=== block 1 ===
[src/rtl/fetch_stage.sv]
// Instruction fetch stage with IF/ID register and one-entry skid buffer.
// Optional FETCH_PERF_EN adds saturating stall/flush counters.
module fetch_stage #(
    parameter logic [31:0] RESET_ADDR = 32'h0000_0000,
    parameter int          XLEN       = 32
) (
    input  logic            i_clk,
    input  logic            i_rst,
    input  logic            i_halt,
    input  logic            i_redirect,
    input  logic [XLEN-1:0] i_redirect_pc,
    output logic            o_imem_ren,
    output logic [XLEN-1:0] o_imem_raddr,
    input  logic [XLEN-1:0] i_imem_rdata,
`ifdef FETCH_PERF_EN
    output logic [31:0]     o_perf_stall_cnt,
    output logic [31:0]     o_perf_flush_cnt,
`endif
    output logic            o_id_valid,
    output logic [XLEN-1:0] o_id_pc,
    output logic [XLEN-1:0] o_id_pc_plus4,
    output logic [XLEN-1:0] o_id_inst
);

    logic [XLEN-1:0] pc_q;
    logic            req_valid_q;
    logic [XLEN-1:0] req_pc_q;
    logic            skid_valid_q;
    logic [XLEN-1:0] skid_pc_q;
    logic [XLEN-1:0] skid_inst_q;
    logic            id_valid_q;
    logic [XLEN-1:0] id_pc_q;
    logic [XLEN-1:0] id_inst_q;

    assign o_imem_ren    = !i_rst && !i_halt && !i_redirect;
    assign o_imem_raddr  = pc_q;
    assign o_id_valid    = id_valid_q;
    assign o_id_pc       = id_pc_q;
    assign o_id_inst     = id_inst_q;
    assign o_id_pc_plus4 = id_pc_q + XLEN'(4);

    always_ff @(posedge i_clk) begin
        if (i_rst) begin
            pc_q         <= XLEN'(RESET_ADDR);
            req_valid_q  <= 1'b0;
            req_pc_q     <= '0;
            skid_valid_q <= 1'b0;
            skid_pc_q    <= '0;
            skid_inst_q  <= '0;
            id_valid_q   <= 1'b0;
            id_pc_q      <= '0;
            id_inst_q    <= '0;
        end else if (i_redirect) begin
            // wrong-path response returning this cycle is simply dropped
            pc_q         <= i_redirect_pc;
            req_valid_q  <= 1'b0;
            skid_valid_q <= 1'b0;
            id_valid_q   <= 1'b0;
        end else if (i_halt) begin
            if (req_valid_q) begin
                skid_valid_q <= 1'b1;
                skid_pc_q    <= req_pc_q;
                skid_inst_q  <= i_imem_rdata;
                req_valid_q  <= 1'b0;
            end
        end else begin
            if (skid_valid_q) begin
                id_valid_q   <= 1'b1;
                id_pc_q      <= skid_pc_q;
                id_inst_q    <= skid_inst_q;
                skid_valid_q <= 1'b0;
            end else begin
                id_valid_q <= req_valid_q;
                id_pc_q    <= req_pc_q;
                id_inst_q  <= i_imem_rdata;
            end
            req_valid_q <= 1'b1;
            req_pc_q    <= pc_q;
            pc_q        <= pc_q + XLEN'(4);
        end
    end

`ifdef FETCH_PERF_EN
    always_ff @(posedge i_clk) begin
        if (i_rst) begin
            o_perf_stall_cnt <= '0;
            o_perf_flush_cnt <= '0;
        end else begin
            if (i_redirect && o_perf_flush_cnt != 32'hFFFF_FFFF)
                o_perf_flush_cnt <= o_perf_flush_cnt + 32'd1;
            if (i_halt && !i_redirect && o_perf_stall_cnt != 32'hFFFF_FFFF)
                o_perf_stall_cnt <= o_perf_stall_cnt + 32'd1;
        end
    end
`endif

endmodule

[config.mk]
export PLATFORM = sky130hd
export DESIGN_NAME = fetch_stage
export DESIGN_NICKNAME = d
export VERILOG_FILES = /design/src/rtl/fetch_stage.sv
export SDC_FILE = /design/constraint.sdc
export NUM_CORES = 1
export LEC_CHECK = 0
export CORE_ASPECT_RATIO = 1.25
export CORE_MARGIN = 8
export CORE_UTILIZATION = 40
export CTS_CLUSTER_SIZE = 16
export DETAILED_ROUTE_END_ITERATION = 8
export PLACE_DENSITY = 0.66
export SLEW_MARGIN = 20
export SYNTH_ARGS = -nofsm -noshare
export SYNTH_HDL_FRONTEND = slang
export SYNTH_SLANG_ARGS = --single-unit
export TNS_END_PERCENT = 10
[constraint.sdc]
create_clock -name i_clk -period 4.29 [get_ports i_clk]
set_input_delay 0.858 -clock i_clk [delete_from_list [all_inputs] [get_ports i_clk]]
set_output_delay 0.858 -clock i_clk [all_outputs]
set_load 0.005 [all_outputs]
==> job_summary.md <==
## PnR job results

| Metric | Value |
|---|---|
| First-pass GRT wire length | 38.4 mm |
| First-pass detailed-route iteration total | 5 |
| All-Layer GR Usage | 17.6% |
| Flip-flop and latch share of the layout cell area | 34.7% |
| FFs w/ async S/R, synth | 0% |
| Clock transition at path regs | 0.07 ns |
| Highest routed layer | met4 |
| Non-CTS buffers | 211 |
| Crit Path Category | reg2out |
| Area grow syn2layout | 31.5% |
| Setup bufs post-CTS | 0 |
| Initial DRC count | 570 |
| Outcome | complete, no violations |
| Row cnt | 60 |
| Combinational share of cell area | 38.1% |
| Synthesized net count | 1107 |
| Cell Chain, Critical Path | ha_1 > nand3_1 > nor4_2 > nand4_1 > xnor2_1 > clkdlybuf4s50_1 |
| Multiplexer share | 7.95% |
| Net Switching | 1030 uW |
| Root Buffer | clkbuf_16 |
| Yosys stat area | 8570 um^2 |
| CLK BUF | 18 |
| Hold Path Sink | skid_pc_q[8]$_SDFFE_PP0P_ |
| Clock Latency Late Sink | 0.43 ns |
| Power Combinational | 456 uW |
| Fin. Hold Viols | 0 |
| Top cells by area | dfxtp_1 (46%), nand2_1 (10%), mux2i_1 (7.8%) |
| Grt met1 use | 22.5% |
| Hold-critical path depth | 2 |
| R2r setup slk | 1.96 ns |
| Logic inverters | 7 |
| Maxcap violations | 0 |
| Mapped Avg Cell Area | 8.27 um^2 |
| Switching share of power | 25.3% |
| Most instantiated logic cell after routing | nand2_1 |
| Seq cells post-synth | 195 |
| Comb_multi_in | 753 |
| Setup violators final | 0 |
| Gr ovfl total | 0 |
| Gate Count Post-Synth | 1037 |
block_1/metal_stack.png
Bar = 50 um. Two of the layers only.
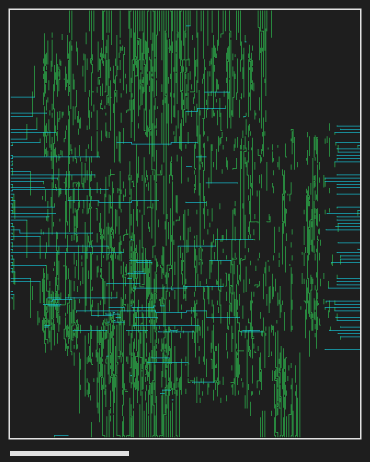
Key: met2 = green [wire length 11400 um]; met3 = cyan [wire length 1490 um]


=== block 2 ===
block_2/cell_classes.png
Fill, decap, tap and diode cells in grey.
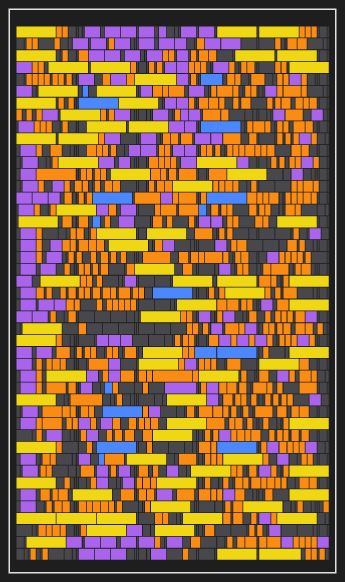
block_2/wire_density.png
Bar = 20 um. The die is cut into 15 by 26 equal tiles; black is low, pale yellow is high, scaled to the fullest tile. Values are wire area over tile area, all layers added.
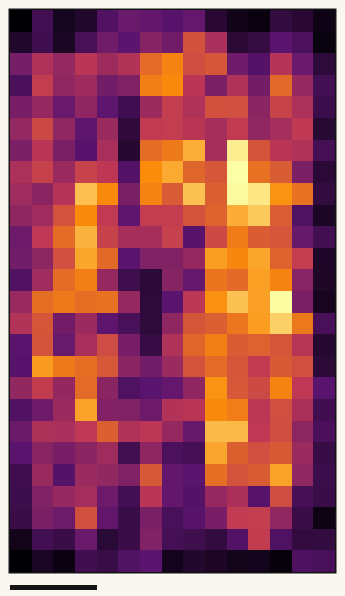
block_2/metal_stack.png
Bar = 20 um. Two of the layers only.
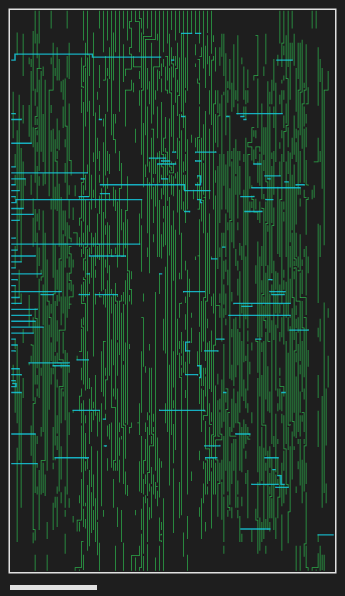
--- src/rtl/lcd_pkg.sv ---
// Shared definitions for the LCD readout path: glyph codes used by the
// character selector, the scheduler state encoding and default geometry.
package lcd_pkg;

    // One-hot glyph codes. XIAOSHU (decimal point) terminates every line.
    localparam logic [6:0] FIRST   = 7'b0000001;
    localparam logic [6:0] SECOND  = 7'b0000010;
    localparam logic [6:0] THIRD   = 7'b0000100;
    localparam logic [6:0] FOURTH  = 7'b0001000;
    localparam logic [6:0] FIFTH   = 7'b0010000;
    localparam logic [6:0] SIXTH   = 7'b0100000;
    localparam logic [6:0] XIAOSHU = 7'b1000000;

    typedef enum logic [2:0] {
        S_IDLE    = 3'd0,
        S_SETTLE  = 3'd1,
        S_START   = 3'd2,
        S_WAIT    = 3'd3,
        S_ADVANCE = 3'd4,
        S_GAP     = 3'd5
    } sched_state_t;

    localparam logic [15:0] Y_TEMP_DEF      = 16'd40;
    localparam logic [15:0] Y_HUM_DEF       = 16'd100;
    localparam logic [15:0] CHAR_H_DEF      = 16'd32;
    localparam logic [31:0] GAP_CYC_DEF     = 32'd25_000_000;
    localparam logic [31:0] TIMEOUT_CYC_DEF = 32'd1_000_000;

    // A state lasting n cycles loads n-1 so the timer hits zero in its last cycle.
    function automatic logic [31:0] timer_load(input logic [31:0] n);
        return (n == 32'd0) ? 32'd0 : n - 32'd1;
    endfunction

endpackage

--- src/rtl/lcd_char_scheduler_if.sv ---
// Bundle between the scheduler, the character selector and the draw engine.
// Handshake: draw_start is a one-cycle pulse and the window is valid in that
// cycle and held until the next draw_start; draw_done is a one-cycle pulse
// back from the engine. next_char_flag is a one-cycle advance pulse to the
// selector, which answers with a new the_char next cycle and x_size a cycle
// later. There is no backpressure on any of these pulses.
interface lcd_char_scheduler_if;
    logic [6:0]  the_char;
    logic [15:0] window_x0;
    logic [5:0]  x_size;
    logic        next_char_flag;
    logic        select;
    logic        draw_start;
    logic        draw_done;
    logic [15:0] win_x0;
    logic [15:0] win_x1;
    logic [15:0] win_y0;
    logic [15:0] win_y1;

    modport master (
        input  the_char, window_x0, x_size, draw_done,
        output next_char_flag, select, draw_start,
        output win_x0, win_x1, win_y0, win_y1
    );

    modport slave (
        output the_char, window_x0, x_size, draw_done,
        input  next_char_flag, select, draw_start,
        input  win_x0, win_x1, win_y0, win_y1
    );
endinterface

--- src/rtl/lcd_char_scheduler_cycle_timer.sv ---
// Loadable 32-bit down-counter shared by the refresh gap and draw timeout.
module cycle_timer (
    input  logic        clk,
    input  logic        rst_n,
    input  logic        clear,
    input  logic        load,
    input  logic [31:0] load_val,
    output logic        expired
);

    logic [31:0] cnt_q;

    // Count down to zero and hold there; clear wins over load.
    always_ff @(posedge clk or negedge rst_n) begin
        if (!rst_n) begin
            cnt_q <= '0;
        end else if (clear) begin
            cnt_q <= '0;
        end else if (load) begin
            cnt_q <= load_val;
        end else if (cnt_q != 32'd0) begin
            cnt_q <= cnt_q - 32'd1;
        end
    end

    assign expired = (cnt_q == 32'd0);

endmodule

--- src/rtl/lcd_char_scheduler.sv ---
// Paces the character selector one glyph at a time, hands each glyph window
// to the draw engine, alternates temperature/humidity lines and inserts a
// refresh gap between frames.
module lcd_char_scheduler
    import lcd_pkg::*;
#(
    parameter logic [15:0] Y_TEMP      = Y_TEMP_DEF,
    parameter logic [15:0] Y_HUM       = Y_HUM_DEF,
    parameter logic [15:0] CHAR_H      = CHAR_H_DEF,
    parameter logic [31:0] GAP_CYC     = GAP_CYC_DEF,
    parameter logic [31:0] TIMEOUT_CYC = TIMEOUT_CYC_DEF
) (
    input  logic                 clk,
    input  logic                 rst_n,
    input  logic                 init_done,
    lcd_char_scheduler_if.master bus,
    output logic                 frame_done,
    output logic                 busy,
    output logic                 err_timeout,
    output sched_state_t         state_dbg
);

    sched_state_t state_q, state_d;
    logic         settle_q;
    logic         select_q;
    logic         err_q;
    logic         is_last;
    logic         timeout_now;
    logic         timer_clear, timer_load_en, timer_expired;
    logic [31:0]  timer_val;
    logic [15:0]  wx0_q, wx1_q, wy0_q, wy1_q;
    logic [15:0]  y0_sel;

    assign is_last     = (bus.the_char == XIAOSHU);
    assign timeout_now = (state_q == S_WAIT) && !bus.draw_done && timer_expired;
    assign y0_sel      = select_q ? Y_TEMP : Y_HUM;

    // The timer is loaded on entry to WAIT (from START) or GAP (from ADVANCE).
    assign timer_clear   = (state_q == S_IDLE);
    assign timer_load_en = (state_q == S_START) ||
                           ((state_q == S_ADVANCE) && (state_d == S_GAP));
    assign timer_val     = (state_q == S_START) ? timer_load(TIMEOUT_CYC)
                                                : timer_load(GAP_CYC);

    cycle_timer u_timer (
        .clk      (clk),
        .rst_n    (rst_n),
        .clear    (timer_clear),
        .load     (timer_load_en),
        .load_val (timer_val),
        .expired  (timer_expired)
    );

    // State register.
    always_ff @(posedge clk or negedge rst_n) begin
        if (!rst_n) state_q <= S_IDLE;
        else        state_q <= state_d;
    end

    // Next-state logic; draw_done only matters in WAIT.
    always_comb begin
        state_d = state_q;
        case (state_q)
            S_IDLE:    if (init_done) state_d = S_SETTLE;
            S_SETTLE: begin
                if (!init_done)    state_d = S_IDLE;
                else if (settle_q) state_d = S_START;
            end
            S_START:   state_d = S_WAIT;
            S_WAIT:    if (bus.draw_done || timer_expired) state_d = S_ADVANCE;
            S_ADVANCE: state_d = (is_last && !select_q) ? S_GAP : S_SETTLE;
            S_GAP: begin
                if (!init_done)         state_d = S_IDLE;
                else if (timer_expired) state_d = S_SETTLE;
            end
            default:   state_d = S_IDLE;
        endcase
    end

    // Pulse and status outputs decoded from the current state.
    always_comb begin
        bus.draw_start     = (state_q == S_START);
        bus.next_char_flag = (state_q == S_ADVANCE);
        frame_done         = (state_q == S_ADVANCE) && is_last && !select_q;
        busy               = (state_q != S_IDLE);
    end

    // SETTLE lasts two cycles: this flag marks the second one.
    always_ff @(posedge clk or negedge rst_n) begin
        if (!rst_n) settle_q <= 1'b0;
        else        settle_q <= (state_q == S_SETTLE) && !settle_q;
    end

    // Line select flips on every XIAOSHU; sticky timeout flag.
    always_ff @(posedge clk or negedge rst_n) begin
        if (!rst_n) begin
            select_q <= 1'b1;
            err_q    <= 1'b0;
        end else begin
            if ((state_q == S_ADVANCE) && is_last) select_q <= ~select_q;
            if (timeout_now)                       err_q    <= 1'b1;
        end
    end

    // Capture the window on entry to START so it is valid with draw_start.
    always_ff @(posedge clk or negedge rst_n) begin
        if (!rst_n) begin
            wx0_q <= '0;
            wx1_q <= '0;
            wy0_q <= '0;
            wy1_q <= '0;
        end else if ((state_q == S_SETTLE) && (state_d == S_START)) begin
            wx0_q <= bus.window_x0;
            wx1_q <= bus.window_x0 + {10'd0, bus.x_size};
            wy0_q <= y0_sel;
            wy1_q <= y0_sel + CHAR_H - 16'd1;
        end
    end

    assign err_timeout = err_q | timeout_now;
    assign bus.select  = select_q;
    assign bus.win_x0  = wx0_q;
    assign bus.win_x1  = wx1_q;
    assign bus.win_y0  = wy0_q;
    assign bus.win_y1  = wy1_q;
    assign state_dbg   = state_q;

endmodule

--- src/flat_wrapper.sv ---
// flat-port wrapper written by rule: the top's interface ports become plain ports
module lcd_char_scheduler_flat import lcd_pkg::*;
#(
    parameter logic [15:0] Y_TEMP      = Y_TEMP_DEF,
    parameter logic [15:0] Y_HUM       = Y_HUM_DEF,
    parameter logic [15:0] CHAR_H      = CHAR_H_DEF,
    parameter logic [31:0] GAP_CYC     = GAP_CYC_DEF,
    parameter logic [31:0] TIMEOUT_CYC = TIMEOUT_CYC_DEF
)
  (clk, rst_n, init_done, frame_done, busy, err_timeout, state_dbg, bus_the_char, bus_window_x0, bus_x_size, bus_draw_done, bus_next_char_flag, bus_select, bus_draw_start, bus_win_x0, bus_win_x1, bus_win_y0, bus_win_y1);
  lcd_char_scheduler_if bus_i ();
  input  logic clk;
  input  logic rst_n;
  input  logic init_done;
  output logic frame_done;
  output logic busy;
  output logic err_timeout;
  output sched_state_t state_dbg;
  input wire logic [$bits(bus_i.the_char)-1:0] bus_the_char;
  input wire logic [$bits(bus_i.window_x0)-1:0] bus_window_x0;
  input wire logic [$bits(bus_i.x_size)-1:0] bus_x_size;
  input wire logic [$bits(bus_i.draw_done)-1:0] bus_draw_done;
  output wire logic [$bits(bus_i.next_char_flag)-1:0] bus_next_char_flag;
  output wire logic [$bits(bus_i.select)-1:0] bus_select;
  output wire logic [$bits(bus_i.draw_start)-1:0] bus_draw_start;
  output wire logic [$bits(bus_i.win_x0)-1:0] bus_win_x0;
  output wire logic [$bits(bus_i.win_x1)-1:0] bus_win_x1;
  output wire logic [$bits(bus_i.win_y0)-1:0] bus_win_y0;
  output wire logic [$bits(bus_i.win_y1)-1:0] bus_win_y1;
  assign bus_i.the_char = bus_the_char;
  assign bus_i.window_x0 = bus_window_x0;
  assign bus_i.x_size = bus_x_size;
  assign bus_i.draw_done = bus_draw_done;
  assign bus_next_char_flag = bus_i.next_char_flag;
  assign bus_select = bus_i.select;
  assign bus_draw_start = bus_i.draw_start;
  assign bus_win_x0 = bus_i.win_x0;
  assign bus_win_x1 = bus_i.win_x1;
  assign bus_win_y0 = bus_i.win_y0;
  assign bus_win_y1 = bus_i.win_y1;
  lcd_char_scheduler #(.Y_TEMP(Y_TEMP), .Y_HUM(Y_HUM), .CHAR_H(CHAR_H), .GAP_CYC(GAP_CYC), .TIMEOUT_CYC(TIMEOUT_CYC)) u_core (.clk(clk), .rst_n(rst_n), .init_done(init_done), .bus(bus_i), .frame_done(frame_done), .busy(busy), .err_timeout(err_timeout), .state_dbg(state_dbg));
endmodule
--- config.mk ---
export PLATFORM = sky130hd
export DESIGN_NAME = lcd_char_scheduler_flat
export DESIGN_NICKNAME = d
export VERILOG_FILES = /design/src/rtl/lcd_pkg.sv /design/src/rtl/lcd_char_scheduler_if.sv /design/src/rtl/lcd_char_scheduler_cycle_timer.sv /design/src/rtl/lcd_char_scheduler.sv /design/src/flat_wrapper.sv
export SDC_FILE = /design/constraint.sdc
export NUM_CORES = 1
export LEC_CHECK = 0
export ABC_AREA = 1
export ABC_CLOCK_PERIOD_IN_PS = 2600
export CAP_MARGIN = 20
export CORE_ASPECT_RATIO = 1.75
export CORE_UTILIZATION = 50
export DETAILED_ROUTE_END_ITERATION = 8
export PLACE_DENSITY_LB_ADDON = 0.1
export SYNTH_ARGS = -nofsm -noshare
export SYNTH_HDL_FRONTEND = slang
export SYNTH_SLANG_ARGS = --single-unit
--- constraint.sdc ---
create_clock -name clk -period 2.6 [get_ports clk]
set_clock_uncertainty 0.15 [all_clocks]
set_input_delay 0.65 -clock clk [delete_from_list [all_inputs] [get_ports clk]]
set_output_delay 0.65 -clock clk [all_outputs]
set_load 0.005 [all_outputs]
==> job_summary.md <==
## PnR job results

| Metric | Value |
|---|---|
| Outcome | complete, no violations |
| Reg2reg path depth | 11 |
| Minimum clock period | 2.59 ns |
| Pleak | 0.00317 uW |
| Gate Area | 2400 um^2 |
| Final worst path period share | 99.7% |
| Post-Synth Adder-Cell Area | 2.34% |
| Yosys stat area | 4590 um^2 |
| Grt met3 use | 5.56% |
| WHS | 0.0884 ns |
| Final core occ | 71.6% |
| Clock Latency Late Sink | 0.34 ns |
| R2r setup slk | 0.44 ns |
| Startpoint Class | flop |
| Pwr top | combinational logic |
| Die Area | 9590 um^2 |
| Worst path slowest cell | dfrtp_1 |
| GRT busiest layer | met2 |
| Num tapcells | 117 |
| Crit path max fanout | 3 |
| Number of flops mapped to enable cells by yosys | 0 |
| Fin. Hold Viols | 0 |
| Critical R2R Capture | u_core.u_timer.cnt_q[24]$_DFFE_PN0P_ |
| Net Switching | 3550 uW |
| Most numerous cell in the Yosys netlist | nand2_1 |
| Seq cells post-synth | 73 |
| ClkCell Share | 4.38% |
| Power in the clock group | 1180 uW |
| Clock buffer count from CTS | 9 |
| Largest class | combinational gates |
| Crit Path Category | reg2out |
| Die span in x | 74.5 um |
| Sequential cell count | 73 |
| DR vias | 4636 |
| CP required | 1.80 ns |
| Total power | 7950 uW |
| Clock Power Share | 14.8% |
| Highest routed layer | met4 |
| Initial antenna violation count | 0 |
| Flip-flop and latch share of the layout cell area | 29.1% |
| Number of diodes | 0 |
| Fp util | 52.3% |
| Die Span Y | 129 um |
| Grt met1 use | 31.5% |
| Multiplexer share | 0% |
| Top cells by area | dfrtp_1 (39%), nand2_1 (14%), nor2_1 (7.9%) |
| Setup_tns | 0 ns |
| All-Layer GR Usage | 32.2% |
| FMAX | 386 MHz |
| First-pass GRT wire length | 22.7 mm |
| CTS Buffer Depth | 2 |
| CTS tree | yes |
| Switching share of power | 44.6% |
| Top-area cell share | 39.2% |
| Mapped Avg Cell Area | 7.33 um^2 |
| Log Warnings | 27 |
| Resized cells post-CTS | 9 |
| Leading cell types in the layout, fill and taps excluded | nand2_1 (173), nor2_1 (90), buf_4 (79) |
| Initial DRC count | 284 |
| Final Net Count | 822 |
| First-pass detailed-route iteration total | 6 |
| Non-CTS buffers | 161 |
| Crit. End Element | primary output |
| M1 wire length | 5.00 mm |
About block_2/cell_classes.png:
Key: other buffers and delay cells = purple [cells 161, share of their area 23%]; all other logic = orange [cells 536, share of their area 43%]; clock drivers and dummy loads = blue [cells 16, share of their area 4.5%]; flip-flops = yellow [cells 73, share of their area 30%]

About block_2/wire_density.png:
The fullest tile reaches 0.59. 0.80% of the tiles are nearly empty. The mean over all tiles is 0.25. 35% of the tiles are over half the peak.

About block_2/metal_stack.png:
Key: met2 = green [wire length 8280 um]; met3 = cyan [wire length 478 um]


=== block 3 ===
===== src/rtl/boot_loader.sv =====
// rtl/boot_loader.sv - copies the BIOS ROM image into instruction RAM while holding the CPU, then releases it.
module boot_loader #(
    parameter int                    DATA_WIDTH     = 32,
    parameter int                    ROM_ADDR_WIDTH = 8,
    parameter int                    RAM_ADDR_WIDTH = 10,
    parameter int unsigned           RAM_BASE       = 0,
    parameter logic [DATA_WIDTH-1:0] END_MARKER     = '1
) (
    input  logic                      clk,
    input  logic                      reset,
    input  logic                      reboot,
    output logic [ROM_ADDR_WIDTH-1:0] rom_addr,
    input  logic [DATA_WIDTH-1:0]     rom_q,
    output logic [RAM_ADDR_WIDTH-1:0] ram_addr,
    output logic [DATA_WIDTH-1:0]     ram_data,
    output logic                      ram_we,
    output logic                      cpu_stall,
    output logic                      cpu_reset,
    output logic                      boot_done,
    output logic [ROM_ADDR_WIDTH:0]   words_copied,
    output logic [DATA_WIDTH-1:0]     checksum
);

    typedef enum logic [1:0] {HOLD, COPY, RELEASE, RUN} state_t;

    localparam logic [ROM_ADDR_WIDTH-1:0] LAST_IDX = '1;
    localparam logic [ROM_ADDR_WIDTH-1:0] IDX_ONE  = ROM_ADDR_WIDTH'(1);
    localparam logic [ROM_ADDR_WIDTH:0]   CNT_ONE  = (ROM_ADDR_WIDTH+1)'(1);

    state_t                    state;
    state_t                    state_nxt;
    logic [ROM_ADDR_WIDTH-1:0] idx;
    logic                      is_marker;

    always_comb begin
        state_nxt = state;
        rom_addr  = '0;
        ram_addr  = '0;
        ram_data  = '0;
        ram_we    = 1'b0;
        cpu_stall = 1'b1;
        cpu_reset = 1'b1;
        boot_done = 1'b0;
        is_marker = (rom_q == END_MARKER);
        case (state)
            HOLD: state_nxt = COPY;
            COPY: begin
                rom_addr = idx;
                if (!is_marker) begin
                    ram_we   = 1'b1;
                    ram_addr = RAM_ADDR_WIDTH'(RAM_BASE) + RAM_ADDR_WIDTH'(idx);
                    ram_data = rom_q;
                    if (idx == LAST_IDX) begin
                        state_nxt = RELEASE;
                    end
                end else begin
                    state_nxt = RELEASE;
                end
            end
            RELEASE: begin
                cpu_reset = 1'b0;
                state_nxt = RUN;
            end
            RUN: begin
                cpu_stall = 1'b0;
                cpu_reset = 1'b0;
                boot_done = 1'b1;
                if (reboot) begin
                    state_nxt = HOLD;
                end
            end
            default: state_nxt = HOLD;
        endcase
    end

    // Counters are cleared on the edge into HOLD as well, so a reboot reads zero in HOLD just like reset does.
    always_ff @(posedge clk) begin
        if (reset) begin
            state        <= HOLD;
            idx          <= '0;
            words_copied <= '0;
            checksum     <= '0;
        end else begin
            state <= state_nxt;
            if (state == HOLD || state_nxt == HOLD) begin
                idx          <= '0;
                words_copied <= '0;
                checksum     <= '0;
            end else if (ram_we) begin
                if (idx != LAST_IDX) begin
                    idx <= idx + IDX_ONE;
                end
                words_copied <= words_copied + CNT_ONE;
                checksum     <= checksum + rom_q;
            end
        end
    end

endmodule


===== config.mk =====
export PLATFORM = sky130hd
export DESIGN_NAME = boot_loader
export DESIGN_NICKNAME = d
export VERILOG_FILES = /design/src/rtl/boot_loader.sv
export SDC_FILE = /design/constraint.sdc
export NUM_CORES = 1
export LEC_CHECK = 0
export CORE_MARGIN = 1.5
export CORE_UTILIZATION = 28
export CTS_CLUSTER_DIAMETER = 40
export DETAILED_ROUTE_END_ITERATION = 12
export HOLD_SLACK_MARGIN = 0.12
export SLEW_MARGIN = 20
export SYNTH_ARGS = -nofsm -noshare
export SYNTH_HDL_FRONTEND = slang
export SYNTH_SLANG_ARGS = --single-unit

===== constraint.sdc =====
create_clock -name clk -period 4 [get_ports clk]
set_input_delay 1.2 -clock clk [delete_from_list [all_inputs] [get_ports clk]]
set_output_delay 1.2 -clock clk [all_outputs]
set_load 0.005 [all_outputs]

==> job_summary.md <==
## PnR job results

| Metric | Value |
|---|---|
| Outcome | complete, no violations |
| Pin count of the biggest net entering global routing | 46 |
| Cell mode on critical path | buf_6 |
| Switching share of power | 31.0% |
| Crit. Startpoint | rom_q[26] |
| CP bufs+invs | 4 |
| Worst-margin pin slew | 0.720 ns |
| Most numerous cell in the Yosys netlist | nand2_1 |
| Reg2reg path depth | 11 |
| Largest area contributor in the netlist | dfxtp_1 |
| Placed insts | 896 |
| R2r setup slk | 1.14 ns |
| Gr ovfl total | 0 |
| Resized cells post-CTS | 237 |
| Pleak | 0.00284 uW |
| Largest reg by FF count | checksum |
| Crit Path Category | in2out |
| Highest routed layer | met4 |
| Multiplexer share | 1.26% |
| Seq cells post-synth | 51 |
| Clock Power Share | 31.5% |
| Flip-flop and latch share of the layout cell area | 16.1% |
| Final worst path period share | 98.0% |
| Final Net Count | 804 |
| Logic inverters | 10 |
| Comb_multi_in | 449 |
| Post-Synthesis Cell Area | 3980 um^2 |
| Post-Synth Adder-Cell Area | 10.9% |
| Combinational power share | 31.4% |
| CLK BUF | 5 |
| Peak supply drop | 0.176 mV |
| Most common reg cell | dfxtp_1 |
| Slew HR | 51.8% |
| Number of diodes | 0 |
| Metal3 WL | 718 um |
| CP Capture Point | ram_data[31] |
| Net Switching | 450 uW |
| Crit path max fanout | 8 |
| Top cells by count, synth | nand2_1 (78), a21oi_1 (65), and3_1 (52) |
| Share of cells above drive strength 1 | 24.5% |
| Top logic family | simple AND/OR/NAND/NOR gates |
| WL final | 14.0 mm |
block_3/wire_density.png
Bar = 20 um. The die is cut into 24 by 24 equal tiles; black is low, pale yellow is high, scaled to the fullest tile. Values are wire area over tile area, all layers added.
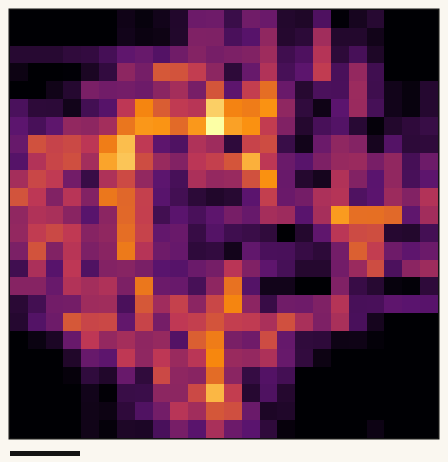
The fullest tile reaches 0.54. 18% of the tiles are nearly empty. 17% of the tiles are over half the peak.

block_3/final_placement.png
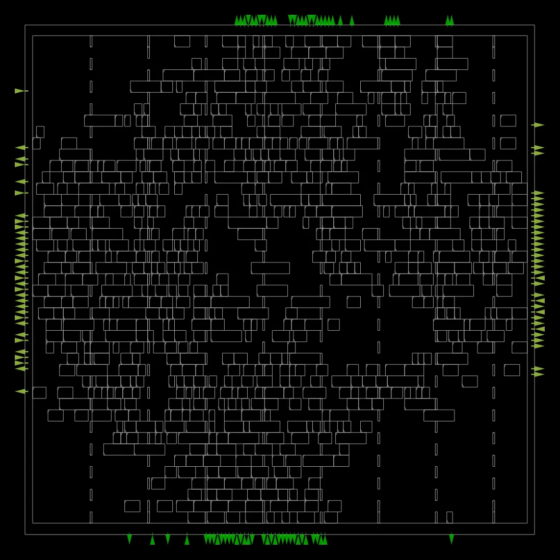
non-filler cells, final: 916
num tapcells: 180


=== block 4 ===
--- src/rtl/fifo_flex.sv ---
// fifo_flex: parametrised count-based synchronous FIFO with optional first-word-fall-through,
// occupancy, programmable almost-full/almost-empty levels and sticky overflow/underflow flags.
// Latency: a write is counted next cycle; registered read data follows the pop by one cycle
// (FWFT=0) or the head is shown combinationally (FWFT=1).
// Backpressure: a write while full is dropped unless a read frees the slot in the same cycle;
// a read while empty is ignored. Both raise a sticky error flag.
module fifo_flex #(
  parameter int WORD_SIZE = 6,
  parameter int MEM_SIZE  = 8,
  parameter int PTR_L     = 3,
  parameter int FWFT      = 0
) (
  input  logic                 clk,
  input  logic                 reset,
  input  logic                 fifo_wr,
  input  logic [WORD_SIZE-1:0] fifo_data_in,
  input  logic                 fifo_rd,
  input  logic [PTR_L:0]       full_threshold,
  input  logic [PTR_L:0]       empty_threshold,
  input  logic                 error_clr,
  output logic [WORD_SIZE-1:0] fifo_data_out,
  output logic                 data_valid,
  output logic [PTR_L:0]       fifo_count,
  output logic                 fifo_full,
  output logic                 fifo_empty,
  output logic                 almost_full,
  output logic                 almost_empty,
  output logic                 overflow,
  output logic                 underflow,
  output logic                 error
);

  localparam logic [PTR_L:0] FULL_CNT = (PTR_L+1)'(MEM_SIZE);

  logic [WORD_SIZE-1:0] mem_q [MEM_SIZE];
  logic [PTR_L-1:0]     wr_ptr_q, wr_ptr_d;
  logic [PTR_L-1:0]     rd_ptr_q, rd_ptr_d;
  logic [PTR_L:0]       count_q, count_d;
  logic [WORD_SIZE-1:0] dout_q, dout_d;
  logic                 dvld_q, dvld_d;
  logic                 ovf_q, ovf_d;
  logic                 udf_q, udf_d;
  logic                 wr_acc, rd_acc;

  // Status flags all derive from the registered occupancy; thresholds act with no delay.
  assign fifo_full    = (count_q == FULL_CNT);
  assign fifo_empty   = (count_q == '0);
  assign almost_full  = (count_q >= full_threshold);
  assign almost_empty = (count_q <= empty_threshold);
  assign fifo_count   = count_q;
  assign overflow     = ovf_q;
  assign underflow    = udf_q;
  assign error        = ovf_q | udf_q;

  // A read in the same cycle frees a slot, so a full FIFO still takes a write alongside it.
  assign wr_acc = fifo_wr && (!fifo_full || fifo_rd);
  assign rd_acc = fifo_rd && !fifo_empty;

  // Next-state for pointers, occupancy, registered read port and sticky error flags.
  always_comb begin
    wr_ptr_d = wr_ptr_q;
    rd_ptr_d = rd_ptr_q;
    count_d  = count_q;
    dout_d   = dout_q;
    dvld_d   = 1'b0;
    ovf_d    = ovf_q;
    udf_d    = udf_q;
    if (wr_acc) wr_ptr_d = wr_ptr_q + PTR_L'(1);
    if (rd_acc) begin
      rd_ptr_d = rd_ptr_q + PTR_L'(1);
      dout_d   = mem_q[rd_ptr_q];
      dvld_d   = 1'b1;
    end
    case ({wr_acc, rd_acc})
      2'b10:   count_d = count_q + (PTR_L+1)'(1);
      2'b01:   count_d = count_q - (PTR_L+1)'(1);
      default: count_d = count_q;
    endcase
    // Clear first so that an error event in the same cycle keeps its flag set.
    if (error_clr) begin
      ovf_d = 1'b0;
      udf_d = 1'b0;
    end
    if (fifo_wr && fifo_full && !fifo_rd) ovf_d = 1'b1;
    if (fifo_rd && fifo_empty)            udf_d = 1'b1;
  end

  // Control state register; reset discards all stored words.
  always_ff @(posedge clk) begin
    if (reset) begin
      wr_ptr_q <= '0;
      rd_ptr_q <= '0;
      count_q  <= '0;
      dout_q   <= '0;
      dvld_q   <= 1'b0;
      ovf_q    <= 1'b0;
      udf_q    <= 1'b0;
    end else begin
      wr_ptr_q <= wr_ptr_d;
      rd_ptr_q <= rd_ptr_d;
      count_q  <= count_d;
      dout_q   <= dout_d;
      dvld_q   <= dvld_d;
      ovf_q    <= ovf_d;
      udf_q    <= udf_d;
    end
  end

  // Storage array: written on accepted writes only, contents survive reset.
  always_ff @(posedge clk) begin
    if (!reset && wr_acc) mem_q[wr_ptr_q] <= fifo_data_in;
  end

  // Read port: head shown directly in fall-through mode, else the registered pop result.
  if (FWFT != 0) begin : g_fwft
    assign fifo_data_out = mem_q[rd_ptr_q];
    assign data_valid    = !fifo_empty;
  end else begin : g_reg
    assign fifo_data_out = dout_q;
    assign data_valid    = dvld_q;
  end

endmodule

--- config.mk ---
export PLATFORM = sky130hd
export DESIGN_NAME = fifo_flex
export DESIGN_NICKNAME = d
export VERILOG_FILES = /design/src/rtl/fifo_flex.sv
export SDC_FILE = /design/constraint.sdc
export NUM_CORES = 1
export LEC_CHECK = 0
export CORE_AREA = 2 2 94 96
export CTS_CLUSTER_DIAMETER = 80
export DETAILED_ROUTE_END_ITERATION = 7
export DIE_AREA = 0 0 96 98
export GPL_TIMING_DRIVEN = 0
export SYNTH_ARGS = -nofsm -noshare
export SYNTH_HDL_FRONTEND = slang
export SYNTH_SLANG_ARGS = --single-unit
--- constraint.sdc ---
create_clock -name clk -period 5.4 [get_ports clk]
set_clock_uncertainty 0.1 [all_clocks]
set_input_delay 1.08 -clock clk [delete_from_list [all_inputs] [get_ports clk]]
set_output_delay 1.08 -clock clk [all_outputs]
set_load 0.01 [all_outputs]
block_4/zoom.png
Bar = 20 um. Region (0, 0) to (50, 50) um. Cells in grey, sequential cells in the stronger grey; small squares are vias.
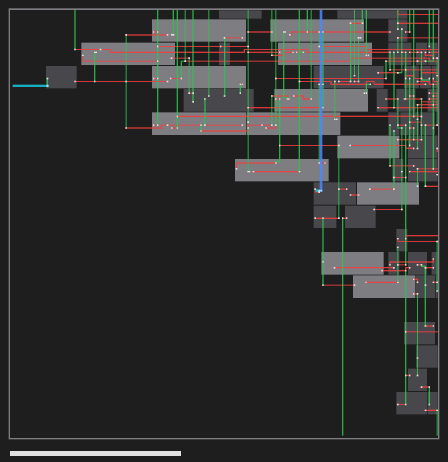
Key: met1 = red; met3 = cyan; met4 = blue; met2 = green
Netlist names of flops here include `mem_q` (9), `wr_ptr_q` (2). Most frequent: edfxtp_1 (9), nor2_1 (6), clkdlybuf4s50_1 (5). 44 logic cells have their middle in the window. Sequential cells in the window: 13.

block_4/cell_classes.png
Fill, decap, tap and diode cells in grey.
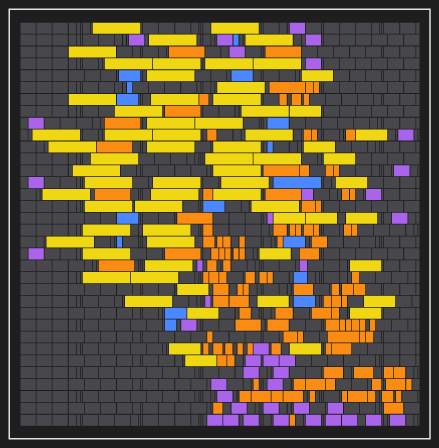
Key: other buffers and delay cells = purple [cells 41, share of their area 11%]; flip-flops = yellow [cells 67, share of their area 54%]; all other logic = orange [cells 123, share of their area 29%]; clock drivers and dummy loads = blue [cells 16, share of their area 5.5%]

block_4/wire_density.png
Bar = 20 um. The die is cut into 19 by 20 equal tiles; black is low, pale yellow is high, scaled to the fullest tile. Values are wire area over tile area, all layers added.
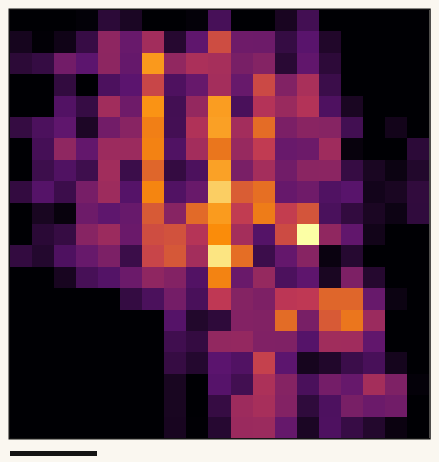
The emptiest ninth of the die: bottom left. 29% of the tiles are nearly empty. The mean over all tiles is 0.089. 11% of the tiles are over half the peak. The densest ninth of the die: middle. The fullest tile reaches 0.40.

==> job_summary.md <==
## PnR job results

| Metric | Value |
|---|---|
| Most instantiated logic cell after routing | edfxtp_1 |
| Pwr per Cell Area | 408 nW/um^2 |
| Finished Cell Area | 3520 um^2 |
| Post-route worst setup slack | 1.17 ns |
| CP required | 4.22 ns |
| Yosys stat area | 2840 um^2 |
| AND-OR/OR-AND Cells, Area Fraction | 5.73% |
| Top logic family | multiplexers |
| WL final | 5.41 mm |
| Critical Path AT | 3.05 ns |
| Cell count along the critical path | 8 |
| Crit. End Element | primary output |
| Outcome | complete, no violations |
| Area of placed instances | 3330 um^2 |
| Power Combinational | 404 uW |
| Critical Path Max Stage Delay | 0.57 ns |
| Hold buffer count at cts | 0 |
| Highest routed layer | met4 |
| CTS Buffer Depth | 2 |
| Worst-margin pin slew | 1.12 ns |
| Crit path max fanout | 2 |
| Worst slack, placed | 1.18 ns |
| Clock Power Share | 27.1% |
| Clk sinks | 67 |
| Logic inverters | 11 |
| Mapped Avg Cell Area | 14.6 um^2 |
| Metal3 WL | 168 um |
| Critical R2R Capture | fifo_count[3]$_SDFFE_PP0P_ |
| Combinational share of cell area | 27.0% |
| DP Wirelength | 3.64 mm |
| Top cells by area | edfxtp_1 (51%), dfxtp_1 (13%), mux4_2 (9.5%) |
| Share of cells above drive strength 1 | 12.6% |
| Core ar. | 8470 um^2 |
| PortBufs | 36 |
| CLK BUF | 11 |
| Met2 Usage GRT | 21.1% |
| DR vias | 1681 |
| Sequential power | 643 uW |
| Pwr top | registers |
| Synthesized net count | 228 |
| Non-clk buf share | 10.9% |
| Clock buffer count from CTS | 9 |
| Hold Path Sink | fifo_data_out[0]$_SDFFE_PP0P_ |
| Number of cells in Yosys stat | 195 |
| Final Net Count | 275 |
| Die Area | 9410 um^2 |
| Power in the clock group | 388 uW |
| Sequential cell count | 67 |
| Pin count of the biggest net entering global routing | 12 |
| Log Warnings | 26 |
| Flop pwr share | 44.8% |
| Num ports | 37 |
| Number of diodes | 0 |
| Vias in the first global route | 1742 |
| Routed WL per cell | 15.3 um |
| Comb_multi_in | 112 |
| Clock Latency Late Sink | 0.33 ns |
| Initial antenna violation count | 0 |
| Root Buffer | clkbuf_8 |

=== block 5 ===
[config.mk]
export PLATFORM = sky130hd
export DESIGN_NAME = pipe_stage_reg
export DESIGN_NICKNAME = d
export VERILOG_FILES = /design/src/rtl/pipe_stage_reg.sv
export SDC_FILE = /design/constraint.sdc
export NUM_CORES = 1
export LEC_CHECK = 0
export CORE_MARGIN = 2
export CORE_UTILIZATION = 35
export DETAILED_ROUTE_END_ITERATION = 10
export PLACE_DENSITY = 0.72
export SYNTH_ARGS = -nofsm -noshare
export SYNTH_HDL_FRONTEND = slang
export SYNTH_SLANG_ARGS = --single-unit
[constraint.sdc]
create_clock -name clk -period 2.7 [get_ports clk]
set_input_delay 0.54 -clock clk [delete_from_list [all_inputs] [get_ports clk]]
set_output_delay 0.54 -clock clk [all_outputs]
set_load 0.01 [all_outputs]
[src/rtl/pipe_stage_reg.sv]
// pipe_stage_reg: valid/ready pipeline stage register between two CPU stages.
// Captures a DATA_W-bit bus from upstream and presents it downstream one cycle
// later. It sustains one beat per cycle, supports a synchronous flush, and keeps
// a saturating counter of back-pressure stall cycles.
//
// Build option: define PIPE_SKID_EN to add a two-entry skid buffer. In that
// mode left_ready is registered, so right_ready has no combinational path to
// left_ready. With the macro undefined there is a single register and
// left_ready = right_ready | ~right_valid.
//
// Handshake: a beat moves on a side only in a cycle where valid and ready are
// both high (lfire / rfire). A valid beat and its data stay unchanged until
// the beat fires. Ready never waits for valid.
// dbg_state exposes occupancy: 2'b00 empty, 2'b01 one beat, 2'b11 two beats.
module pipe_stage_reg #(
    parameter int DATA_W = 166,
    parameter int CNT_W  = 16
) (
    input  logic              clk,
    input  logic              reset,
    input  logic              flush,
    input  logic              left_valid,
    output logic              left_ready,
    input  logic [DATA_W-1:0] left_data,
    output logic              right_valid,
    input  logic              right_ready,
    output logic [DATA_W-1:0] right_data,
    output logic [CNT_W-1:0]  stall_cnt,
    input  logic              cnt_clr,
    output logic [1:0]        dbg_state
);

    logic              lfire;
    logic              rfire;
    logic              m_valid;
    logic [DATA_W-1:0] m_data_q;
    logic [DATA_W-1:0] m_data_d;
    logic [CNT_W-1:0]  stall_cnt_q;
    logic [CNT_W-1:0]  stall_cnt_d;

    assign lfire       = left_valid & left_ready;
    assign rfire       = right_valid & right_ready;
    assign right_valid = m_valid;
    assign right_data  = m_data_q;
    assign stall_cnt   = stall_cnt_q;

`ifdef PIPE_SKID_EN
    typedef enum logic [1:0] {
        ST_EMPTY = 2'b00,
        ST_ONE   = 2'b01,
        ST_TWO   = 2'b11
    } state_e;

    state_e            state_q;
    state_e            state_d;
    logic              s_valid;
    logic [DATA_W-1:0] s_data_q;
    logic [DATA_W-1:0] s_data_d;

    // Occupancy comes straight from the state flop, so left_ready is registered.
    assign m_valid    = (state_q != ST_EMPTY);
    assign s_valid    = (state_q == ST_TWO);
    assign left_ready = ~s_valid;
    assign dbg_state  = state_q;

    // State, main and skid registers; reset clears the data so right_data reads 0.
    always_ff @(posedge clk) begin
        if (reset) begin
            state_q  <= ST_EMPTY;
            m_data_q <= '0;
            s_data_q <= '0;
        end else begin
            state_q  <= state_d;
            m_data_q <= m_data_d;
            s_data_q <= s_data_d;
        end
    end

    // Next state: fill main first, overflow into skid, refill main from skid.
    always_comb begin
        state_d  = state_q;
        m_data_d = m_data_q;
        s_data_d = s_data_q;
        case (state_q)
            ST_EMPTY: begin
                if (lfire) begin
                    state_d  = ST_ONE;
                    m_data_d = left_data;
                end
            end
            ST_ONE: begin
                if (lfire && rfire) begin
                    m_data_d = left_data;
                end else if (lfire) begin
                    state_d  = ST_TWO;
                    s_data_d = left_data;
                end else if (rfire) begin
                    state_d  = ST_EMPTY;
                end
            end
            ST_TWO: begin
                if (rfire) begin
                    state_d  = ST_ONE;
                    m_data_d = s_data_q;
                end
            end
            default: state_d = ST_EMPTY;
        endcase
        // Flush drops every held and incoming beat; the data registers keep their contents.
        if (flush) begin
            state_d  = ST_EMPTY;
            m_data_d = m_data_q;
            s_data_d = s_data_q;
        end
    end
`else
    logic m_valid_q;
    logic m_valid_d;

    // Ready passes through combinationally: accept when the slot drains or is empty.
    assign m_valid    = m_valid_q;
    assign left_ready = right_ready | ~m_valid_q;
    assign dbg_state  = {1'b0, m_valid_q};

    // Single main register; reset clears the data so right_data reads 0.
    always_ff @(posedge clk) begin
        if (reset) begin
            m_valid_q <= 1'b0;
            m_data_q  <= '0;
        end else begin
            m_valid_q <= m_valid_d;
            m_data_q  <= m_data_d;
        end
    end

    // Load on lfire, empty on rfire without a replacement, and drop everything on flush.
    always_comb begin
        m_valid_d = m_valid_q;
        m_data_d  = m_data_q;
        if (lfire) begin
            m_valid_d = 1'b1;
            m_data_d  = left_data;
        end else if (rfire) begin
            m_valid_d = 1'b0;
        end
        if (flush) begin
            m_valid_d = 1'b0;
            m_data_d  = m_data_q;
        end
    end
`endif

    // Stall counter register.
    always_ff @(posedge clk) begin
        if (reset) begin
            stall_cnt_q <= '0;
        end else begin
            stall_cnt_q <= stall_cnt_d;
        end
    end

    // Count cycles where a held beat is refused downstream; clear wins; never wrap.
    always_comb begin
        stall_cnt_d = stall_cnt_q;
        if (cnt_clr) begin
            stall_cnt_d = '0;
        end else if (right_valid && !right_ready && (stall_cnt_q != {CNT_W{1'b1}})) begin
            stall_cnt_d = stall_cnt_q + CNT_W'(1);
        end
    end

endmodule
block_5/zoom.png
Bar = 20 um. Region (10, 10) to (60, 60) um. Cells in grey, sequential cells in the stronger grey; small squares are vias.
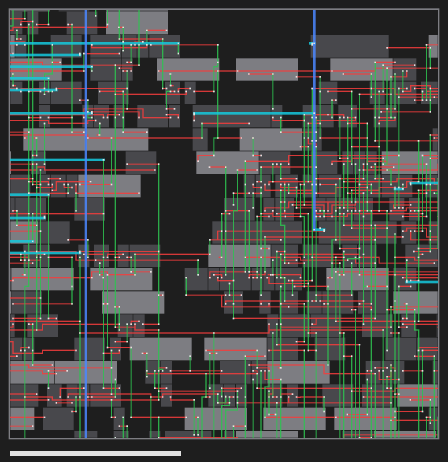
Key: met1 = red; met2 = green; met4 = blue; met3 = cyan
162 logic cells have their middle in the window. Netlist names of flops here include `right_data` (17), `stall_cnt` (9). Most frequent: nand2_1 (35), clkdlybuf4s50_1 (33), dfxtp_1 (26). Sequential cells in the window: 26.

block_5/registers.png
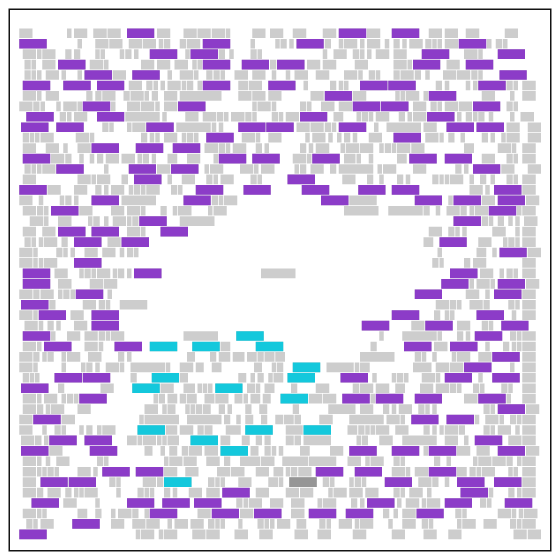
Key: `stall_cnt` = cyan [sequential cells 16]; `right_data` = purple [sequential cells 166, where spread over the die]
Another 1 sequential cells are not coloured.

==> job_summary.md <==
## PnR job results

| Metric | Value |
|---|---|
| WL final | 21.1 mm |
| Critical R2R Capture | stall_cnt[5]$_SDFFE_PP0P_ |
| AND-OR/OR-AND Cells, Area Fraction | 15.5% |
| Pwr per Cell Area | 556 nW/um^2 |
| M1 wire length | 8.75 mm |
| Flop pwr share | 47.4% |
| Hold-critical path depth | 2 |
| Fin. Hold Viols | 0 |
| Clock Latency Late Sink | 0.42 ns |
| Placer congestion estimate | 0.820 |
| Met2 Usage GRT | 34.9% |
| Outcome | complete, no violations |
| Startpoint Class | input pin |
| Critical Path Max Stage Delay | 0.57 ns |
| All-Layer GR Usage | 20.5% |
| FMAX | 406 MHz |
| Comb_multi_in | 584 |
| Non-CTS buffers | 372 |
| ClkCell Share | 5.01% |
| Routed WL per cell | 15.1 um |
| Crit Path Category | in2out |
| Setup_tns | 0 ns |
| Final worst path period share | 91.2% |
| Non-filler cells, final | 1404 |
| Num ports | 358 |
| Top logic family | simple AND/OR/NAND/NOR gates |
| Hold buffer count at cts | 0 |
| Num tapcells | 229 |
| Gate Count Post-Synth | 831 |
| Worst hold start | reset |
| Netlist cell types | 36 |
| Final Net Count | 1337 |
| Initial DRC count | 335 |
| GRT busiest layer | met2 |
| Row cnt | 49 |
| Number of cells in Yosys stat | 831 |
| Placed insts | 1374 |
| Top-area cell share | 56.0% |
| RR Startpoint | stall_cnt[0]$_SDFFE_PP0P_ |
| Seq share, synth | 56.0% |
| Most common reg cell | dfxtp_1 |
| Initial antenna violation count | 0 |
| Setup violators final | 0 |
| Switching share of power | 24.0% |
| XOR Share, Synth | 0% |
| Peak supply drop | 0.416 mV |
| Max FFs per register | 166 |
| Root Buffer | clkbuf_16 |
| Most numerous cell in the Yosys netlist | nand2_1 |
| Crit. End Element | primary output |
| Worst slack, placed | 0.224 ns |
| Die span in x | 141 um |
| Post-route worst setup slack | 0.239 ns |
| WHS | 0.420 ns |
| Power in the clock group | 2330 uW |
| DRC errors left | 0 |
| Synthesized net count | 1004 |
| Die Area | 19800 um^2 |
| Grt met3 use | 6.56% |
| Hold Path Sink | right_data[156]$_SDFFE_PP0P_ |
| Clk sinks | 183 |
| Slew HR | 54.4% |
| Worst path slowest cell | clkdlybuf4s50_1 |
| Log Warnings | 28 |
| Crit path max fanout | 6 |
block_5/wire_density.png
Bar = 50 um. The die is cut into 28 by 28 equal tiles; black is low, pale yellow is high, scaled to the fullest tile. Values are wire area over tile area, all layers added.
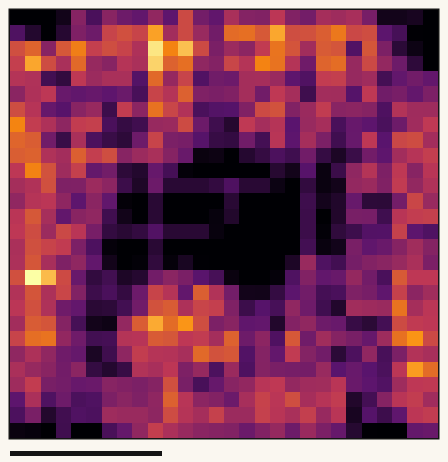
20% of the tiles are over half the peak. The fullest tile reaches 0.53. The mean over all tiles is 0.18. 9.3% of the tiles are nearly empty. The emptiest ninth of the die: middle.


=== block 6 ===
block_6/zoom.png
Bar = 20 um. Region (0, 16) to (50, 66) um. Cells in grey, sequential cells in the stronger grey; small squares are vias.
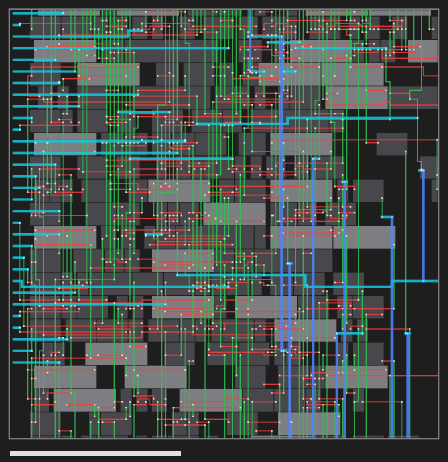
block_6/registers.png
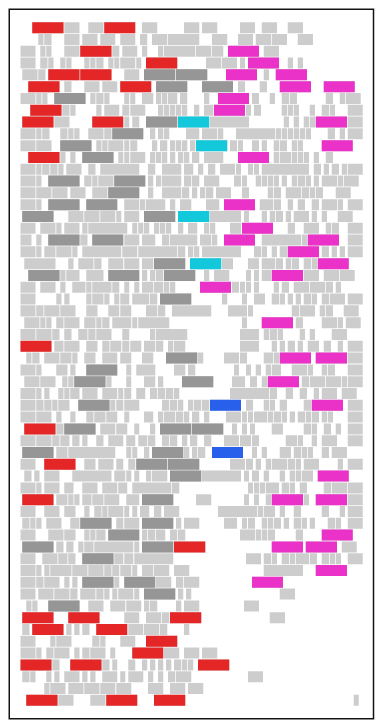
File: src/rtl/mem_lsu.sv
// rtl/mem_lsu.sv - MEM-stage load/store unit with branch resolution
//
// Purpose: issues byte/half/word/double loads and stores to a variable-latency
// data memory via a req/ack handshake, stalls the pipeline while waiting,
// aborts with a bus error after TIMEOUT cycles, rejects misaligned or illegal
// accesses, sign/zero extends load data and resolves branch conditions.
//
// Ports:
//   i_clk, i_reset          clock, synchronous active-high reset
//   i_valid                 instruction in MEM is valid
//   i_memRead, i_memWrite   load / store
//   i_funct3                access size+sign (mem) or condition (branch)
//   i_memAddr, i_wrData     byte address, LSB-aligned store data
//   i_branch, i_jump        conditional branch / unconditional jump
//   i_zero, i_lt, i_ltu     ALU flags
//   o_PCSrc                 take branch/jump target (combinational)
//   o_stall                 freeze upstream pipeline (combinational)
//   o_done, o_readData      access-complete pulse, extended load data
//   o_misaligned, o_busErr  rejected-access pulse, timeout pulse
//   dmem_*                  data-memory request side
module mem_lsu #(
   parameter int XLEN    = 32,
   parameter int ADDR_W  = 32,
   parameter int TIMEOUT = 16
) (
   input  logic                i_clk,
   input  logic                i_reset,
   input  logic                i_valid,
   input  logic                i_memRead,
   input  logic                i_memWrite,
   input  logic [2:0]          i_funct3,
   input  logic [ADDR_W-1:0]   i_memAddr,
   input  logic [XLEN-1:0]     i_wrData,
   input  logic                i_branch,
   input  logic                i_jump,
   input  logic                i_zero,
   input  logic                i_lt,
   input  logic                i_ltu,
   output logic                o_PCSrc,
   output logic                o_stall,
   output logic                o_done,
   output logic [XLEN-1:0]     o_readData,
   output logic                o_misaligned,
   output logic                o_busErr,
   output logic                dmem_req,
   output logic                dmem_we,
   output logic [ADDR_W-1:0]   dmem_addr,
   output logic [XLEN-1:0]     dmem_wdata,
   output logic [XLEN/8-1:0]   dmem_be,
   input  logic                dmem_ack,
   input  logic [XLEN-1:0]     dmem_rdata
);

   localparam int NB    = XLEN / 8;
   localparam int OFF_W = $clog2(NB);
   localparam int CNT_W = (TIMEOUT > 1) ? $clog2(TIMEOUT) : 1;
   localparam logic [CNT_W-1:0] CNT_MAX = CNT_W'((TIMEOUT > 0) ? TIMEOUT - 1 : 0);

   typedef enum logic [1:0] {IDLE, REQ, RESP} state_t;

   state_t            state;
   logic [CNT_W-1:0]  cnt;
   logic              ld_active;
   logic              ld_uns;
   logic [1:0]        ld_size;
   logic [OFF_W-1:0]  ld_off;

   // ---------------- branch resolution ----------------
   logic cond;
   always_comb begin
      cond = 1'b0;
      case (i_funct3)
         3'b000:  cond = i_zero;
         3'b001:  cond = ~i_zero;
         3'b100:  cond = i_lt;
         3'b101:  cond = ~i_lt;
         3'b110:  cond = i_ltu;
         3'b111:  cond = ~i_ltu;
         default: cond = 1'b0;
      endcase
   end

   assign o_PCSrc = i_valid & (i_jump | (i_branch & cond));

   // ---------------- access decode ----------------
   logic [1:0]        size;
   logic [OFF_W-1:0]  off;
   logic              legal;
   logic              misal;
   logic              start;
   logic [NB-1:0]     be_next;
   logic [XLEN-1:0]   wdata_next;
   int                nbytes;

   assign size  = i_funct3[1:0];
   assign off   = i_memAddr[OFF_W-1:0];
   assign start = (state == IDLE) & i_valid & (i_memRead | i_memWrite);

   always_comb begin
      logic size_ok;
      nbytes  = 1 << size;
      size_ok = (size != 2'b11) || (XLEN == 64);
      legal   = size_ok;
      // Unsigned loads exist for sizes narrower than XLEN only.
      if (i_memRead && i_funct3[2])
         legal = (size == 2'b00) || (size == 2'b01) || ((size == 2'b10) && (XLEN == 64));
      misal   = !legal || ((int'(off) & (nbytes - 1)) != 0);
      be_next = NB'((1 << nbytes) - 1) << off;
      // Replicate the low access-size bytes of the store data into every lane.
      wdata_next = '0;
      for (int i = 0; i < NB; i++)
         wdata_next[8*i +: 8] = i_wrData[8*(i & (nbytes - 1)) +: 8];
   end

   assign o_stall = (state == REQ) | (start & ~misal);

   // ---------------- load data extraction ----------------
   logic [XLEN-1:0] shifted;
   logic [XLEN-1:0] load_res;
   logic            sign;
   int              nbits;

   always_comb begin
      shifted = dmem_rdata >> {ld_off, 3'b000};
      nbits   = 8 << ld_size;
      if (nbits > XLEN)
         nbits = XLEN;
      sign    = ~ld_uns & shifted[nbits-1];
      load_res = '0;
      for (int b = 0; b < XLEN; b++)
         load_res[b] = (b < nbits) ? shifted[b] : sign;
   end

   logic timeout;
   assign timeout = (TIMEOUT != 0) && (cnt == CNT_MAX);

   // ---------------- FSM ----------------
   always_ff @(posedge i_clk) begin
      if (i_reset) begin
         state        <= IDLE;
         cnt          <= '0;
         dmem_req     <= 1'b0;
         dmem_we      <= 1'b0;
         dmem_addr    <= '0;
         dmem_wdata   <= '0;
         dmem_be      <= '0;
         o_readData   <= '0;
         o_done       <= 1'b0;
         o_misaligned <= 1'b0;
         o_busErr     <= 1'b0;
         ld_active    <= 1'b0;
         ld_uns       <= 1'b0;
         ld_size      <= 2'b00;
         ld_off       <= '0;
      end else begin
         o_done       <= 1'b0;
         o_misaligned <= 1'b0;
         o_busErr     <= 1'b0;
         case (state)
            IDLE: begin
               if (start) begin
                  if (misal) begin
                     o_misaligned <= 1'b1;
                  end else begin
                     dmem_req   <= 1'b1;
                     dmem_we    <= i_memWrite;
                     dmem_addr  <= {i_memAddr[ADDR_W-1:OFF_W], {OFF_W{1'b0}}};
                     dmem_be    <= be_next;
                     dmem_wdata <= wdata_next;
                     ld_active  <= i_memRead;
                     ld_uns     <= i_funct3[2];
                     ld_size    <= size;
                     ld_off     <= off;
                     cnt        <= '0;
                     state      <= REQ;
                  end
               end
            end
            REQ: begin
               if (dmem_ack) begin
                  dmem_req <= 1'b0;
                  if (ld_active)
                     o_readData <= load_res;
                  o_done <= 1'b1;
                  cnt    <= '0;
                  state  <= RESP;
               end else if (timeout) begin
                  dmem_req <= 1'b0;
                  if (ld_active)
                     o_readData <= '0;
                  o_done   <= 1'b1;
                  o_busErr <= 1'b1;
                  cnt      <= '0;
                  state    <= RESP;
               end else begin
                  cnt <= cnt + CNT_W'(1);
               end
            end
            RESP: begin
               // The completed instruction is still presented here; do not restart it.
               dmem_req <= 1'b0;
               cnt      <= '0;
               state    <= IDLE;
            end
            default: state <= IDLE;
         endcase
      end
   end

endmodule

File: config.mk
export PLATFORM = sky130hd
export DESIGN_NAME = mem_lsu
export DESIGN_NICKNAME = d
export VERILOG_FILES = /design/src/rtl/mem_lsu.sv
export SDC_FILE = /design/constraint.sdc
export NUM_CORES = 1
export LEC_CHECK = 0
export ABC_AREA = 1
export CAP_MARGIN = 25
export CORE_ASPECT_RATIO = 2
export CORE_MARGIN = 2
export CORE_UTILIZATION = 44
export CTS_CLUSTER_SIZE = 24
export DETAILED_ROUTE_END_ITERATION = 10
export PLACE_DENSITY = 0.81
export SLEW_MARGIN = 20
export SYNTH_ARGS = -nofsm -noshare
export SYNTH_HDL_FRONTEND = slang
export SYNTH_SLANG_ARGS = --single-unit
File: constraint.sdc
create_clock -name i_clk -period 2.35 [get_ports i_clk]
set_input_delay 0.235 -clock i_clk [delete_from_list [all_inputs] [get_ports i_clk]]
set_output_delay 0.235 -clock i_clk [all_outputs]
set_load 0.05 [all_outputs]
==> job_summary.md <==
## PnR job results

| Metric | Value |
|---|---|
| Die span in x | 83.6 um |
| Area grow syn2layout | 53.2% |
| Num ports | 217 |
| CP required | 2.12 ns |
| Hold Path Sink | dmem_addr[5]$_SDFFE_PP0P_ |
| Combinational power share | 31.3% |
| Gate Area | 2820 um^2 |
| Crit. Startpoint | i_funct3[1] |
| Reg2reg path depth | 12 |
| Critical Path AT | 2.02 ns |
| Crit. End Element | primary output |
| Largest class | combinational gates |
| Grt met3 use | 6.92% |
| Row cnt | 58 |
| Non-clk buf share | 29.1% |
| CTS tree | yes |
| Post-Synthesis Cell Area | 5580 um^2 |
| CLK BUF | 20 |
| Pleak | 0.00360 uW |
| Routed WL per cell | 16.1 um |
| Number of diodes | 0 |
| Max-slew violations | 0 |
| Placer congestion estimate | 0.889 |
| Most instantiated logic cell after routing | clkdlybuf4s50_1 |
| # fillers | 1048 |
| Fin. Hold Viols | 0 |
| Clock transition at path regs | 0.06 ns |
| Crit Path Category | in2out |
| Peak supply drop | 0.580 mV |
| RR Startpoint | ld_size[1]$_SDFFE_PP0P_ |
| Outcome | complete, no violations |
| Min-delay worst type | in2reg |
| DP Wirelength | 13.7 mm |
| Top-area cell share | 41.3% |
| Seq cells post-synth | 115 |
| Gate Count Post-Synth | 792 |
| Post-route worst setup slack | 0.0925 ns |
| Cell family with the largest share of critical-path delay | buffers and inverters |
| Slew HR | 62.4% |
| FFs w/ async S/R, synth | 0% |
| Hold-critical path depth | 3 |
| Mapped Avg Cell Area | 7.04 um^2 |
| Initial antenna violation count | 0 |
## Picture notes: block_6/zoom.png
Key: met4 = blue; met3 = cyan; met2 = green; met1 = red
Netlist names of flops here include `dmem_wdata` (14), `dmem_addr` (9), `dmem_be` (2). 186 logic cells have their middle in the window. Most frequent: clkdlybuf4s50_1 (48), nor2_1 (25), dfxtp_1 (25). Sequential cells in the window: 25.

## Picture notes: block_6/registers.png
Key: `ld_off` = blue [sequential cells 2]; `dmem_addr` = red [sequential cells 30]; `o_readData` = magenta [sequential cells 32]; `cnt` = cyan [sequential cells 4, where top middle]


=== block 7 ===
block_7/final_placement.png
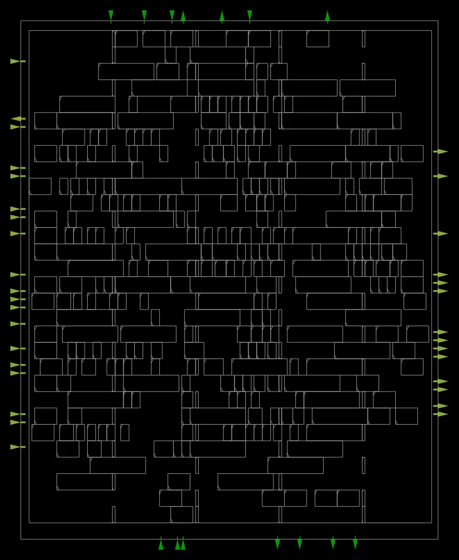
$ cat src/rtl/ctrl_pkg.sv
// Shared types and opcode-class constants for the multi-cycle controller.
package ctrl_pkg;

    typedef enum logic [2:0] {
        FETCH,
        DECODE,
        EXEC,
        MEM,
        WB,
        HALT
    } state_t;

    localparam logic [1:0] OP_R     = 2'b00;
    localparam logic [1:0] OP_RI    = 2'b01;
    localparam logic [2:0] OP_SHIFT = 3'b110;
    localparam logic [2:0] OP_MEM   = 3'b100;
    localparam logic [2:0] OP_BR    = 3'b101;
    localparam logic [3:0] OP_JMP   = 4'b1110;
    localparam logic [5:0] OP_RET   = 6'b111100;

    localparam logic [1:0] PC_INC   = 2'b00;
    localparam logic [1:0] PC_JMP   = 2'b01;
    localparam logic [1:0] PC_STACK = 2'b10;
    localparam logic [1:0] PC_BR    = 2'b11;

    typedef struct packed {
        logic       ir_write;
        logic       pc_write;
        logic [1:0] pc_src;
        logic       reg2_read_source;
        logic       alu_src;
        logic       is_shift;
        logic       mem_or_alu;
        logic       update_z_c;
        logic       reg_write_signal;
        logic       mem_req;
        logic       mem_read_write;
        logic       stack_push;
        logic       stack_pop;
        logic [1:0] scode;
    } ctrl_t;

endpackage

$ cat src/rtl/ctrl_stack_depth.sv
// Return-stack occupancy counter; saturates at 0 and STACK_DEPTH.
module ctrl_stack_depth
    import ctrl_pkg::*;
#(
    parameter int unsigned STACK_DEPTH = 8
) (
    input  logic clk,
    input  logic rst,
    input  logic push,
    input  logic pop,
    output logic full,
    output logic empty
);

    localparam int unsigned DW = $clog2(STACK_DEPTH + 1);

    logic [DW-1:0] depth;

    always_ff @(posedge clk or posedge rst) begin
        if (rst) begin
            depth <= '0;
        end else if (push && !full) begin
            depth <= depth + DW'(1);
        end else if (pop && !empty) begin
            depth <= depth - DW'(1);
        end
    end

    assign full  = (depth == DW'(STACK_DEPTH));
    assign empty = (depth == '0);

endmodule

$ cat src/rtl/multicycle_controller.sv
// Multi-cycle instruction sequencer: FETCH/DECODE/EXEC(/MEM/WB) with registered
// Moore outputs, memory handshake, return-stack depth tracking and HALT.
module multicycle_controller
    import ctrl_pkg::*;
#(
    parameter int unsigned IW          = 19,
    parameter int unsigned STACK_DEPTH = 8,
    parameter int unsigned ACODE_W     = 3
) (
    input  logic               clk,
    input  logic               rst,
    input  logic [IW-1:0]      instruction,
    input  logic               instr_valid,
    input  logic               zero,
    input  logic               carry,
    input  logic               mem_ready,
    output logic               ir_write,
    output logic               pc_write,
    output logic [1:0]         pc_src,
    output logic               reg2_read_source,
    output logic               alu_src,
    output logic               is_shift,
    output logic               mem_or_alu,
    output logic               update_z_c,
    output logic               reg_write_signal,
    output logic               mem_req,
    output logic               mem_read_write,
    output logic               stack_push,
    output logic               stack_pop,
    output logic [1:0]         scode,
    output logic [ACODE_W-1:0] acode,
    output logic               halted,
    output logic               stack_fault,
    output logic               busy
);

    state_t               state;
    logic [IW-1:0]        ir;
    logic                 z_l, c_l;
    ctrl_t                ctl, exec_c;
    logic [ACODE_W-1:0]   acode_r, exec_acode;
    logic                 exec_fault, br_taken, full, empty;
    state_t               exec_next;
    logic [5:0]           op;
    logic [1:0]           sub;

    assign op  = ir[IW-1 -: 6];
    assign sub = ir[IW-4 -: 2];

    ctrl_stack_depth #(.STACK_DEPTH(STACK_DEPTH)) u_depth (
        .clk   (clk),
        .rst   (rst),
        .push  (ctl.stack_push),
        .pop   (ctl.stack_pop),
        .full  (full),
        .empty (empty)
    );

    always_comb begin
        case (sub)
            2'b00:   br_taken = z_l;
            2'b01:   br_taken = !z_l;
            2'b10:   br_taken = c_l;
            default: br_taken = !c_l;
        endcase
    end

    // EXEC controls; IR and depth are stable from DECODE through EXEC.
    always_comb begin
        exec_c          = '0;
        exec_c.pc_write = 1'b1;
        exec_acode      = '0;
        exec_fault      = 1'b0;
        exec_next       = FETCH;
        if (op[5:4] == OP_R || op[5:4] == OP_RI) begin
            exec_c.update_z_c       = 1'b1;
            exec_c.reg_write_signal = 1'b1;
            exec_c.mem_or_alu       = 1'b1;
            exec_c.alu_src          = (op[5:4] == OP_RI);
            exec_acode              = ir[IW-3 -: ACODE_W];
        end else if (op[5:3] == OP_SHIFT) begin
            exec_c.is_shift         = 1'b1;
            exec_c.scode            = sub;
            exec_c.mem_or_alu       = 1'b1;
            exec_c.reg_write_signal = 1'b1;
            exec_c.update_z_c       = 1'b1;
        end else if (op[5:3] == OP_MEM) begin
            exec_c.pc_write         = 1'b0;
            exec_c.reg2_read_source = 1'b1;
            exec_c.alu_src          = 1'b1;
            exec_next               = MEM;
        end else if (op[5:3] == OP_BR) begin
            exec_c.pc_src = br_taken ? PC_BR : PC_INC;
        end else if (op[5:2] == OP_JMP) begin
            exec_c.pc_src = PC_JMP;
            if (ir[IW-5]) begin
                if (full) exec_fault = 1'b1;
                else      exec_c.stack_push = 1'b1;
            end
        end else if (op == OP_RET) begin
            exec_c.pc_src = PC_STACK;
            if (empty) exec_fault = 1'b1;
            else       exec_c.stack_pop = 1'b1;
        end
        if (exec_fault) begin
            exec_c    = '0;
            exec_next = HALT;
        end
    end

    always_ff @(posedge clk or posedge rst) begin
        if (rst) begin
            state       <= FETCH;
            ir          <= '0;
            z_l         <= 1'b0;
            c_l         <= 1'b0;
            ctl         <= '0;
            acode_r     <= '0;
            busy        <= 1'b0;
            halted      <= 1'b0;
            stack_fault <= 1'b0;
        end else begin
            ctl     <= '0;
            acode_r <= '0;
            case (state)
                FETCH: begin
                    if (instr_valid) begin
                        ir           <= instruction;
                        z_l          <= zero;
                        c_l          <= carry;
                        ctl.ir_write <= 1'b1;
                        busy         <= 1'b1;
                        state        <= DECODE;
                    end
                end
                DECODE: begin
                    if (&ir) begin
                        state  <= HALT;
                        halted <= 1'b1;
                        busy   <= 1'b0;
                    end else begin
                        state   <= EXEC;
                        ctl     <= exec_c;
                        acode_r <= exec_acode;
                        if (exec_fault) stack_fault <= 1'b1;
                    end
                end
                EXEC: begin
                    if (exec_next == MEM) begin
                        state              <= MEM;
                        ctl.mem_req        <= !sub[1];
                        ctl.mem_read_write <= (sub == 2'b01);
                    end else if (exec_next == HALT) begin
                        state  <= HALT;
                        halted <= 1'b1;
                        busy   <= 1'b0;
                    end else begin
                        state <= FETCH;
                        busy  <= 1'b0;
                    end
                end
                MEM: begin
                    if (sub[1] || mem_ready) begin
                        state        <= WB;
                        ctl.pc_write <= 1'b1;
                        if (sub == 2'b00) ctl.reg_write_signal <= 1'b1;
                    end else begin
                        ctl.mem_req        <= 1'b1;
                        ctl.mem_read_write <= (sub == 2'b01);
                    end
                end
                WB: begin
                    state <= FETCH;
                    busy  <= 1'b0;
                end
                HALT:    state <= HALT;
                default: state <= FETCH;
            endcase
        end
    end

    assign ir_write         = ctl.ir_write;
    assign pc_write         = ctl.pc_write;
    assign pc_src           = ctl.pc_src;
    assign reg2_read_source = ctl.reg2_read_source;
    assign alu_src          = ctl.alu_src;
    assign is_shift         = ctl.is_shift;
    assign mem_or_alu       = ctl.mem_or_alu;
    assign update_z_c       = ctl.update_z_c;
    assign reg_write_signal = ctl.reg_write_signal;
    assign mem_req          = ctl.mem_req;
    assign mem_read_write   = ctl.mem_read_write;
    assign stack_push       = ctl.stack_push;
    assign stack_pop        = ctl.stack_pop;
    assign scode            = ctl.scode;
    assign acode            = acode_r;

endmodule

$ cat config.mk
export PLATFORM = sky130hd
export DESIGN_NAME = multicycle_controller
export DESIGN_NICKNAME = d
export VERILOG_FILES = /design/src/rtl/ctrl_pkg.sv /design/src/rtl/ctrl_stack_depth.sv /design/src/rtl/multicycle_controller.sv
export SDC_FILE = /design/constraint.sdc
export NUM_CORES = 1
export LEC_CHECK = 0
export ABC_AREA = 1
export CAP_MARGIN = 20
export CORE_ASPECT_RATIO = 1.25
export CORE_MARGIN = 1
export CORE_UTILIZATION = 40
export CTS_BUF_LIST = sky130_fd_sc_hd__clkbuf_2
export DETAILED_ROUTE_END_ITERATION = 16
export GPL_ROUTABILITY_DRIVEN = 1
export PLACE_DENSITY = 0.63
export SLEW_MARGIN = 20
export SYNTH_ARGS = -nofsm -noshare
export SYNTH_HDL_FRONTEND = slang
export SYNTH_SLANG_ARGS = --single-unit
$ cat constraint.sdc
create_clock -name clk -period 5.25 [get_ports clk]
set_input_delay 0.525 -clock clk [delete_from_list [all_inputs] [get_ports clk]]
set_output_delay 0.525 -clock clk [all_outputs]
set_load 0.02 [all_outputs]
==> job_summary.md <==
## PnR job results

| Metric | Value |
|---|---|
| Largest class | flip-flops and latches |
| Pleak | 0.00138 uW |
| Hold Path Sink | ir[2]$_DFFE_PP0P_ |
| Gate Count Post-Synth | 261 |
| Outcome | complete, no violations |
| Gr ovfl total | 0 |
| Most common reg cell | dfrtp_1 |
| Top Registers | ir (19), u_depth.depth (4) |
| Maxcap violations | 0 |
| R2r setup slk | 3.23 ns |
| Non-clk buf share | 16.5% |
| Fin. Hold Viols | 0 |
| Die Area | 5940 um^2 |
| Sequential power | 602 uW |
| Fp util | 41.4% |
| Max FFs per register | 19 |
| Multiplexer share | 0% |
About block_7/final_placement.png:
Core ar.: 5440 um^2
flip-flop and latch share of the layout cell area: 44.0%
non-filler cells, final: 372
# fillers: 556


=== block 8 ===
`config.mk`:
```
export PLATFORM = sky130hd
export DESIGN_NAME = imem_arbiter_flat
export DESIGN_NICKNAME = d
export VERILOG_FILES = /design/src/rtl/imem_arbiter_if.sv /design/src/rtl/imem_arbiter.sv /design/src/flat_wrapper.sv
export SDC_FILE = /design/constraint.sdc
export NUM_CORES = 1
export LEC_CHECK = 0
export CAP_MARGIN = 40
export CORE_UTILIZATION = 30
export CTS_BUF_LIST = sky130_fd_sc_hd__clkbuf_2
export DETAILED_ROUTE_END_ITERATION = 7
export PLACE_DENSITY = 0.77
export SYNTH_ARGS = -nofsm -noshare
export SYNTH_HDL_FRONTEND = slang
export SYNTH_SLANG_ARGS = --single-unit
```
`constraint.sdc`:
```
create_clock -name clk_i -period 1.7 [get_ports clk_i]
set_clock_uncertainty 0.05 [all_clocks]
set_input_delay 0.34 -clock clk_i [delete_from_list [all_inputs] [get_ports clk_i]]
set_output_delay 0.34 -clock clk_i [all_outputs]
set_load 0.1 [all_outputs]
```
`src/rtl/imem_arbiter_if.sv`:
```
// Bus bundle between the fetch stage, the program loader and the instruction RAM.
// The arbiter takes the slave view; the environment (requesters plus RAM) takes the master view.
interface imem_arbiter_if #(
  parameter int ADDR_W = 8,
  parameter int IDX_W  = 6
);
  logic              fetch_req;
  logic [ADDR_W-1:0] fetch_addr;
  logic              fetch_gnt;
  logic              fetch_rvalid;
  logic [31:0]       fetch_rdata;
  logic              fetch_err;

  logic              ld_req;
  logic              ld_we;
  logic [ADDR_W-1:0] ld_addr;
  logic [31:0]       ld_wdata;
  logic              ld_gnt;
  logic              ld_rvalid;
  logic [31:0]       ld_rdata;

  logic              mem_en;
  logic              mem_we;
  logic [IDX_W-1:0]  mem_idx;
  logic [31:0]       mem_wdata;
  logic [31:0]       mem_rdata;

  modport slave (
    input  fetch_req, fetch_addr, ld_req, ld_we, ld_addr, ld_wdata, mem_rdata,
    output fetch_gnt, fetch_rvalid, fetch_rdata, fetch_err,
           ld_gnt, ld_rvalid, ld_rdata,
           mem_en, mem_we, mem_idx, mem_wdata
  );

  modport master (
    output fetch_req, fetch_addr, ld_req, ld_we, ld_addr, ld_wdata, mem_rdata,
    input  fetch_gnt, fetch_rvalid, fetch_rdata, fetch_err,
           ld_gnt, ld_rvalid, ld_rdata,
           mem_en, mem_we, mem_idx, mem_wdata
  );
endinterface

```
`src/rtl/imem_arbiter.sv`:
```
// Arbitrates the single-ported instruction RAM between instruction fetch and the loader/debug port,
// with a starvation guard for the loader and a one-cycle response pipeline tagged by owner.
module imem_arbiter #(
  parameter int ADDR_W     = 8,
  parameter int DEPTH      = 64,
  parameter int STARVE_MAX = 4
) (
  input  logic          clk_i,
  input  logic          reset_n_i,
  input  logic          boot_mode_i,
  imem_arbiter_if.slave bus
);
  localparam int IDX_W  = $clog2(DEPTH);
  localparam int IDX_HI = ADDR_W - 1;
  localparam int CNT_W  = $clog2(STARVE_MAX + 1);

  typedef enum logic [1:0] {
    OWN_NONE,
    OWN_FETCH,
    OWN_FETCH_ERR,
    OWN_LOAD_RD
  } owner_e;

  owner_e           owner_q, ownerD;
  logic [CNT_W-1:0] starveCnt_q, starveCntD;
  logic             fetchRvalid_q, fetchErr_q, ldRvalid_q;
  logic [31:0]      fetchHold_q, ldHold_q;

  logic fetchGnt, ldGnt, starveHit, fetchAligned;
  logic unusedLdAddrLsb;

  assign unusedLdAddrLsb = ^bus.ld_addr[1:0];
  assign fetchAligned    = (bus.fetch_addr[1:0] == 2'b00);
  assign starveHit       = (starveCnt_q == CNT_W'(STARVE_MAX));

  // Fetch normally wins a collision; a loader that has lost STARVE_MAX times in a row takes the slot.
  always_comb begin
    fetchGnt = 1'b0;
    ldGnt    = 1'b0;
    if (boot_mode_i) begin
      ldGnt = bus.ld_req;
    end else if (bus.fetch_req && bus.ld_req) begin
      if (starveHit) ldGnt = 1'b1;
      else           fetchGnt = 1'b1;
    end else begin
      fetchGnt = bus.fetch_req;
      ldGnt    = bus.ld_req;
    end
  end

  assign bus.fetch_gnt = fetchGnt;
  assign bus.ld_gnt    = ldGnt;

  // A misaligned fetch is still granted but never touches the RAM.
  assign bus.mem_en    = ldGnt | (fetchGnt & fetchAligned);
  assign bus.mem_we    = ldGnt & bus.ld_we;
  assign bus.mem_idx   = ldGnt ? bus.ld_addr[IDX_HI:2] : bus.fetch_addr[IDX_HI:2];
  assign bus.mem_wdata = bus.ld_wdata;

  always_comb begin
    starveCntD = starveCnt_q;
    ownerD     = OWN_NONE;
    if (ldGnt) begin
      starveCntD = '0;
    end else if (bus.ld_req && fetchGnt && !starveHit) begin
      starveCntD = starveCnt_q + CNT_W'(1);
    end
    if (fetchGnt) begin
      ownerD = fetchAligned ? OWN_FETCH : OWN_FETCH_ERR;
    end else if (ldGnt && !bus.ld_we) begin
      ownerD = OWN_LOAD_RD;
    end
  end

  // Reset drops whatever response is in flight by clearing the owner along with the valids.
  always_ff @(posedge clk_i or negedge reset_n_i) begin
    if (!reset_n_i) begin
      owner_q       <= OWN_NONE;
      starveCnt_q   <= '0;
      fetchRvalid_q <= 1'b0;
      fetchErr_q    <= 1'b0;
      ldRvalid_q    <= 1'b0;
      fetchHold_q   <= '0;
      ldHold_q      <= '0;
    end else begin
      owner_q       <= ownerD;
      starveCnt_q   <= starveCntD;
      fetchRvalid_q <= (ownerD == OWN_FETCH) || (ownerD == OWN_FETCH_ERR);
      fetchErr_q    <= (ownerD == OWN_FETCH_ERR);
      ldRvalid_q    <= (ownerD == OWN_LOAD_RD);
      case (owner_q)
        OWN_FETCH:     fetchHold_q <= bus.mem_rdata;
        OWN_FETCH_ERR: fetchHold_q <= '0;
        OWN_LOAD_RD:   ldHold_q    <= bus.mem_rdata;
        default:       ;
      endcase
    end
  end

  // RAM data is only valid in the response cycle, so it is forwarded then and held afterwards.
  always_comb begin
    bus.fetch_rdata = fetchHold_q;
    bus.ld_rdata    = ldHold_q;
    case (owner_q)
      OWN_FETCH:     bus.fetch_rdata = bus.mem_rdata;
      OWN_FETCH_ERR: bus.fetch_rdata = '0;
      OWN_LOAD_RD:   bus.ld_rdata    = bus.mem_rdata;
      default:       ;
    endcase
  end

  assign bus.fetch_rvalid = fetchRvalid_q;
  assign bus.fetch_err    = fetchErr_q;
  assign bus.ld_rvalid    = ldRvalid_q;
endmodule

```
`src/flat_wrapper.sv`:
```
// flat-port wrapper written by rule: the top's interface ports become plain ports
module imem_arbiter_flat 
#(
  parameter int ADDR_W     = 8,
  parameter int DEPTH      = 64,
  parameter int STARVE_MAX = 4
)
  (clk_i, reset_n_i, boot_mode_i, bus_fetch_req, bus_fetch_addr, bus_ld_req, bus_ld_we, bus_ld_addr, bus_ld_wdata, bus_mem_rdata, bus_fetch_gnt, bus_fetch_rvalid, bus_fetch_rdata, bus_fetch_err, bus_ld_gnt, bus_ld_rvalid, bus_ld_rdata, bus_mem_en, bus_mem_we, bus_mem_idx, bus_mem_wdata);
  imem_arbiter_if #(.ADDR_W(ADDR_W)) bus_i ();
  input  logic clk_i;
  input  logic reset_n_i;
  input  logic boot_mode_i;
  input wire logic [$bits(bus_i.fetch_req)-1:0] bus_fetch_req;
  input wire logic [$bits(bus_i.fetch_addr)-1:0] bus_fetch_addr;
  input wire logic [$bits(bus_i.ld_req)-1:0] bus_ld_req;
  input wire logic [$bits(bus_i.ld_we)-1:0] bus_ld_we;
  input wire logic [$bits(bus_i.ld_addr)-1:0] bus_ld_addr;
  input wire logic [$bits(bus_i.ld_wdata)-1:0] bus_ld_wdata;
  input wire logic [$bits(bus_i.mem_rdata)-1:0] bus_mem_rdata;
  output wire logic [$bits(bus_i.fetch_gnt)-1:0] bus_fetch_gnt;
  output wire logic [$bits(bus_i.fetch_rvalid)-1:0] bus_fetch_rvalid;
  output wire logic [$bits(bus_i.fetch_rdata)-1:0] bus_fetch_rdata;
  output wire logic [$bits(bus_i.fetch_err)-1:0] bus_fetch_err;
  output wire logic [$bits(bus_i.ld_gnt)-1:0] bus_ld_gnt;
  output wire logic [$bits(bus_i.ld_rvalid)-1:0] bus_ld_rvalid;
  output wire logic [$bits(bus_i.ld_rdata)-1:0] bus_ld_rdata;
  output wire logic [$bits(bus_i.mem_en)-1:0] bus_mem_en;
  output wire logic [$bits(bus_i.mem_we)-1:0] bus_mem_we;
  output wire logic [$bits(bus_i.mem_idx)-1:0] bus_mem_idx;
  output wire logic [$bits(bus_i.mem_wdata)-1:0] bus_mem_wdata;
  assign bus_i.fetch_req = bus_fetch_req;
  assign bus_i.fetch_addr = bus_fetch_addr;
  assign bus_i.ld_req = bus_ld_req;
  assign bus_i.ld_we = bus_ld_we;
  assign bus_i.ld_addr = bus_ld_addr;
  assign bus_i.ld_wdata = bus_ld_wdata;
  assign bus_i.mem_rdata = bus_mem_rdata;
  assign bus_fetch_gnt = bus_i.fetch_gnt;
  assign bus_fetch_rvalid = bus_i.fetch_rvalid;
  assign bus_fetch_rdata = bus_i.fetch_rdata;
  assign bus_fetch_err = bus_i.fetch_err;
  assign bus_ld_gnt = bus_i.ld_gnt;
  assign bus_ld_rvalid = bus_i.ld_rvalid;
  assign bus_ld_rdata = bus_i.ld_rdata;
  assign bus_mem_en = bus_i.mem_en;
  assign bus_mem_we = bus_i.mem_we;
  assign bus_mem_idx = bus_i.mem_idx;
  assign bus_mem_wdata = bus_i.mem_wdata;
  imem_arbiter #(.ADDR_W(ADDR_W), .DEPTH(DEPTH), .STARVE_MAX(STARVE_MAX)) u_core (.clk_i(clk_i), .reset_n_i(reset_n_i), .boot_mode_i(boot_mode_i), .bus(bus_i));
endmodule
```
block_8/final_placement.png
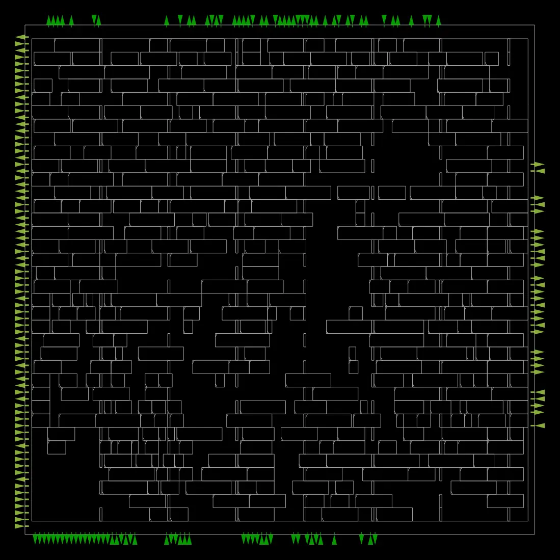
flip-flop and latch share of the layout cell area: 27.8%
non-filler cells, final: 533
# fillers: 684
sequential cell count: 72
Core ar.: 9860 um^2

block_8/wire_density.png
Bar = 20 um. The die is cut into 21 by 21 equal tiles; black is low, pale yellow is high, scaled to the fullest tile. Values are wire area over tile area, all layers added.
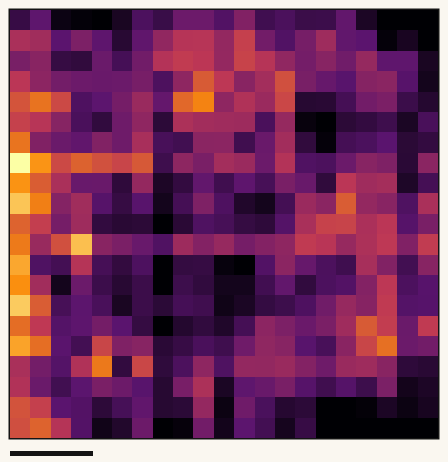
5.7% of the tiles are nearly empty. The mean over all tiles is 0.15. The densest ninth of the die: left middle. 13% of the tiles are over half the peak. The fullest tile reaches 0.50.

block_8/cell_classes.png
Fill, decap, tap and diode cells in grey.
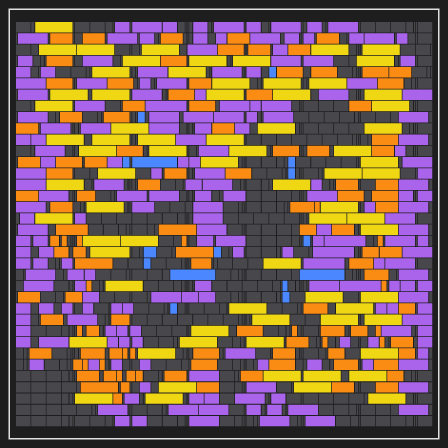
Key: clock drivers and dummy loads = blue [cells 15, share of their area 2.4%]; flip-flops = yellow [cells 72, share of their area 29%]; other buffers and delay cells = purple [cells 196, share of their area 45%]; all other logic = orange [cells 116, share of their area 25%]

==> job_summary.md <==
## PnR job results

| Metric | Value |
|---|---|
| Setup violators final | 76 |
| Post-route worst setup slack | -0.728 ns |
| Switching share of power | 45.4% |
| Initial antenna violation count | 0 |
| Post-Synth Adder-Cell Area | 2.03% |
| Crit path max fanout | 7 |
| ClkCell Share | 2.35% |
| All-Layer GR Usage | 19.2% |
| Reg2reg path depth | 9 |
| Die Span Y | 103 um |
| Fin. Hold Viols | 0 |
| Non-CTS buffers | 196 |
| Outcome | finished with violations |
| Failing checks | negative setup slack |
| PortBufs | 128 |
| Pwr top | combinational logic |
| Highest routed layer | met4 |
| Critical R2R Capture | u_core.bus.fetch_rvalid$_DFF_PN0_ |
| Multiplexer share | 14.6% |
| CLK BUF | 9 |


==> notes/layouts.md <==
Pictures saved along the way, in no particular order.

Cell classes on the final placement.
Fill, decap, tap and diode cells in grey.
shot_01.png
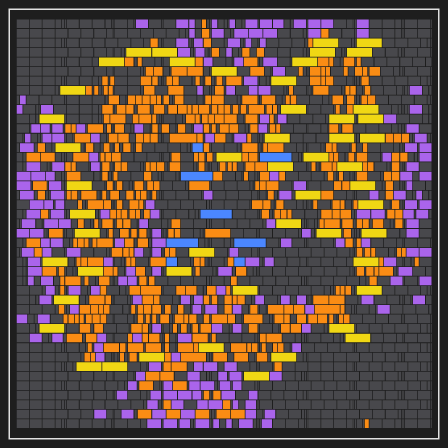
shot_02.png
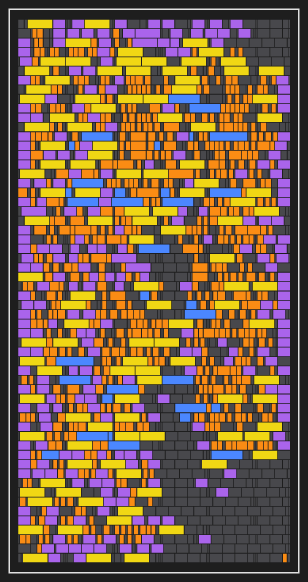
shot_03.png
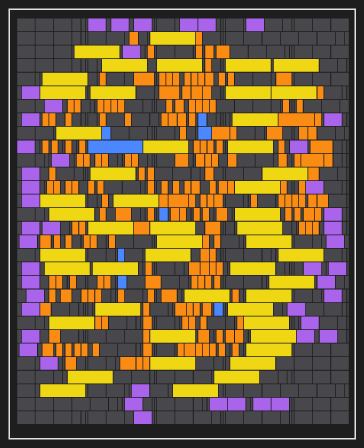
shot_04.png
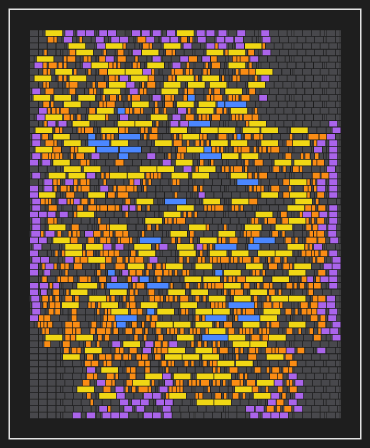
shot_05.png
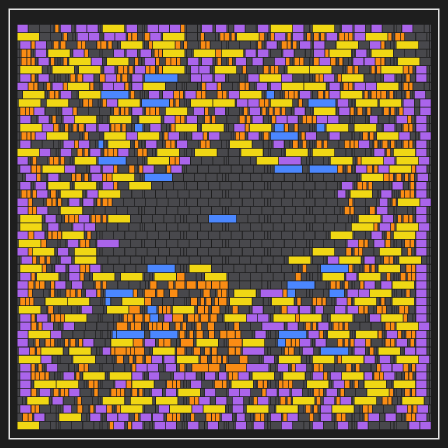
- block 5 = shot_05.png
- block 7 = shot_03.png
- block 1 = shot_04.png
- block 6 = shot_02.png
- block 3 = shot_01.png
The one with the fewest cells is shot_03.png.


==> gallery <==
Sequential cells coloured by netlist name.
image #1
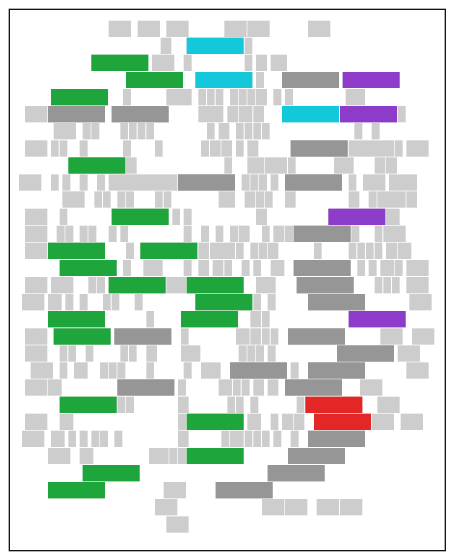
image #2
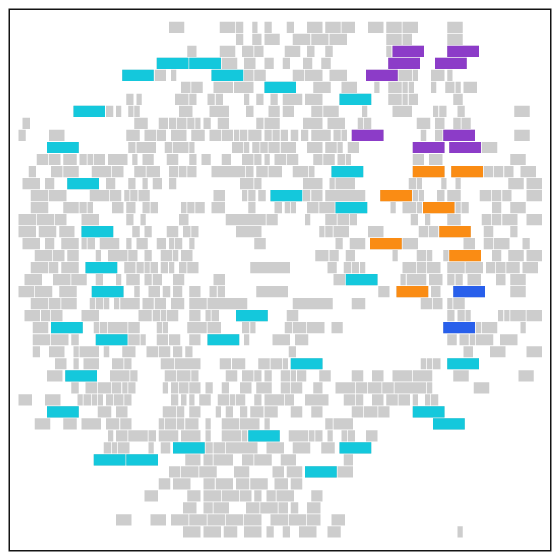
image #3
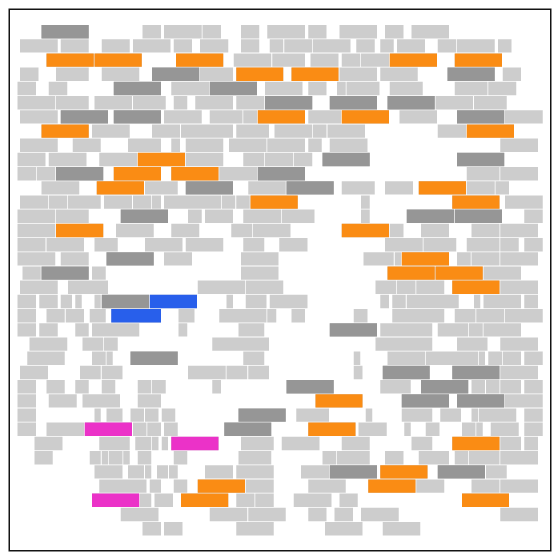
image #4
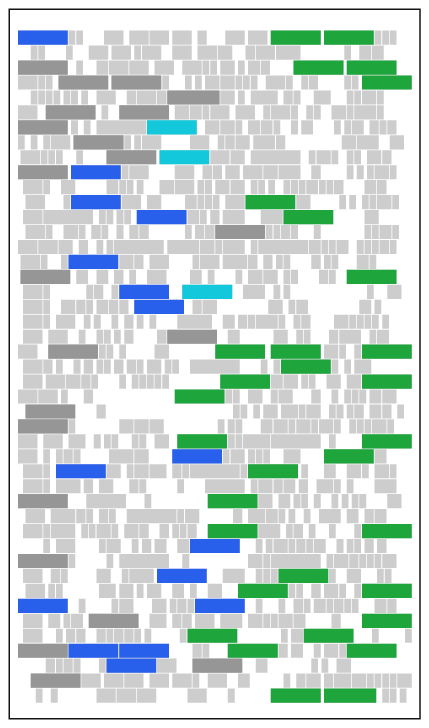
image #5
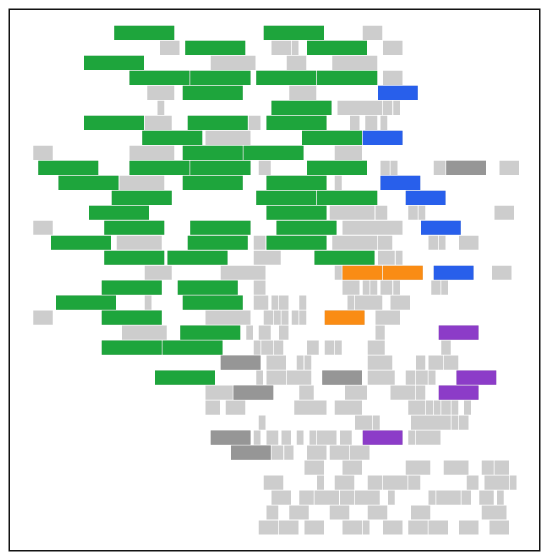
image #5: block 4
image #1: block 7
image #4: block 2
image #2: block 3
image #3: block 8

No activity file was given, so power comes from the tool's default toggle rates.
